######## design 1 ########
**Design 1: signal wires on met1**

Drawn at 3 px/µm. Supply wires on this layer in gray.
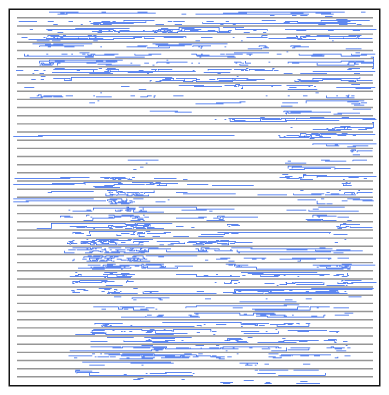
**Design 1: met2 routing**

Drawn at 2 px/µm.
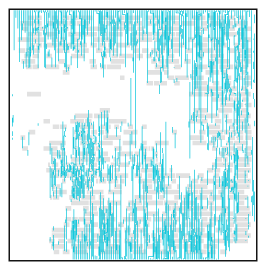
File: src/rtl/ramio_arbiter_pkg.sv
// Shared types and helpers for the two-requester ramio arbiter.
package ramio_arbiter_pkg;

  localparam int ReadTypeW  = 3;
  localparam int WriteTypeW = 2;

  typedef enum logic [1:0] {
    IDLE = 2'd0,
    GNT0 = 2'd1,
    GNT1 = 2'd2
  } arb_state_e;

  // A write finishes when ramio is not busy; a read also needs its data ready.
  function automatic logic xfer_complete(input logic                 busy,
                                         input logic                 ready,
                                         input logic [ReadTypeW-1:0] read_type);
    return !busy && ((read_type == '0) || ready);
  endfunction

endpackage

File: src/rtl/ramio_arbiter_if.sv
// Requester-side link (core -> arbiter) and the shared ramio client port.
interface ramio_arbiter_if #(
  parameter int AddressBitWidth = 32,
  parameter int DataBitWidth    = 32
);
  logic                                   enable;
  logic [ramio_arbiter_pkg::ReadTypeW-1:0]  read_type;
  logic [ramio_arbiter_pkg::WriteTypeW-1:0] write_type;
  logic [AddressBitWidth-1:0]             address;
  logic [DataBitWidth-1:0]                data_in;
  logic [DataBitWidth-1:0]                data_out;
  logic                                   done;

  modport master (output enable, read_type, write_type, address, data_in,
                  input  data_out, done);
  modport slave  (input  enable, read_type, write_type, address, data_in,
                  output data_out, done);
endinterface

interface ramio_port_if #(
  parameter int AddressBitWidth = 32,
  parameter int DataBitWidth    = 32
);
  logic                                   enable;
  logic [ramio_arbiter_pkg::ReadTypeW-1:0]  read_type;
  logic [ramio_arbiter_pkg::WriteTypeW-1:0] write_type;
  logic [AddressBitWidth-1:0]             address;
  logic [DataBitWidth-1:0]                data_in;
  logic [DataBitWidth-1:0]                data_out;
  logic                                   data_out_ready;
  logic                                   busy;

  modport master (output enable, read_type, write_type, address, data_in,
                  input  data_out, data_out_ready, busy);
  modport slave  (input  enable, read_type, write_type, address, data_in,
                  output data_out, data_out_ready, busy);
endinterface

File: src/rtl/ramio_arbiter.sv
// Round-robin arbiter sharing one ramio client port between instruction fetch
// (m0) and load/store (m1); each grant is held until completion or timeout.
module ramio_arbiter
  import ramio_arbiter_pkg::*;
#(
  parameter int AddressBitWidth = 32,
  parameter int DataBitWidth    = 32,
  parameter int TimeoutCycles   = 1024
) (
  input  logic            clk,
  input  logic            rst_n,
  ramio_arbiter_if.slave  m0,
  ramio_arbiter_if.slave  m1,
  ramio_port_if.master    r,
  output logic            timeout_err
);

  localparam int                TcntW    = $clog2(TimeoutCycles);
  localparam logic [TcntW-1:0]  TcntLast = TcntW'(TimeoutCycles - 1);

  if (TimeoutCycles < 2) begin : g_bad_timeout
    $error("ramio_arbiter: TimeoutCycles must be at least 2");
  end

  arb_state_e                 state, state_nxt;
  logic                       last, last_nxt;
  logic [TcntW-1:0]           tcnt, tcnt_nxt;
  logic                       timeout_err_nxt;

  logic                       granted, sel1;
  logic                       complete, abort, finish;
  logic [ReadTypeW-1:0]       cmd_rt;
  logic [WriteTypeW-1:0]      cmd_wt;
  logic [AddressBitWidth-1:0] cmd_addr;
  logic [DataBitWidth-1:0]    cmd_wdata;

  // Downstream command mux; everything stays zero outside a grant because
  // ramio I/O side effects decode address/type without looking at enable.
  always_comb begin
    granted   = (state == GNT0) || (state == GNT1);
    sel1      = (state == GNT1);
    cmd_rt    = '0;
    cmd_wt    = '0;
    cmd_addr  = '0;
    cmd_wdata = '0;
    if (state == GNT0) begin
      cmd_rt    = m0.read_type;
      cmd_wt    = m0.write_type;
      cmd_addr  = m0.address;
      cmd_wdata = m0.data_in;
    end else if (state == GNT1) begin
      cmd_rt    = m1.read_type;
      cmd_wt    = m1.write_type;
      cmd_addr  = m1.address;
      cmd_wdata = m1.data_in;
    end
    complete = granted && xfer_complete(r.busy, r.data_out_ready, cmd_rt);
    abort    = granted && !complete && (tcnt == TcntLast);
    finish   = complete || abort;
  end

  assign r.enable     = granted;
  assign r.read_type  = cmd_rt;
  assign r.write_type = cmd_wt;
  assign r.address    = cmd_addr;
  assign r.data_in    = cmd_wdata;

  assign m0.done      = finish && !sel1;
  assign m1.done      = finish && sel1;
  assign m0.data_out  = (complete && !sel1) ? r.data_out : '0;
  assign m1.data_out  = (complete && sel1)  ? r.data_out : '0;

  // Grants only start from IDLE, so every grant is followed by an idle cycle.
  always_comb begin
    state_nxt       = state;
    last_nxt        = last;
    tcnt_nxt        = tcnt;
    timeout_err_nxt = timeout_err | abort;
    unique case (state)
      IDLE: begin
        tcnt_nxt = '0;
        if (m0.enable && (!m1.enable || last)) begin
          state_nxt = GNT0;
          last_nxt  = 1'b0;
        end else if (m1.enable) begin
          state_nxt = GNT1;
          last_nxt  = 1'b1;
        end
      end
      GNT0, GNT1: begin
        if (finish) begin
          state_nxt = IDLE;
        end else begin
          tcnt_nxt = tcnt + 1'b1;
        end
      end
      default: state_nxt = IDLE;
    endcase
  end

  always_ff @(posedge clk) begin
    if (!rst_n) begin
      state       <= IDLE;
      last        <= 1'b1;
      tcnt        <= '0;
      timeout_err <= 1'b0;
    end else begin
      state       <= state_nxt;
      last        <= last_nxt;
      tcnt        <= tcnt_nxt;
      timeout_err <= timeout_err_nxt;
    end
  end

endmodule

File: src/flat_wrapper.sv
// flat-port wrapper written by rule: the top's interface ports become plain ports
module ramio_arbiter_flat import ramio_arbiter_pkg::*;
#(
  parameter int AddressBitWidth = 32,
  parameter int DataBitWidth    = 32,
  parameter int TimeoutCycles   = 1024
)
  (clk, rst_n, timeout_err, m0_enable, m0_read_type, m0_write_type, m0_address, m0_data_in, m0_data_out, m0_done, m1_enable, m1_read_type, m1_write_type, m1_address, m1_data_in, m1_data_out, m1_done, r_enable, r_read_type, r_write_type, r_address, r_data_in, r_data_out, r_data_out_ready, r_busy);
  ramio_arbiter_if #(.AddressBitWidth(AddressBitWidth), .DataBitWidth(DataBitWidth)) m0_i ();
  ramio_arbiter_if #(.AddressBitWidth(AddressBitWidth), .DataBitWidth(DataBitWidth)) m1_i ();
  ramio_port_if #(.AddressBitWidth(AddressBitWidth), .DataBitWidth(DataBitWidth)) r_i ();
  input  logic clk;
  input  logic rst_n;
  output logic timeout_err;
  input wire logic [$bits(m0_i.enable)-1:0] m0_enable;
  input wire logic [$bits(m0_i.read_type)-1:0] m0_read_type;
  input wire logic [$bits(m0_i.write_type)-1:0] m0_write_type;
  input wire logic [$bits(m0_i.address)-1:0] m0_address;
  input wire logic [$bits(m0_i.data_in)-1:0] m0_data_in;
  output wire logic [$bits(m0_i.data_out)-1:0] m0_data_out;
  output wire logic [$bits(m0_i.done)-1:0] m0_done;
  input wire logic [$bits(m1_i.enable)-1:0] m1_enable;
  input wire logic [$bits(m1_i.read_type)-1:0] m1_read_type;
  input wire logic [$bits(m1_i.write_type)-1:0] m1_write_type;
  input wire logic [$bits(m1_i.address)-1:0] m1_address;
  input wire logic [$bits(m1_i.data_in)-1:0] m1_data_in;
  output wire logic [$bits(m1_i.data_out)-1:0] m1_data_out;
  output wire logic [$bits(m1_i.done)-1:0] m1_done;
  output wire logic [$bits(r_i.enable)-1:0] r_enable;
  output wire logic [$bits(r_i.read_type)-1:0] r_read_type;
  output wire logic [$bits(r_i.write_type)-1:0] r_write_type;
  output wire logic [$bits(r_i.address)-1:0] r_address;
  output wire logic [$bits(r_i.data_in)-1:0] r_data_in;
  input wire logic [$bits(r_i.data_out)-1:0] r_data_out;
  input wire logic [$bits(r_i.data_out_ready)-1:0] r_data_out_ready;
  input wire logic [$bits(r_i.busy)-1:0] r_busy;
  assign m0_i.enable = m0_enable;
  assign m0_i.read_type = m0_read_type;
  assign m0_i.write_type = m0_write_type;
  assign m0_i.address = m0_address;
  assign m0_i.data_in = m0_data_in;
  assign m0_data_out = m0_i.data_out;
  assign m0_done = m0_i.done;
  assign m1_i.enable = m1_enable;
  assign m1_i.read_type = m1_read_type;
  assign m1_i.write_type = m1_write_type;
  assign m1_i.address = m1_address;
  assign m1_i.data_in = m1_data_in;
  assign m1_data_out = m1_i.data_out;
  assign m1_done = m1_i.done;
  assign r_enable = r_i.enable;
  assign r_read_type = r_i.read_type;
  assign r_write_type = r_i.write_type;
  assign r_address = r_i.address;
  assign r_data_in = r_i.data_in;
  assign r_i.data_out = r_data_out;
  assign r_i.data_out_ready = r_data_out_ready;
  assign r_i.busy = r_busy;
  ramio_arbiter #(.AddressBitWidth(AddressBitWidth), .DataBitWidth(DataBitWidth), .TimeoutCycles(TimeoutCycles)) u_core (.clk(clk), .rst_n(rst_n), .m0(m0_i), .m1(m1_i), .r(r_i), .timeout_err(timeout_err));
endmodule
File: config.mk
export PLATFORM = sky130hd
export DESIGN_NAME = ramio_arbiter_flat
export DESIGN_NICKNAME = d
export VERILOG_FILES = /design/src/rtl/ramio_arbiter_pkg.sv /design/src/rtl/ramio_arbiter_if.sv /design/src/rtl/ramio_arbiter.sv /design/src/flat_wrapper.sv
export SDC_FILE = /design/constraint.sdc
export NUM_CORES = 1
export LEC_CHECK = 0
export CAP_MARGIN = 25
export CORE_AREA = 2 2 121 123
export DETAILED_ROUTE_END_ITERATION = 10
export DIE_AREA = 0 0 123 125
export GPL_ROUTABILITY_DRIVEN = 0
export REMOVE_ABC_BUFFERS = 1
export SLEW_MARGIN = 20
export SYNTH_ARGS = -nofsm -noshare
export SYNTH_HDL_FRONTEND = slang
export SYNTH_SLANG_ARGS = --single-unit
export TNS_END_PERCENT = 20
File: constraint.sdc
create_clock -name clk -period 2.92 [get_ports clk]
set_input_delay 0.73 -clock clk [delete_from_list [all_inputs] [get_ports clk]]
set_output_delay 0.73 -clock clk [all_outputs]
set_load 0.05 [all_outputs]
==> out/notes.md <==
Timing analysis after detailed placement gives a worst setup slack of -370 ps. With the core utilization before placement at 14.0%, the setup slack after layout is -9.99 ps. The final report lists a non-filler cell total of 771. Worst reg2reg path endpoint: u_core.state[0]. For the number of nets with antenna violations after routing, the log shows 0. By instance count after routing, the leading logic cell type is sky130_fd_sc_hd__clkdlybuf4s50_1. Per the layout report, the design carries 346 non-clock buffers. Looking at the worst setup and hold paths, the clock pins of their registers show a slew of 50 ps. In the hold timing report, the worst path depth is 2. The global router reports that the layer with the highest usage is met2. The number of instances in the synthesized netlist is 262.

In this run the cell area of the synthesized design comes to 1990 µm². Per the synthesis report, the single largest cell type by area occupies 29.1% of cell area. The run gives 0 as the final tally of max-slew violations.

Across all stage logs, warnings added up to 29. The design draws 2.87 mW. The first detailed-routing pass ran for 4 iterations.

The area share of buffers outside the clock network came out at 66.6%. The startpoint of the lowest-slack hold path is u_core.tcnt[9]. Clock insertion delay at the later pin of the skew report: 250 ps. For reference, the top cells by area after synthesis are sky130_fd_sc_hd__a22o_1, sky130_fd_sc_hd__and2_1, sky130_fd_sc_hd__dfxtp_1. The script extracted a net switching power of 1.29 mW. In the setup report, the worst path falls into the class input pin to output pin.

The most common logic cells in the final layout are sky130_fd_sc_hd__clkdlybuf4s50_1, sky130_fd_sc_hd__buf_12, sky130_fd_sc_hd__a22o_1. The run finished, with violations left. Buffers inserted to repair hold after CTS numbered 0. Per the placement report, the placed cell count is 752. The logs give 768 for the total number of nets in the final design and 3 for the number of buffers added by the clock tree synthesis step. In this run the static leakage power is 2.90 nW. STA classifies the critical path endpoint as an output pin. In this run the cell area measured after placement is 6780 µm². Using the TritonRoute via totals, the vias-per-cell ratio works out to 4.45. The total global routing overflow came out at 0. The run gives 3395 for the via count of the first global-routing pass. TritonCTS built the clock tree. 0 antenna diodes ended up in the layout.

The checks that failed: negative setup slack. For reference, the post-synthesis area per instance comes to 7.59 µm². The last timing report of the flow puts the setup violation total at 16. The floorplan step set the die width to 123 µm.

Combinational gate power: 2.37 mW. The wire length of the first global-routing pass is 21400 µm, and the clock power share is 10.2%. Endpoints failing hold in the final report were tallied at 0. After layout, the inverter instance count without clock inverters stands at 7. Looking at the hold checks, the worst path lands on u_core.tcnt[9]. The cell type taking the most area was non-clock buffers. No sink is reached through more buffers than the 2 on the longest clock path. CTS placed an instance of sky130_fd_sc_hd__clkbuf_16 at the clock tree root. For the internal power, the log shows 1.59 mW.
About 'signal wires on met1' of design 1:
nets with wire on the layer: 619
wire length on this layer: 5700 µm
share of all routed wire: 37%
longest straight run: 65.3 µm
total number of vias: 3429
final WL: 15300 µm
GR met1 Demand/Resource: 20.8%

About 'met2 routing' of design 1:
main direction: vertical
wire length on this layer: 8060 µm
global routing usage on met2: 33.4%

==> critical path, delay by kind of cell <==
| kind | cells | cell delay, ps |
|---|---|---|
| AOI/OAI and AO/OA | 1 | 90 |
| buffers and inverters | 5 | 700 |
| and+or+nand+nor | 3 | 680 |
==> repair_timing <==
action | 4_1_cts | 5_1_grt
pin swaps | 7 | 24
buffers inserted | 1 | 9
gates resized | 56 | 58
gates cloned | 2 | 3
setup endpoints to repair | 66 | 68
==> kinds of logic (layout without fill, tap and decap cells) <==
logic type	count (synthesis)	after routing	share of synthesized area (%)
AOI/OAI and AO/OA	94	94	40.2
buffers and inverters	32	357	6.80
DFF	14	14	14.1
adders and majority gates	4	4	2.52
and+or+nand+nor	115	115	34.9
muxes	3	3	1.51
==> flip-flops by register name, summed over array words and instances, names as in the netlist <==
signal,count
u_core.timeout_err,1
u_core.last,1
u_core.state,2
u_core.tcnt,10
==> routing by layer <==
| metal | up-vias | wire (µm) |
|---|---|---|
| met5 | - | 12 |
| met4 | 2 | 189 |
| met3 | 16 | 1300 |
| met2 | 134 | 8060 |
| met1 | 1636 | 5700 |
| li1 | 1641 | - |

######## design 2 ########
**Design 2: signal wires on met1**

Drawn at 4 px/µm. Supply wires on this layer in gray.
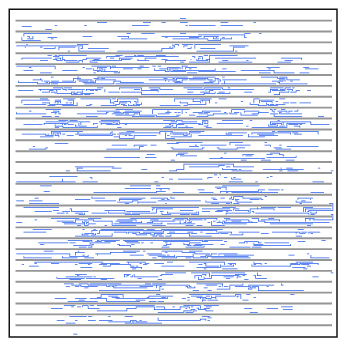
**Design 2: met2 routing**

Drawn at 3 px/µm.
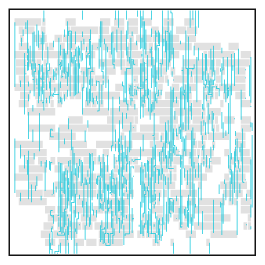
==> src/rtl/alien_shot_scheduler_if.sv <==
// Launcher-side bundle for the alien shot scheduler: timer tick, field status,
// missile slot status, fire request/ack handshake and timer reload period.
interface alien_shot_scheduler_if #(
  parameter int unsigned NUM_COLS  = 8,
  parameter int unsigned NUM_SLOTS = 4
);
  localparam int unsigned CW = $clog2(NUM_COLS);
  localparam int unsigned SW = $clog2(NUM_SLOTS);

  logic                 shootPulse;
  logic                 gameActive;
  logic                 levelUp;
  logic [NUM_COLS-1:0]  colAlive;
  logic [NUM_SLOTS-1:0] slotBusy;
  logic                 fireAck;
  logic [25:0]          periodOut;
  logic                 fireReq;
  logic [CW-1:0]        fireCol;
  logic [SW-1:0]        fireSlot;
  logic [7:0]           droppedCnt;

  modport slave (
    input  shootPulse, gameActive, levelUp, colAlive, slotBusy, fireAck,
    output periodOut, fireReq, fireCol, fireSlot, droppedCnt
  );

  modport master (
    output shootPulse, gameActive, levelUp, colAlive, slotBusy, fireAck,
    input  periodOut, fireReq, fireCol, fireSlot, droppedCnt
  );
endinterface

==> src/rtl/alien_shot_scheduler.sv <==
// Alien fire sequencer: on each timer tick picks a live column (LFSR start,
// wrap search) and a free missile slot, then holds a request to the launcher.
module alien_shot_scheduler #(
  parameter int unsigned NUM_COLS    = 8,
  parameter int unsigned NUM_SLOTS   = 4,
  parameter logic [15:0] LFSR_SEED   = 16'hACE1,
  parameter logic [25:0] BASE_PERIOD = 26'd50_000_000,
  parameter logic [25:0] PERIOD_STEP = 26'd5_000_000,
  parameter logic [25:0] MIN_PERIOD  = 26'd10_000_000
) (
  input  logic                   clk,
  input  logic                   resetN,
  alien_shot_scheduler_if.slave  bus
);
  localparam int unsigned CW = $clog2(NUM_COLS);
  localparam int unsigned SW = $clog2(NUM_SLOTS);

  typedef enum logic [1:0] {IDLE, PICK, REQ} state_e;

  state_e        state_q, state_d;
  logic [15:0]   lfsr_q, lfsr_d;
  logic          fireReq_q, fireReq_d;
  logic [CW-1:0] fireCol_q, fireCol_d;
  logic [SW-1:0] fireSlot_q, fireSlot_d;
  logic [7:0]    dropped_q, dropped_d;
  logic [25:0]   period_q, period_d;

  logic          col_found, slot_found;
  logic [CW-1:0] pick_col, col_idx;
  logic [SW-1:0] pick_slot;
  logic [1:0]    drop_inc;
  logic [8:0]    drop_sum;

  assign lfsr_d = {1'b0, lfsr_q[15:1]} ^ (lfsr_q[0] ? 16'hB400 : 16'h0000);

  // Column search wraps naturally through CW-bit truncation of start+k.
  always_comb begin
    col_found = 1'b0;
    pick_col  = '0;
    col_idx   = '0;
    for (int unsigned k = 0; k < NUM_COLS; k++) begin
      col_idx = lfsr_q[CW-1:0] + CW'(k);
      if (!col_found && bus.colAlive[col_idx]) begin
        col_found = 1'b1;
        pick_col  = col_idx;
      end
    end
    slot_found = 1'b0;
    pick_slot  = '0;
    for (int unsigned j = 0; j < NUM_SLOTS; j++) begin
      if (!slot_found && !bus.slotBusy[j]) begin
        slot_found = 1'b1;
        pick_slot  = SW'(j);
      end
    end
  end

  always_comb begin
    state_d    = state_q;
    fireReq_d  = fireReq_q;
    fireCol_d  = fireCol_q;
    fireSlot_d = fireSlot_q;
    drop_inc   = 2'd0;
    unique case (state_q)
      IDLE: if (bus.shootPulse && bus.gameActive) state_d = PICK;
      PICK: begin
        if (bus.shootPulse) drop_inc = drop_inc + 2'd1;
        if (!col_found || !slot_found || !bus.gameActive) begin
          drop_inc = drop_inc + 2'd1;
          state_d  = IDLE;
        end else begin
          fireCol_d  = pick_col;
          fireSlot_d = pick_slot;
          fireReq_d  = 1'b1;
          state_d    = REQ;
        end
      end
      REQ: begin
        if (bus.shootPulse) drop_inc = drop_inc + 2'd1;
        if (!bus.gameActive || bus.fireAck) begin
          fireReq_d = 1'b0;
          state_d   = IDLE;
        end
      end
      default: begin
        fireReq_d = 1'b0;
        state_d   = IDLE;
      end
    endcase
    drop_sum  = {1'b0, dropped_q} + 9'(drop_inc);
    dropped_d = drop_sum[8] ? 8'hFF : drop_sum[7:0];
    period_d  = period_q;
    if (bus.levelUp)
      period_d = (period_q >= MIN_PERIOD + PERIOD_STEP) ? period_q - PERIOD_STEP : MIN_PERIOD;
  end

  always_ff @(posedge clk or negedge resetN) begin
    if (!resetN) begin
      state_q    <= IDLE;
      lfsr_q     <= LFSR_SEED;
      fireReq_q  <= 1'b0;
      fireCol_q  <= '0;
      fireSlot_q <= '0;
      dropped_q  <= '0;
      period_q   <= BASE_PERIOD;
    end else begin
      state_q    <= state_d;
      lfsr_q     <= lfsr_d;
      fireReq_q  <= fireReq_d;
      fireCol_q  <= fireCol_d;
      fireSlot_q <= fireSlot_d;
      dropped_q  <= dropped_d;
      period_q   <= period_d;
    end
  end

  assign bus.fireReq    = fireReq_q;
  assign bus.fireCol    = fireCol_q;
  assign bus.fireSlot   = fireSlot_q;
  assign bus.droppedCnt = dropped_q;
  assign bus.periodOut  = period_q;
endmodule

==> src/flat_wrapper.sv <==
// flat-port wrapper written by rule: the top's interface ports become plain ports
module alien_shot_scheduler_flat 
#(
  parameter int unsigned NUM_COLS    = 8,
  parameter int unsigned NUM_SLOTS   = 4,
  parameter logic [15:0] LFSR_SEED   = 16'hACE1,
  parameter logic [25:0] BASE_PERIOD = 26'd50_000_000,
  parameter logic [25:0] PERIOD_STEP = 26'd5_000_000,
  parameter logic [25:0] MIN_PERIOD  = 26'd10_000_000
)
  (clk, resetN, bus_shootPulse, bus_gameActive, bus_levelUp, bus_colAlive, bus_slotBusy, bus_fireAck, bus_periodOut, bus_fireReq, bus_fireCol, bus_fireSlot, bus_droppedCnt);
  alien_shot_scheduler_if #(.NUM_COLS(NUM_COLS), .NUM_SLOTS(NUM_SLOTS)) bus_i ();
  input  logic clk;
  input  logic resetN;
  input wire logic [$bits(bus_i.shootPulse)-1:0] bus_shootPulse;
  input wire logic [$bits(bus_i.gameActive)-1:0] bus_gameActive;
  input wire logic [$bits(bus_i.levelUp)-1:0] bus_levelUp;
  input wire logic [$bits(bus_i.colAlive)-1:0] bus_colAlive;
  input wire logic [$bits(bus_i.slotBusy)-1:0] bus_slotBusy;
  input wire logic [$bits(bus_i.fireAck)-1:0] bus_fireAck;
  output wire logic [$bits(bus_i.periodOut)-1:0] bus_periodOut;
  output wire logic [$bits(bus_i.fireReq)-1:0] bus_fireReq;
  output wire logic [$bits(bus_i.fireCol)-1:0] bus_fireCol;
  output wire logic [$bits(bus_i.fireSlot)-1:0] bus_fireSlot;
  output wire logic [$bits(bus_i.droppedCnt)-1:0] bus_droppedCnt;
  assign bus_i.shootPulse = bus_shootPulse;
  assign bus_i.gameActive = bus_gameActive;
  assign bus_i.levelUp = bus_levelUp;
  assign bus_i.colAlive = bus_colAlive;
  assign bus_i.slotBusy = bus_slotBusy;
  assign bus_i.fireAck = bus_fireAck;
  assign bus_periodOut = bus_i.periodOut;
  assign bus_fireReq = bus_i.fireReq;
  assign bus_fireCol = bus_i.fireCol;
  assign bus_fireSlot = bus_i.fireSlot;
  assign bus_droppedCnt = bus_i.droppedCnt;
  alien_shot_scheduler #(.NUM_COLS(NUM_COLS), .NUM_SLOTS(NUM_SLOTS), .LFSR_SEED(LFSR_SEED), .BASE_PERIOD(BASE_PERIOD), .PERIOD_STEP(PERIOD_STEP), .MIN_PERIOD(MIN_PERIOD)) u_core (.clk(clk), .resetN(resetN), .bus(bus_i));
endmodule
==> config.mk <==
export PLATFORM = sky130hd
export DESIGN_NAME = alien_shot_scheduler_flat
export DESIGN_NICKNAME = d
export VERILOG_FILES = /design/src/rtl/alien_shot_scheduler_if.sv /design/src/rtl/alien_shot_scheduler.sv /design/src/flat_wrapper.sv
export SDC_FILE = /design/constraint.sdc
export NUM_CORES = 1
export LEC_CHECK = 0
export CAP_MARGIN = 40
export CORE_MARGIN = 1
export CORE_UTILIZATION = 54
export CTS_CLUSTER_SIZE = 16
export DETAILED_ROUTE_END_ITERATION = 6
export PLACE_DENSITY = 0.81
export REMOVE_ABC_BUFFERS = 1
export SYNTH_ARGS = -nofsm -noshare
export SYNTH_HDL_FRONTEND = slang
export SYNTH_SLANG_ARGS = --single-unit
==> constraint.sdc <==
create_clock -name clk -period 6.1 [get_ports clk]
set_clock_uncertainty 0.05 [all_clocks]
set_input_delay 0.61 -clock clk [delete_from_list [all_inputs] [get_ports clk]]
set_output_delay 0.61 -clock clk [all_outputs]
set_load 0.05 [all_outputs]
==> out/notes.md <==
TritonCTS built the clock tree. In this run the number of H-tree levels came out at 2. Worst reg2reg path endpoint: u_core.bus.droppedCnt[6].

The run gives 1.18 mW for the total power. The run gives 506 as the filler cell count. The post-synth register bit count is 52.

The first detailed-routing pass took 4 iterations. Share of flip-flops with an asynchronous set or reset after synthesis: 100%. With the logic depth of the worst path, buffers included at 19, the number of hold buffers added after CTS is 0.

Dividing the detail-routed wire length by the instance count gives 16.1 µm. The worst hold path class was flip-flop to flip-flop. Post-CTS repair ended up resizing 0 cells. The cell sequence reported for the critical path is inv_1 > ha_1 > mux2_1 > mux4_2 > o32a_1 > or3_1 > o311ai_2 > ha_1 > a22oi_1 > nor2b_1 > ha_1 > inv_1 > fa_1 > inv_1 > nand2_1 > nor2_1 > nand2_1 > nor2_1 > a21oi_1. The number of clock sinks seen by CTS came out at 52. The die is 81.5 µm tall. For flop-to-flop paths, the worst setup slack is 1010 ps. The number of primary I/O pins came out at 58. The logs give 51.7% for the relative slew slack and 0 for the setup violation total in the final timing report. Per the timing report, the most critical flop-to-flop path originates at u_core.lfsr_q[0].

The share of the core filled with cells in the final layout is 67.0%, and the clock insertion delay at the later pin of the skew report is 310 ps. The script computed a power per unit cell area of 293 nW/µm². The run gives 0 as the number of antenna violations at the first check in global routing. Warnings raised by the tools during the run amount to 29.

For the setup slack after layout, the log shows 1010 ps. The run finished with clean final reports. For reference, the final report shows the max-slew violation count at 0. The tools report the category of the worst setup path launch point as a flip-flop.

The sort of element at the end of the critical path was a flip-flop. The run gives 0 for the number of nets with antenna violations after routing. Setup repair after global routing left no endpoint under its margin. For the number of standard cells in the layout, taps in and fillers out, the log shows 475. The slowest cell on the critical path is sky130_fd_sc_hd__ha_1. Per the breakdown, switching nets consume 41.7% of all power.

The highest supply drop recorded on VDD is 0.310 mV. The worst path uses 83.5% of the clock period. For this run, the top clock speed supported by timing is 196 MHz.

The number of I/O port buffers was 51. The synthesized instance count is 356. From left edge to right edge, the die measures 81.5 µm.

OpenSTA, run right after detailed placement, puts the worst setup slack at 1090 ps.
About 'signal wires on met1' of design 2:
main direction: horizontal
longest straight run: 25.8 µm
share of all routed wire: 45%
wire length on this layer: 3420 µm

About 'met2 routing' of design 2:
wire length on this layer: 3640 µm
share of all routed wire: 48%
main direction: vertical
final WL: 7630 µm
global routing usage on met2: 40.8%
total number of vias: 2865

==> metal layers <==
layer  GRT usage, %  share of wire [%]
met1           32.7                 45
met2           40.8                 48
met3           5.22                6.2
met4           7.32                1.2
met5              0                  0
==> final cells by class <==
cell class                      instances  area (µm²)  share of cell area (%)
Tap cell                               75        93.8                    2.33
Clock inverter                          1        5.00                   0.124
Inverter                               20        75.1                    1.86
Multi-Input combinational cell        265        1900                    47.1
Sequential cell                        52        1330                    32.9
Clock buffer                            7        97.6                    2.42
Timing Repair Buffer                   55         536                    13.3
==> Yosys cell counts, drive strengths merged, types with 6 or more instances <==
cell type | count | area, µm²
inv | 20 | 75.1
mux4 | 11 | 248
nand2 | 40 | 150
ha | 10 | 125
nor2 | 19 | 71.3
mux2 | 6 | 75.1
clkbuf | 12 | 45.0
buf | 12 | 86.3
mux2i | 14 | 140
nor3 | 6 | 30.0
a21oi | 19 | 95.1
dfrtp | 32 | 801
xor2 | 6 | 52.6
o31ai | 10 | 88.8
dfstp | 20 | 526
o21ai | 38 | 190
nor2b | 8 | 50.1
nand2b | 9 | 56.3

######## design 3 ########
**src/rtl/useq_pkg.sv**
```systemverilog
// Shared types and default sizes for the micro-sequencer next-address stage.
// Contents: microword opcode enum, default widths/depth, stack-pointer width helper.
// No logic lives here.
package useq_pkg;

  typedef enum logic [2:0] {
    NEXT  = 3'd0,
    JUMP  = 3'd1,
    BRZ   = 3'd2,
    CALL  = 3'd3,
    RET   = 3'd4,
    LDCNT = 3'd5,
    LOOP  = 3'd6,
    WAIT  = 3'd7
  } uop_t;

  localparam int UPC_W_DFLT = 5;
  localparam int CNT_W_DFLT = 4;
  localparam int DEPTH_DFLT = 4;

  // Occupancy counter must represent 0..depth inclusive.
  function automatic int sp_width(input int depth);
    return $clog2(depth + 1);
  endfunction

endpackage

```
**src/rtl/useq_next_if.sv**
```systemverilog
// Bundle between the microcode ROM / upc register side and the next-address stage.
// master: drives en/upc/microword fields/cond_z/ready, receives the decision.
// slave:  the sequencer, drives load_incr/upc_next/sp/waiting/err.
interface useq_next_if
  import useq_pkg::*;
#(
  parameter int DEPTH = DEPTH_DFLT,
  parameter int UPC_W = UPC_W_DFLT,
  parameter int CNT_W = CNT_W_DFLT
);
  localparam int SP_W = sp_width(DEPTH);

  logic             en;
  logic [UPC_W-1:0] upc;
  uop_t             uop;
  logic [UPC_W-1:0] uaddr;
  logic [CNT_W-1:0] ucnt;
  logic             cond_z;
  logic             ready;
  logic             load_incr;
  logic [UPC_W-1:0] upc_next;
  logic [SP_W-1:0]  sp;
  logic             waiting;
  logic             err;

  modport master (
    output en, upc, uop, uaddr, ucnt, cond_z, ready,
    input  load_incr, upc_next, sp, waiting, err
  );

  modport slave (
    input  en, upc, uop, uaddr, ucnt, cond_z, ready,
    output load_incr, upc_next, sp, waiting, err
  );

endinterface

```
**src/rtl/useq_stack.sv**
```systemverilog
// Return-address LIFO: push/pop/din in, top/sp/full/empty out.
// Push and pop take effect on the clock edge; top is combinational from stack[sp-1].
// A push when full or a pop when empty is ignored; the parent reports the error.
module useq_stack
  import useq_pkg::*;
#(
  parameter int DEPTH = DEPTH_DFLT,
  parameter int W     = UPC_W_DFLT,
  parameter int SP_W  = sp_width(DEPTH)
) (
  input  logic            clk,
  input  logic            reset,
  input  logic            push,
  input  logic            pop,
  input  logic [W-1:0]    din,
  output logic [W-1:0]    top,
  output logic [SP_W-1:0] sp,
  output logic            full,
  output logic            empty
);
  localparam int IDX_W = $clog2(DEPTH);

  logic [W-1:0]     mem [DEPTH];
  logic [IDX_W-1:0] wr_idx;
  logic [IDX_W-1:0] rd_idx;
  logic             do_push;
  logic             do_pop;

  assign full    = (sp == SP_W'(DEPTH));
  assign empty   = (sp == '0);
  assign do_push = push && !full;
  assign do_pop  = pop && !empty;

  // Only reached when not full, so sp always fits the index width here.
  assign wr_idx  = IDX_W'(sp);
  // Wraps harmlessly when empty; top is not consumed in that case.
  assign rd_idx  = IDX_W'(sp - 1'b1);
  assign top     = mem[rd_idx];

  always_ff @(posedge clk or posedge reset) begin
    if (reset) begin
      sp <= '0;
    end else if (do_push) begin
      sp <= sp + 1'b1;
    end else if (do_pop) begin
      sp <= sp - 1'b1;
    end
  end

  // Contents need no reset: anything above sp is never read.
  always_ff @(posedge clk) begin
    if (do_push) begin
      mem[wr_idx] <= din;
    end
  end

endmodule

```
**src/rtl/useq_next.sv**
```systemverilog
// Micro-sequencer next-address stage: chooses increment/jump/call/return/loop/hold for the upc register.
// Ports: clk, reset (async, active-high), bus (useq_next_if.slave) carrying microword, flags and decision.
// Decision is combinational (same cycle); sp/cnt/err/stack update on the posedge. Hold = load upc.
module useq_next
  import useq_pkg::*;
#(
  parameter int DEPTH = DEPTH_DFLT,
  parameter int UPC_W = UPC_W_DFLT,
  parameter int CNT_W = CNT_W_DFLT
) (
  input  logic        clk,
  input  logic        reset,
  useq_next_if.slave  bus
);
  localparam int SP_W = sp_width(DEPTH);

  logic [CNT_W-1:0] cnt;
  logic [CNT_W-1:0] cnt_d;
  logic             err_q;
  logic             err_set;
  logic             push;
  logic             pop;
  logic [UPC_W-1:0] ret_addr;
  logic [UPC_W-1:0] stk_top;
  logic [SP_W-1:0]  stk_sp;
  logic             stk_full;
  logic             stk_empty;
  logic             load_incr;
  logic [UPC_W-1:0] upc_next;
  logic             waiting;

  // Return address wraps naturally at the UPC_W boundary.
  assign ret_addr = bus.upc + 1'b1;

  always_comb begin
    // Default is hold: the counter has no hold mode, so reload the current upc.
    load_incr = 1'b1;
    upc_next  = bus.upc;
    waiting   = 1'b0;
    push      = 1'b0;
    pop       = 1'b0;
    cnt_d     = cnt;
    err_set   = 1'b0;

    if (reset) begin
      upc_next = '0;
    end else if (bus.en) begin
      case (bus.uop)
        NEXT: load_incr = 1'b0;
        JUMP: upc_next  = bus.uaddr;
        BRZ: begin
          if (bus.cond_z) upc_next  = bus.uaddr;
          else            load_incr = 1'b0;
        end
        CALL: begin
          if (!stk_full) begin
            push     = 1'b1;
            upc_next = bus.uaddr;
          end else begin
            err_set   = 1'b1;
            load_incr = 1'b0;
          end
        end
        RET: begin
          if (!stk_empty) begin
            pop      = 1'b1;
            upc_next = stk_top;
          end else begin
            err_set   = 1'b1;
            load_incr = 1'b0;
          end
        end
        LDCNT: begin
          cnt_d     = bus.ucnt;
          load_incr = 1'b0;
        end
        LOOP: begin
          // Exhausted counter falls through and stays at zero.
          if (cnt != '0) begin
            cnt_d    = cnt - 1'b1;
            upc_next = bus.uaddr;
          end else begin
            load_incr = 1'b0;
          end
        end
        WAIT: begin
          if (bus.ready) load_incr = 1'b0;
          else           waiting   = 1'b1;
        end
        default: ;
      endcase
    end
  end

  always_ff @(posedge clk or posedge reset) begin
    if (reset) begin
      cnt   <= '0;
      err_q <= 1'b0;
    end else begin
      cnt <= cnt_d;
      if (err_set) err_q <= 1'b1;
    end
  end

  useq_stack #(
    .DEPTH (DEPTH),
    .W     (UPC_W),
    .SP_W  (SP_W)
  ) u_stack (
    .clk   (clk),
    .reset (reset),
    .push  (push),
    .pop   (pop),
    .din   (ret_addr),
    .top   (stk_top),
    .sp    (stk_sp),
    .full  (stk_full),
    .empty (stk_empty)
  );

  assign bus.load_incr = load_incr;
  assign bus.upc_next  = upc_next;
  assign bus.waiting   = waiting;
  assign bus.sp        = stk_sp;
  assign bus.err       = err_q;

endmodule

```
**src/flat_wrapper.sv**
```systemverilog
// flat-port wrapper written by rule: the top's interface ports become plain ports
module useq_next_flat import useq_pkg::*;
#(
  parameter int DEPTH = DEPTH_DFLT,
  parameter int UPC_W = UPC_W_DFLT,
  parameter int CNT_W = CNT_W_DFLT
)
  (clk, reset, bus_en, bus_upc, bus_uop, bus_uaddr, bus_ucnt, bus_cond_z, bus_ready, bus_load_incr, bus_upc_next, bus_sp, bus_waiting, bus_err);
  useq_next_if #(.DEPTH(DEPTH), .UPC_W(UPC_W), .CNT_W(CNT_W)) bus_i ();
  input  logic clk;
  input  logic reset;
  input wire logic [$bits(bus_i.en)-1:0] bus_en;
  input wire logic [$bits(bus_i.upc)-1:0] bus_upc;
  input wire logic [$bits(bus_i.uop)-1:0] bus_uop;
  input wire logic [$bits(bus_i.uaddr)-1:0] bus_uaddr;
  input wire logic [$bits(bus_i.ucnt)-1:0] bus_ucnt;
  input wire logic [$bits(bus_i.cond_z)-1:0] bus_cond_z;
  input wire logic [$bits(bus_i.ready)-1:0] bus_ready;
  output wire logic [$bits(bus_i.load_incr)-1:0] bus_load_incr;
  output wire logic [$bits(bus_i.upc_next)-1:0] bus_upc_next;
  output wire logic [$bits(bus_i.sp)-1:0] bus_sp;
  output wire logic [$bits(bus_i.waiting)-1:0] bus_waiting;
  output wire logic [$bits(bus_i.err)-1:0] bus_err;
  assign bus_i.en = bus_en;
  assign bus_i.upc = bus_upc;
  assign bus_i.uop = bus_uop;
  assign bus_i.uaddr = bus_uaddr;
  assign bus_i.ucnt = bus_ucnt;
  assign bus_i.cond_z = bus_cond_z;
  assign bus_i.ready = bus_ready;
  assign bus_load_incr = bus_i.load_incr;
  assign bus_upc_next = bus_i.upc_next;
  assign bus_sp = bus_i.sp;
  assign bus_waiting = bus_i.waiting;
  assign bus_err = bus_i.err;
  useq_next #(.DEPTH(DEPTH), .UPC_W(UPC_W), .CNT_W(CNT_W)) u_core (.clk(clk), .reset(reset), .bus(bus_i));
endmodule
```
**config.mk**
```make
export PLATFORM = sky130hd
export DESIGN_NAME = useq_next_flat
export DESIGN_NICKNAME = d
export VERILOG_FILES = /design/src/rtl/useq_pkg.sv /design/src/rtl/useq_next_if.sv /design/src/rtl/useq_stack.sv /design/src/rtl/useq_next.sv /design/src/flat_wrapper.sv
export SDC_FILE = /design/constraint.sdc
export NUM_CORES = 1
export LEC_CHECK = 0
export CORE_MARGIN = 3
export CORE_UTILIZATION = 45
export CTS_CLUSTER_SIZE = 12
export DETAILED_ROUTE_END_ITERATION = 10
export DONT_BUFFER_PORTS = 1
export PLACE_DENSITY_LB_ADDON = 0.15
export SLEW_MARGIN = 10
export SYNTH_ARGS = -nofsm -noshare
export SYNTH_HDL_FRONTEND = slang
export SYNTH_SLANG_ARGS = --single-unit
export TNS_END_PERCENT = 30
```
**constraint.sdc**
```tcl
create_clock -name clk -period 2.7 [get_ports clk]
set_clock_uncertainty 0.05 [all_clocks]
set_input_delay 0.405 -clock clk [delete_from_list [all_inputs] [get_ports clk]]
set_output_delay 0.405 -clock clk [all_outputs]
set_load 0.01 [all_outputs]
```
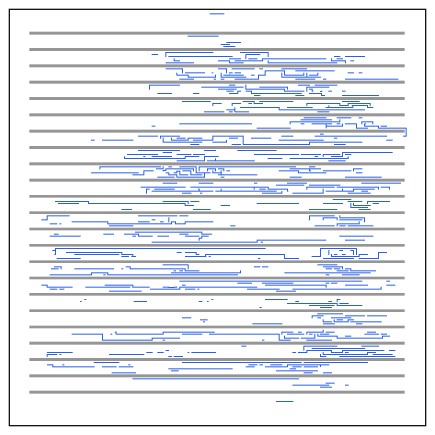
**Above:** design 3 (signal wires on met1).
Drawn at 6 px/µm. Supply wires on this layer in gray.
longest straight run: 35.0 µm
share of all routed wire: 46%
main direction: horizontal

==> out/notes.md <==
The most utilized layer in the global route result was met2. With the clock insertion delay at the later pin of the skew report at 270 ps, the number of nets with antenna violations after routing is 0. The largest register by flop count was u_core.u_stack.mem.

The number of stages on the worst hold path is 1. In the routed design, unresolved DRC markers number 0. The die is 69.1 µm wide. met1 track demand over resource after global routing is 22.0%. The flow ran to the end, and the final reports show no timing, DRC or antenna violations. The power report lists the combinational group at 467 µW. Area share of buffers outside the clock network: 1.30%. Sequential power for this build is 566 µW. In the final layout, the registers with the most flip-flops are u_core.u_stack.mem: 20 flops, u_core.cnt: 4 flops, u_core.u_stack.sp: 3 flops. The run gives 6.14 for the number of vias per cell after detailed routing. The core region is 3740 µm².

Clock tree root buffer cell: sky130_fd_sc_hd__clkbuf_8. In the finished design, the share of the clock period the worst path needs comes to 93.5%. For the completed layout, the total cell area is recorded as 1920 µm².

The prevailing post-synth register cell is sky130_fd_sc_hd__edfxtp_1. Sort of element at the end of the critical path: an output pin. The power report puts the net switching power at 431 µW. The tools report the startpoint of the lowest-slack hold path as bus_upc[0]. The total met3 wirelength after detailed routing came out at 257 µm. The Yosys step of the flow raised 0 warnings. Leaving out fill and tap cells, the most frequent cell in the layout is sky130_fd_sc_hd__edfxtp_1. After synthesis, the largest area contributor takes up 33.5% of total cell area.
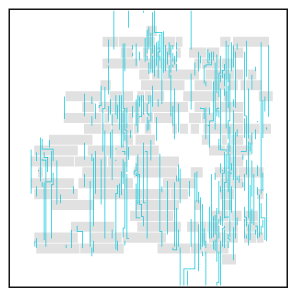
**Above:** design 3 (met2 routing).
Drawn at 4 px/µm.
longest straight run: 37.7 µm
nets with wire on the layer: 154

## metrics by stage
stage	hold slack, ps	cells
after floorplan	207	154
after global placement	267	196
after detailed placement	268	196
after CTS	284	201
after global routing	284	201
final	294	201
## repair_timing
action / 4_1_cts / 5_1_grt
hold buffers: 1 / 0
resized: 0 / 3
endpoints found under the setup margin: 0 / 5
hold endpoints to repair: 8 / 0
## critical path: cells and delay by family (launching register included)
| kind | cells | cell delay [ps] |
|---|---|---|
| buffers and inverters | 1 | 150 |
| flip-flops | 1 | 470 |
| adder cells (fa/ha/maj) | 1 | 220 |
| AND-OR/OR-AND | 3 | 840 |
| AND/OR/NAND/NOR | 1 | 110 |
## cells in the mapped netlist (all sizes together), types with 3 or more instances
master,count
a21oi,6
a221oi,6
and2,6
buf,7
dfrtp,8
edfxtp,20
ha,7
inv,9
mux2i,5
mux4,5
nand2,7
nand2b,3
nand3,5
nor2,6
nor3b,3
o211ai,5
o21ai,9
o2bb2ai,5
xnor2,3
## cells by family after synthesis
family / count (synthesis) / synth area share (%)
fa+ha+maj: 7 / 4.88
xor+xnor: 5 / 2.44
simple gates: 42 / 14.6
mux: 11 / 9.69
buf+inv: 17 / 4.53
compound gates: 44 / 19.2
flops: 28 / 44.6

######## design 4 ########
==> config.mk <==
export PLATFORM = sky130hd
export DESIGN_NAME = output_arbiter_flat
export DESIGN_NICKNAME = d
export VERILOG_FILES = /design/src/rtl/output_arbiter_if.sv /design/src/rtl/output_arbiter.sv /design/src/flat_wrapper.sv
export SDC_FILE = /design/constraint.sdc
export NUM_CORES = 1
export LEC_CHECK = 0
export CORE_ASPECT_RATIO = 0.6
export CORE_MARGIN = 4
export CORE_UTILIZATION = 45
export CTS_CLUSTER_DIAMETER = 30
export CTS_CLUSTER_SIZE = 8
export DETAILED_ROUTE_END_ITERATION = 6
export GPL_ROUTABILITY_DRIVEN = 0
export PLACE_DENSITY_LB_ADDON = 0.15
export SYNTH_ARGS = -nofsm -noshare
export SYNTH_HDL_FRONTEND = slang
export SYNTH_SLANG_ARGS = --single-unit
==> constraint.sdc <==
create_clock -name clock -period 2.7 [get_ports clock]
set_clock_uncertainty 0.15 [all_clocks]
set_input_delay 0.405 -clock clock [delete_from_list [all_inputs] [get_ports clock]]
set_output_delay 0.405 -clock clock [all_outputs]
set_load 0.02 [all_outputs]
==> src/rtl/output_arbiter_if.sv <==
// ============================================================================
// output_arbiter_if
//   Requester-side bus of the output-register arbiter.
//   Revision: 1.0
// ============================================================================
`default_nettype none

interface output_arbiter_if #(
    parameter int WORD_W = 8,
    parameter int N_REQ  = 2
);
    logic [N_REQ-1:0]        req;
    logic [N_REQ*WORD_W-1:0] wdata_in;
    logic [N_REQ-1:0]        ack;
    logic                    WE;
    logic [WORD_W-1:0]       Wdata;
    logic                    busy;

    modport master (output req, wdata_in, input ack, WE, Wdata, busy);
    modport slave  (input req, wdata_in, output ack, WE, Wdata, busy);
endinterface

`default_nettype wire

==> src/rtl/output_arbiter.sv <==
// ============================================================================
// output_arbiter
//   Round-robin sharing of the output register with a post-write hold period.
//   Define OUTARB_FIXED_PRIO_EN for fixed lowest-index-wins priority.
//   Revision: 1.0
// ============================================================================
`default_nettype none

module output_arbiter #(
    parameter int WORD_W      = 8,
    parameter int N_REQ       = 2,
    parameter int HOLD_CYCLES = 4
) (
    input  logic            clock,
    input  logic            reset,
    output_arbiter_if.slave bus
);
    localparam int         c_ptr_w     = $clog2(N_REQ);
    localparam logic [7:0] c_hold_load = (HOLD_CYCLES > 0) ? 8'(HOLD_CYCLES - 1) : 8'd0;

    localparam logic [1:0] c_idle  = 2'd0;
    localparam logic [1:0] c_write = 2'd1;
    localparam logic [1:0] c_hold  = 2'd2;

    logic [1:0]         r_state;
    logic [1:0]         w_state_nxt;
    logic [7:0]         r_cnt;
    logic [c_ptr_w-1:0] r_winner;
    logic [c_ptr_w-1:0] w_sel;
    logic               w_found;
    logic [WORD_W-1:0]  r_data;
    logic [N_REQ-1:0]   w_ack;
    logic [WORD_W-1:0]  w_slot [N_REQ];

    for (genvar gi = 0; gi < N_REQ; gi++) begin : g_unpack
        assign w_slot[gi] = bus.wdata_in[gi*WORD_W +: WORD_W];
    end

`ifdef OUTARB_FIXED_PRIO_EN
    always_comb begin
        w_found = 1'b0;
        w_sel   = '0;
        for (int k = 0; k < N_REQ; k++) begin
            if (!w_found && bus.req[k]) begin
                w_found = 1'b1;
                w_sel   = c_ptr_w'(k);
            end
        end
    end
`else
    logic [c_ptr_w-1:0] r_ptr;
    logic [c_ptr_w-1:0] w_cand;
    int                 w_idx;

    always_ff @(posedge clock) begin
        if (reset) begin
            r_ptr <= '0;
        end else if (r_state == c_write) begin
            r_ptr <= (r_winner == c_ptr_w'(N_REQ - 1)) ? '0 : r_winner + c_ptr_w'(1);
        end
    end

    // Search upward from the pointer, wrapping past the last requester.
    always_comb begin
        w_found = 1'b0;
        w_sel   = '0;
        w_idx   = 0;
        w_cand  = '0;
        for (int k = 0; k < N_REQ; k++) begin
            w_idx  = (int'(r_ptr) + k) % N_REQ;
            w_cand = c_ptr_w'(w_idx);
            if (!w_found && bus.req[w_cand]) begin
                w_found = 1'b1;
                w_sel   = w_cand;
            end
        end
    end
`endif

    always_comb begin
        w_state_nxt = r_state;
        case (r_state)
            c_idle:  if (w_found) w_state_nxt = c_write;
            c_write: w_state_nxt = (HOLD_CYCLES > 0) ? c_hold : c_idle;
            c_hold:  if (r_cnt == 8'd0) w_state_nxt = c_idle;
            default: w_state_nxt = c_idle;
        endcase
    end

    always_ff @(posedge clock) begin
        if (reset) begin
            r_state  <= c_idle;
            r_cnt    <= 8'd0;
            r_winner <= '0;
            r_data   <= '0;
        end else begin
            r_state <= w_state_nxt;
            if (r_state == c_idle && w_found) begin
                r_winner <= w_sel;
                r_data   <= w_slot[w_sel];
            end
            if (r_state == c_write) begin
                r_cnt <= c_hold_load;
            end else if (r_state == c_hold && r_cnt != 8'd0) begin
                r_cnt <= r_cnt - 8'd1;
            end
        end
    end

    always_comb begin
        w_ack = '0;
        for (int k = 0; k < N_REQ; k++) begin
            w_ack[k] = (r_state == c_write) && (r_winner == c_ptr_w'(k));
        end
    end

    // Latched data doubles as Wdata: it only changes on a grant, so it
    // holds the last written value outside WRITE.
    assign bus.WE    = (r_state == c_write);
    assign bus.ack   = w_ack;
    assign bus.Wdata = r_data;
    assign bus.busy  = (r_state != c_idle);

endmodule

`default_nettype wire

==> src/flat_wrapper.sv <==
// flat-port wrapper written by rule: the top's interface ports become plain ports
module output_arbiter_flat 
#(
    parameter int WORD_W      = 8,
    parameter int N_REQ       = 2,
    parameter int HOLD_CYCLES = 4
)
  (clock, reset, bus_req, bus_wdata_in, bus_ack, bus_WE, bus_Wdata, bus_busy);
  output_arbiter_if #(.WORD_W(WORD_W), .N_REQ(N_REQ)) bus_i ();
  input  logic clock;
  input  logic reset;
  input wire logic [$bits(bus_i.req)-1:0] bus_req;
  input wire logic [$bits(bus_i.wdata_in)-1:0] bus_wdata_in;
  output wire logic [$bits(bus_i.ack)-1:0] bus_ack;
  output wire logic [$bits(bus_i.WE)-1:0] bus_WE;
  output wire logic [$bits(bus_i.Wdata)-1:0] bus_Wdata;
  output wire logic [$bits(bus_i.busy)-1:0] bus_busy;
  assign bus_i.req = bus_req;
  assign bus_i.wdata_in = bus_wdata_in;
  assign bus_ack = bus_i.ack;
  assign bus_WE = bus_i.WE;
  assign bus_Wdata = bus_i.Wdata;
  assign bus_busy = bus_i.busy;
  output_arbiter #(.WORD_W(WORD_W), .N_REQ(N_REQ), .HOLD_CYCLES(HOLD_CYCLES)) u_core (.clock(clock), .reset(reset), .bus(bus_i));
endmodule
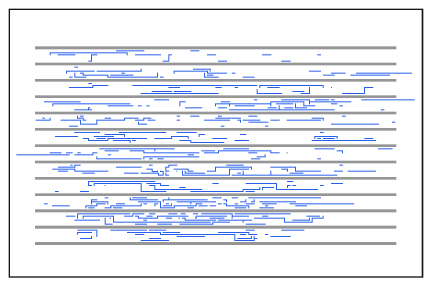
**Above:** design 4 (signal wires on met1).
Drawn at 6 px/µm. Supply wires on this layer in gray.
longest straight run: 20.7 µm
nets with wire on the layer: 144
main direction: horizontal
share of all routed wire: 43%
total number of vias: 924
GR met1 Demand/Resource: 21.8%
final WL: 2440 µm

==> out/notes.md <==
The worst hold path belongs to the class flip-flop to flip-flop. The core region is 1970 µm². The top cell type's share of synthesized area is 40.4%, and the die height is 44.4 µm. Share of flip-flops with an asynchronous set or reset after synthesis: 0%. The count of nets left with antenna violations once routing finished came out at 0.

The depth of the worst register-to-register path was 4; the share of the clock period used by the worst path was 93.8%. Footprint of the multi-input gates: 532 µm². The prevailing post-synth register cell was sky130_fd_sc_hd__dfxtp_1. The logs give 900 for the via count of the first global-routing pass and 168 ps for the setup slack after layout. With the post-synthesis chip area from yosys at 992 µm², the all-layer global routing usage is 17.6%.

The run gives 0.554 nW for the static leakage power. Clock tree synthesis selected as its root buffer the cell sky130_fd_sc_hd__clkbuf_8. The number of hold buffers added after CTS came out at 0. Internal power comes to 644 µW.

In the floorplan report the effective utilization is 50.4%. According to the floorplan report, the total die area is 3040 µm². The area growth from synthesis to layout is 39.3%. The violation tally recorded at the end of detailed-routing iteration 0 is 24. The tools report the total global routing overflow as 0. The synthesized netlist was found by Yosys to have 111 cells.

The flow ran to the end, and the final reports show no timing, DRC or antenna violations. Cell total after placement: 164.
[power groups by stage]
stage	sequential, mW	combinational (mW)	clock [mW]
3_5_place_dp	0.355	0.250	0
5_1_grt	0.352	0.276	0.312
6_report	0.349	0.253	0.294
3_3_place_gp	0.353	0.241	0
2_1_floorplan	0.369	0.141	0
4_1_cts	0.348	0.253	0.300
[flip-flops by register name (all words and copies together), names as in the netlist]
signal            flops
u_core.bus.Wdata      8
u_core.r_cnt          8
u_core.r_ptr          1
u_core.r_state        2
u_core.r_winner       1
[layout make-up]
type	instances	share of cell area [%]
repair buffers	33	23.5
clock buffers	3	2.99
multi-input cells	78	38.5
flip-flops and latches	20	29.0
well taps	28	2.53
inverters	5	1.36
clock inverters	1	2.17
[worst max-delay path, cell delays in order (launching register included)]
cell,delay [ps]
sky130_fd_sc_hd__dfxtp_1,440
sky130_fd_sc_hd__nor2b_1,440
sky130_fd_sc_hd__and2_1,220
sky130_fd_sc_hd__clkdlybuf4s50_1,610
[routing by layer]
layer | global-route usage, % | up-vias | routed length [µm]
li1 | - | 452 | -
met1 | 21.8 | 433 | 1040
met3 | 6.85 | 0 | 198
met4 | 1.19 | 0 | 0
met5 | 0 | - | 0
met2 | 30.2 | 39 | 1190

######## design 5 ########
**Design 5: signal wires on met1**

Drawn at 4 px/µm. Supply wires on this layer in gray.
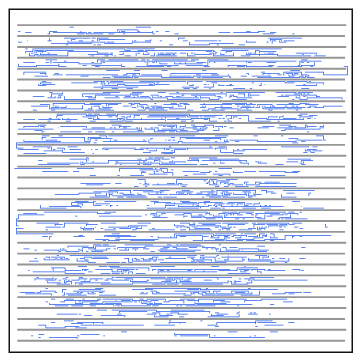
**Design 5: met2 routing**

Drawn at 3 px/µm.
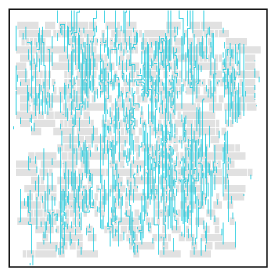
**src/rtl/lcd_msg_ctrl.sv**
```systemverilog
// lcd_msg_ctrl: HD44780-class LCD controller that initialises the panel, then writes a full page from a message ROM.
// Optional build macro LCD_AUTO_REFRESH_EN adds a periodic page rewrite while idle.
module lcd_msg_ctrl #(
    parameter int NUM_MSG      = 4,
    parameter int MSG_W        = (NUM_MSG > 1) ? $clog2(NUM_MSG) : 1,
    parameter int COLS         = 16,
    parameter int ROWS         = 2,
    parameter int PWRUP_CYC    = 750000,
    parameter int SETUP_CYC    = 2,
    parameter int EN_CYC       = 12,
    parameter int CMD_WAIT_CYC = 2000,
    parameter int CLR_WAIT_CYC = 82000,
    parameter int REFRESH_CYC  = 50000000
) (
    input  logic                         iCLK,
    input  logic                         iRST_N,
    input  logic [MSG_W-1:0]             msg_sel,
    input  logic                         refresh_req,
    output logic [MSG_W-1:0]             chr_msg,
    output logic [$clog2(ROWS*COLS)-1:0] chr_addr,
    input  logic [7:0]                   chr_data,
    output logic                         busy,
    output logic                         done,
    output logic [7:0]                   LCD_DATA,
    output logic                         LCD_RW,
    output logic                         LCD_EN,
    output logic                         LCD_RS
);
    localparam int            AW        = $clog2(ROWS*COLS);
    localparam int            CW        = $clog2(COLS);
    localparam logic [AW-1:0] LAST_ADDR = AW'(ROWS*COLS-1);
    localparam logic [7:0]    FUNC_SET  = (ROWS == 2) ? 8'h38 : 8'h30;

    typedef enum logic [2:0] {ST_PWRUP, ST_IDLE, ST_FETCH, ST_LOAD, ST_SETUP, ST_ENH, ST_HOLD} state_t;
    typedef enum logic [1:0] {CTX_INIT, CTX_ADDR, CTX_CHAR} ctx_t;

    state_t           r_state, w_state_next;
    ctx_t             r_ctx, w_ctx_next;
    logic [31:0]      r_cnt, w_cnt_next;
    logic [1:0]       r_idx, w_idx_next;
    logic [AW-1:0]    r_addr, w_addr_next;
    logic [MSG_W-1:0] r_msg, w_msg_next;
    logic [7:0]       r_data, w_data_next;
    logic             r_rs, w_rs_next;
    logic             r_en;
    logic             r_busy, w_busy_next;
    logic             r_done, w_done_next;
    logic             r_pend, w_pend_next;

    logic             w_sel_valid, w_event, w_ref_hit, w_load_cmd, w_start_page, w_next_row;
    logic [7:0]       w_cmd_byte;
    logic [31:0]      w_wait_last;
    logic [AW-1:0]    w_addr_inc;

    assign w_sel_valid = {{(32-MSG_W){1'b0}}, msg_sel} < 32'(NUM_MSG);
    assign w_event     = (w_sel_valid && (msg_sel != r_msg)) || refresh_req;

`ifdef LCD_AUTO_REFRESH_EN
    logic [31:0] r_ref_cnt;

    // Counts idle cycles only, so every completed write restarts the period.
    always_ff @(posedge iCLK) begin
        if (!iRST_N || (r_state != ST_IDLE) || w_ref_hit)
            r_ref_cnt <= '0;
        else
            r_ref_cnt <= r_ref_cnt + 32'd1;
    end
    assign w_ref_hit = (r_state == ST_IDLE) && (r_ref_cnt == 32'(REFRESH_CYC - 1));
`else
    logic w_unused_refresh;
    assign w_unused_refresh = &{1'b0, REFRESH_CYC[0]};
    assign w_ref_hit        = 1'b0;
`endif

    always_comb begin
        w_state_next = r_state;
        w_ctx_next   = r_ctx;
        w_cnt_next   = r_cnt + 32'd1;
        w_idx_next   = r_idx;
        w_addr_next  = r_addr;
        w_msg_next   = r_msg;
        w_data_next  = r_data;
        w_rs_next    = r_rs;
        w_busy_next  = r_busy;
        w_done_next  = 1'b0;
        w_pend_next  = r_pend || (w_event && r_busy && (r_ctx != CTX_INIT));
        w_load_cmd   = 1'b0;
        w_start_page = 1'b0;
        w_cmd_byte   = 8'h80;
        w_addr_inc   = r_addr + 1'b1;
        w_next_row   = (ROWS == 2) ? w_addr_inc[AW-1] : 1'b0;
        // Only the Clear Display command needs the long settle time.
        w_wait_last  = ((r_ctx == CTX_INIT) && (r_idx == 2'd2)) ? 32'(CLR_WAIT_CYC - 1)
                                                                 : 32'(CMD_WAIT_CYC - 1);
        unique case (r_state)
            ST_PWRUP: begin
                if (r_cnt == 32'(PWRUP_CYC - 1)) begin
                    w_load_cmd = 1'b1;
                    w_cmd_byte = FUNC_SET;
                    w_ctx_next = CTX_INIT;
                    w_idx_next = 2'd0;
                end
            end
            ST_IDLE: begin
                w_cnt_next = '0;
                if (w_event || w_ref_hit)
                    w_start_page = 1'b1;
            end
            ST_FETCH: begin
                w_state_next = ST_LOAD;
                w_cnt_next   = '0;
            end
            ST_LOAD: begin
                w_state_next = ST_SETUP;
                w_cnt_next   = '0;
                w_data_next  = chr_data;
                w_rs_next    = 1'b1;
                w_ctx_next   = CTX_CHAR;
            end
            ST_SETUP: begin
                if (r_cnt == 32'(SETUP_CYC - 1)) begin
                    w_state_next = ST_ENH;
                    w_cnt_next   = '0;
                end
            end
            ST_ENH: begin
                if (r_cnt == 32'(EN_CYC - 1)) begin
                    w_state_next = ST_HOLD;
                    w_cnt_next   = '0;
                end
            end
            ST_HOLD: begin
                if (r_cnt == w_wait_last) begin
                    unique case (r_ctx)
                        CTX_INIT: begin
                            if (r_idx == 2'd3) begin
                                w_start_page = 1'b1;
                            end else begin
                                w_idx_next = r_idx + 2'd1;
                                w_load_cmd = 1'b1;
                                unique case (r_idx)
                                    2'd0:    w_cmd_byte = 8'h0C;
                                    2'd1:    w_cmd_byte = 8'h01;
                                    default: w_cmd_byte = 8'h06;
                                endcase
                            end
                        end
                        CTX_ADDR: begin
                            w_state_next = ST_FETCH;
                            w_cnt_next   = '0;
                        end
                        default: begin
                            if (r_addr == LAST_ADDR) begin
                                w_addr_next = '0;
                                w_done_next = 1'b1;
                                // An event landing on the final cycle counts as pending too.
                                if (r_pend || w_event) begin
                                    w_start_page = 1'b1;
                                end else begin
                                    w_state_next = ST_IDLE;
                                    w_busy_next  = 1'b0;
                                    w_cnt_next   = '0;
                                end
                            end else begin
                                w_addr_next = w_addr_inc;
                                if (w_addr_inc[CW-1:0] == '0) begin
                                    w_load_cmd = 1'b1;
                                    w_cmd_byte = w_next_row ? 8'hC0 : 8'h80;
                                    w_ctx_next = CTX_ADDR;
                                end else begin
                                    w_state_next = ST_FETCH;
                                    w_cnt_next   = '0;
                                end
                            end
                        end
                    endcase
                end
            end
            default: begin
                w_state_next = ST_PWRUP;
                w_cnt_next   = '0;
            end
        endcase

        if (w_start_page) begin
            if (w_sel_valid)
                w_msg_next = msg_sel;
            w_addr_next = '0;
            w_pend_next = 1'b0;
            w_busy_next = 1'b1;
            w_load_cmd  = 1'b1;
            w_cmd_byte  = 8'h80;
            w_ctx_next  = CTX_ADDR;
        end

        if (w_load_cmd) begin
            w_state_next = ST_SETUP;
            w_cnt_next   = '0;
            w_data_next  = w_cmd_byte;
            w_rs_next    = 1'b0;
        end
    end

    always_ff @(posedge iCLK) begin
        if (!iRST_N) begin
            r_state <= ST_PWRUP;
            r_ctx   <= CTX_INIT;
            r_cnt   <= '0;
            r_idx   <= '0;
            r_addr  <= '0;
            r_msg   <= '0;
            r_data  <= '0;
            r_rs    <= 1'b0;
            r_en    <= 1'b0;
            r_busy  <= 1'b1;
            r_done  <= 1'b0;
            r_pend  <= 1'b0;
        end else begin
            r_state <= w_state_next;
            r_ctx   <= w_ctx_next;
            r_cnt   <= w_cnt_next;
            r_idx   <= w_idx_next;
            r_addr  <= w_addr_next;
            r_msg   <= w_msg_next;
            r_data  <= w_data_next;
            r_rs    <= w_rs_next;
            r_en    <= (w_state_next == ST_ENH);
            r_busy  <= w_busy_next;
            r_done  <= w_done_next;
            r_pend  <= w_pend_next;
        end
    end

    assign chr_msg  = r_msg;
    assign chr_addr = r_addr;
    assign busy     = r_busy;
    assign done     = r_done;
    assign LCD_DATA = r_data;
    assign LCD_RW   = 1'b0;
    assign LCD_EN   = r_en;
    assign LCD_RS   = r_rs;
endmodule

```
**config.mk**
```make
export PLATFORM = sky130hd
export DESIGN_NAME = lcd_msg_ctrl
export DESIGN_NICKNAME = d
export VERILOG_FILES = /design/src/rtl/lcd_msg_ctrl.sv
export SDC_FILE = /design/constraint.sdc
export NUM_CORES = 1
export LEC_CHECK = 0
export ABC_AREA = 1
export CAP_MARGIN = 20
export CORE_MARGIN = 1.5
export CORE_UTILIZATION = 55
export DETAILED_ROUTE_END_ITERATION = 16
export GPL_TIMING_DRIVEN = 0
export PLACE_DENSITY = 0.86
export SYNTH_ARGS = -nofsm -noshare
export SYNTH_HDL_FRONTEND = slang
export SYNTH_SLANG_ARGS = --single-unit
```
**constraint.sdc**
```tcl
create_clock -name iCLK -period 3 [get_ports iCLK]
set_clock_uncertainty 0.1 [all_clocks]
set_input_delay 0.6 -clock iCLK [delete_from_list [all_inputs] [get_ports iCLK]]
set_output_delay 0.6 -clock iCLK [all_outputs]
set_load 0.05 [all_outputs]
```
==> out/notes.md <==
Number of instances in the synthesized netlist: 557. Per the synth log, the flip-flop and latch total comes to 59. The critical path runs through a total of 15 cells.

Internal power comes to 1.28 mW. From synthesis to final layout, the design area changed by 16.5%. The run gives 33 as the number of primary I/O pins. Looking at the post-CTS report, the setup buffer insertion count equals 0. The run gives 3398 for the via count of the first global-routing pass. The run gives 3190 ps as the required time at the endpoint of the critical path. Max-slew check failures listed in the final report amount to 0. In this run the number of H-tree levels came out at 3. The run finished, with violations left. The flow reports an fmax of 371 MHz.

The number of antenna diodes in the final layout is 0. By area, logic gates come first. With the top cell type's share of synthesized area at 31.6%, the power in the clock group is 781 µW.

The run gives 0 for the number of hold buffers added after CTS. Per report_power, the clock group accounts for 47.7% of the total. According to the CTS report, the clock sink count is 59. TritonCTS built the clock tree. Clock buffers in the final layout number 10. The logs give 577 for the filler cell count and 0 for the total global routing overflow. For this block, the initial DRC count from the detailed router was 294. The final reports fail on design-rule violations.

With the setup slack at placement at 185 ps, the share of the core filled with cells in the final layout is 67.3%. The routed wire length per instance was 13.5 µm. The setup check on the worst reg-to-reg path leaves a slack of 310 ps. Number of cell instances after yosys synthesis: 557. The die height is 85.4 µm. The tools report the portion of total power attributed to sequential cells as 48.2%. RePlAce ended its routability-driven mode at a weighted congestion of 0.967. Nets still carrying antenna violations after routing amount to 0. With the flop count at 59, the layout buffer count excluding clock buffers is 46.

The number of stages on the worst hold path is 1. Highest-power group: registers. Per STA, the worst path accumulates the most delay in the family simple AND/OR/NAND/NOR gates. The logs give 1 for the number of DRC violations after detailed routing and 791 µW for the power in sequential cells.

On the critical path the data arrives at 2880 ps.
## Picture notes: 'signal wires on met1' of design 5
nets with wire on the layer: 570
wire length on this layer: 4340 µm
main direction: horizontal
total number of vias: 3717
final WL: 9160 µm
GR met1 Demand/Resource: 37.4%

## Picture notes: 'met2 routing' of design 5
nets with wire on the layer: 517
main direction: vertical
wire length on this layer: 4030 µm
global routing usage on met2: 39.8%

==> Yosys cell counts (3+ instances only) <==
| cell | instances |
|---|---|
| sky130_fd_sc_hd__nor3_1 | 16 |
| sky130_fd_sc_hd__nor2_1 | 93 |
| sky130_fd_sc_hd__or2_2 | 5 |
| sky130_fd_sc_hd__inv_2 | 4 |
| sky130_fd_sc_hd__o21ai_0 | 12 |
| sky130_fd_sc_hd__nand3b_1 | 11 |
| sky130_fd_sc_hd__nand3_1 | 42 |
| sky130_fd_sc_hd__xnor2_1 | 9 |
| sky130_fd_sc_hd__nand2_1 | 118 |
| sky130_fd_sc_hd__buf_4 | 3 |
| sky130_fd_sc_hd__nor2_4 | 7 |
| sky130_fd_sc_hd__ha_1 | 10 |
| sky130_fd_sc_hd__buf_2 | 7 |
| sky130_fd_sc_hd__nand4_1 | 18 |
| sky130_fd_sc_hd__a21oi_1 | 19 |
| sky130_fd_sc_hd__xor2_1 | 14 |
| sky130_fd_sc_hd__nor2_2 | 25 |
| sky130_fd_sc_hd__nand2_2 | 5 |
| sky130_fd_sc_hd__nor4_1 | 6 |
| sky130_fd_sc_hd__dfxtp_1 | 59 |
| sky130_fd_sc_hd__inv_1 | 55 |


==> notes/layouts.md <==
Pictures saved along the way, in no particular order.

Placement view.
picture 1
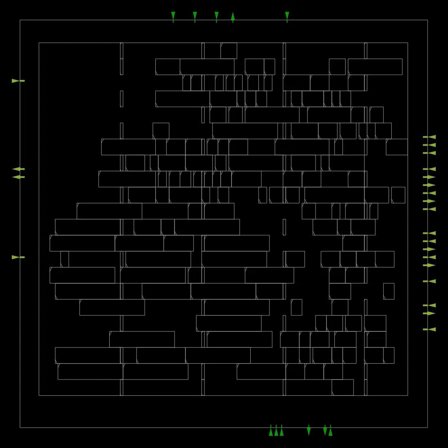
picture 2
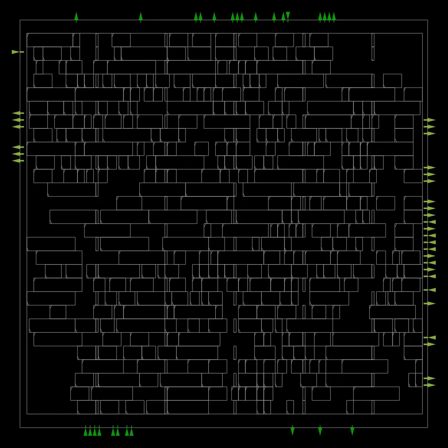
picture 3
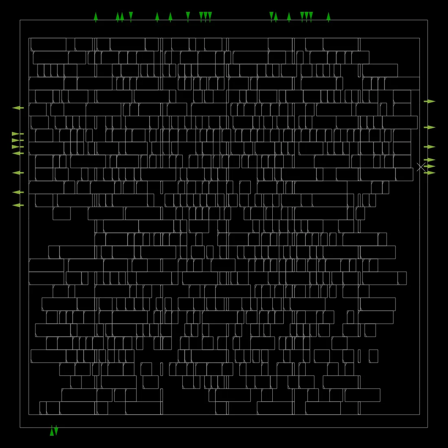
picture 4
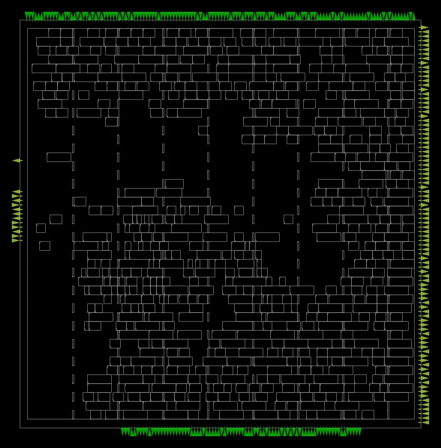
picture 4 -> design 1
picture 3 -> design 5
picture 1 -> design 3
picture 2 -> design 2


==> notes/layouts.md <==
Pictures saved along the way, in no particular order.

Metal 3.
(a)
Drawn at 6 px/µm.
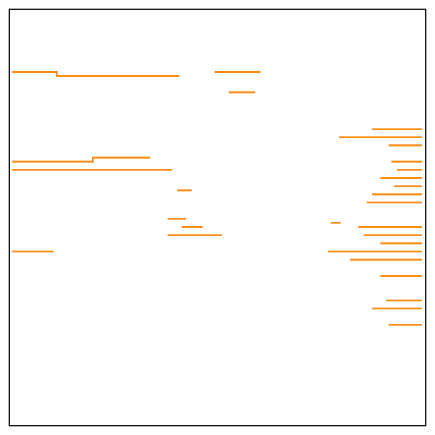
(b)
Drawn at 3 px/µm.
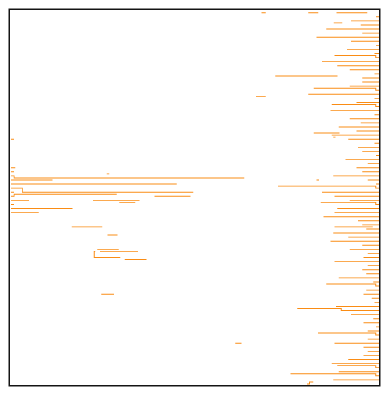
(c)
Drawn at 6 px/µm.
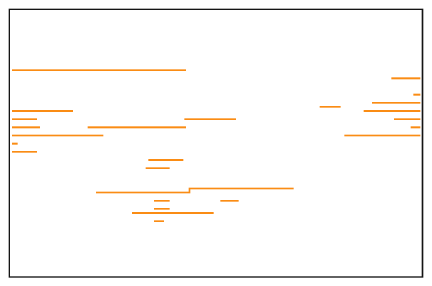
(d)
Drawn at 4 px/µm.
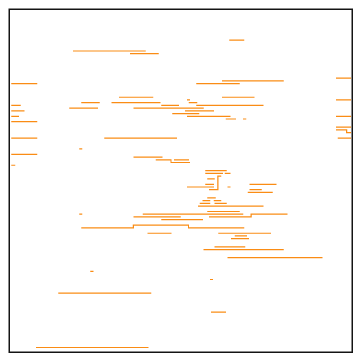
(e)
Drawn at 4 px/µm.
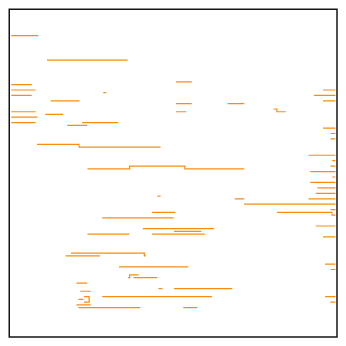
(d) comes from design 5.
(b) comes from design 1.
(e) comes from design 2.
(c) comes from design 4.
(a) comes from design 3.
The one with the largest die is (b).
The one with the smallest die is (c).

Power figures rest on the tool's default switching activity, not on a simulated workload.
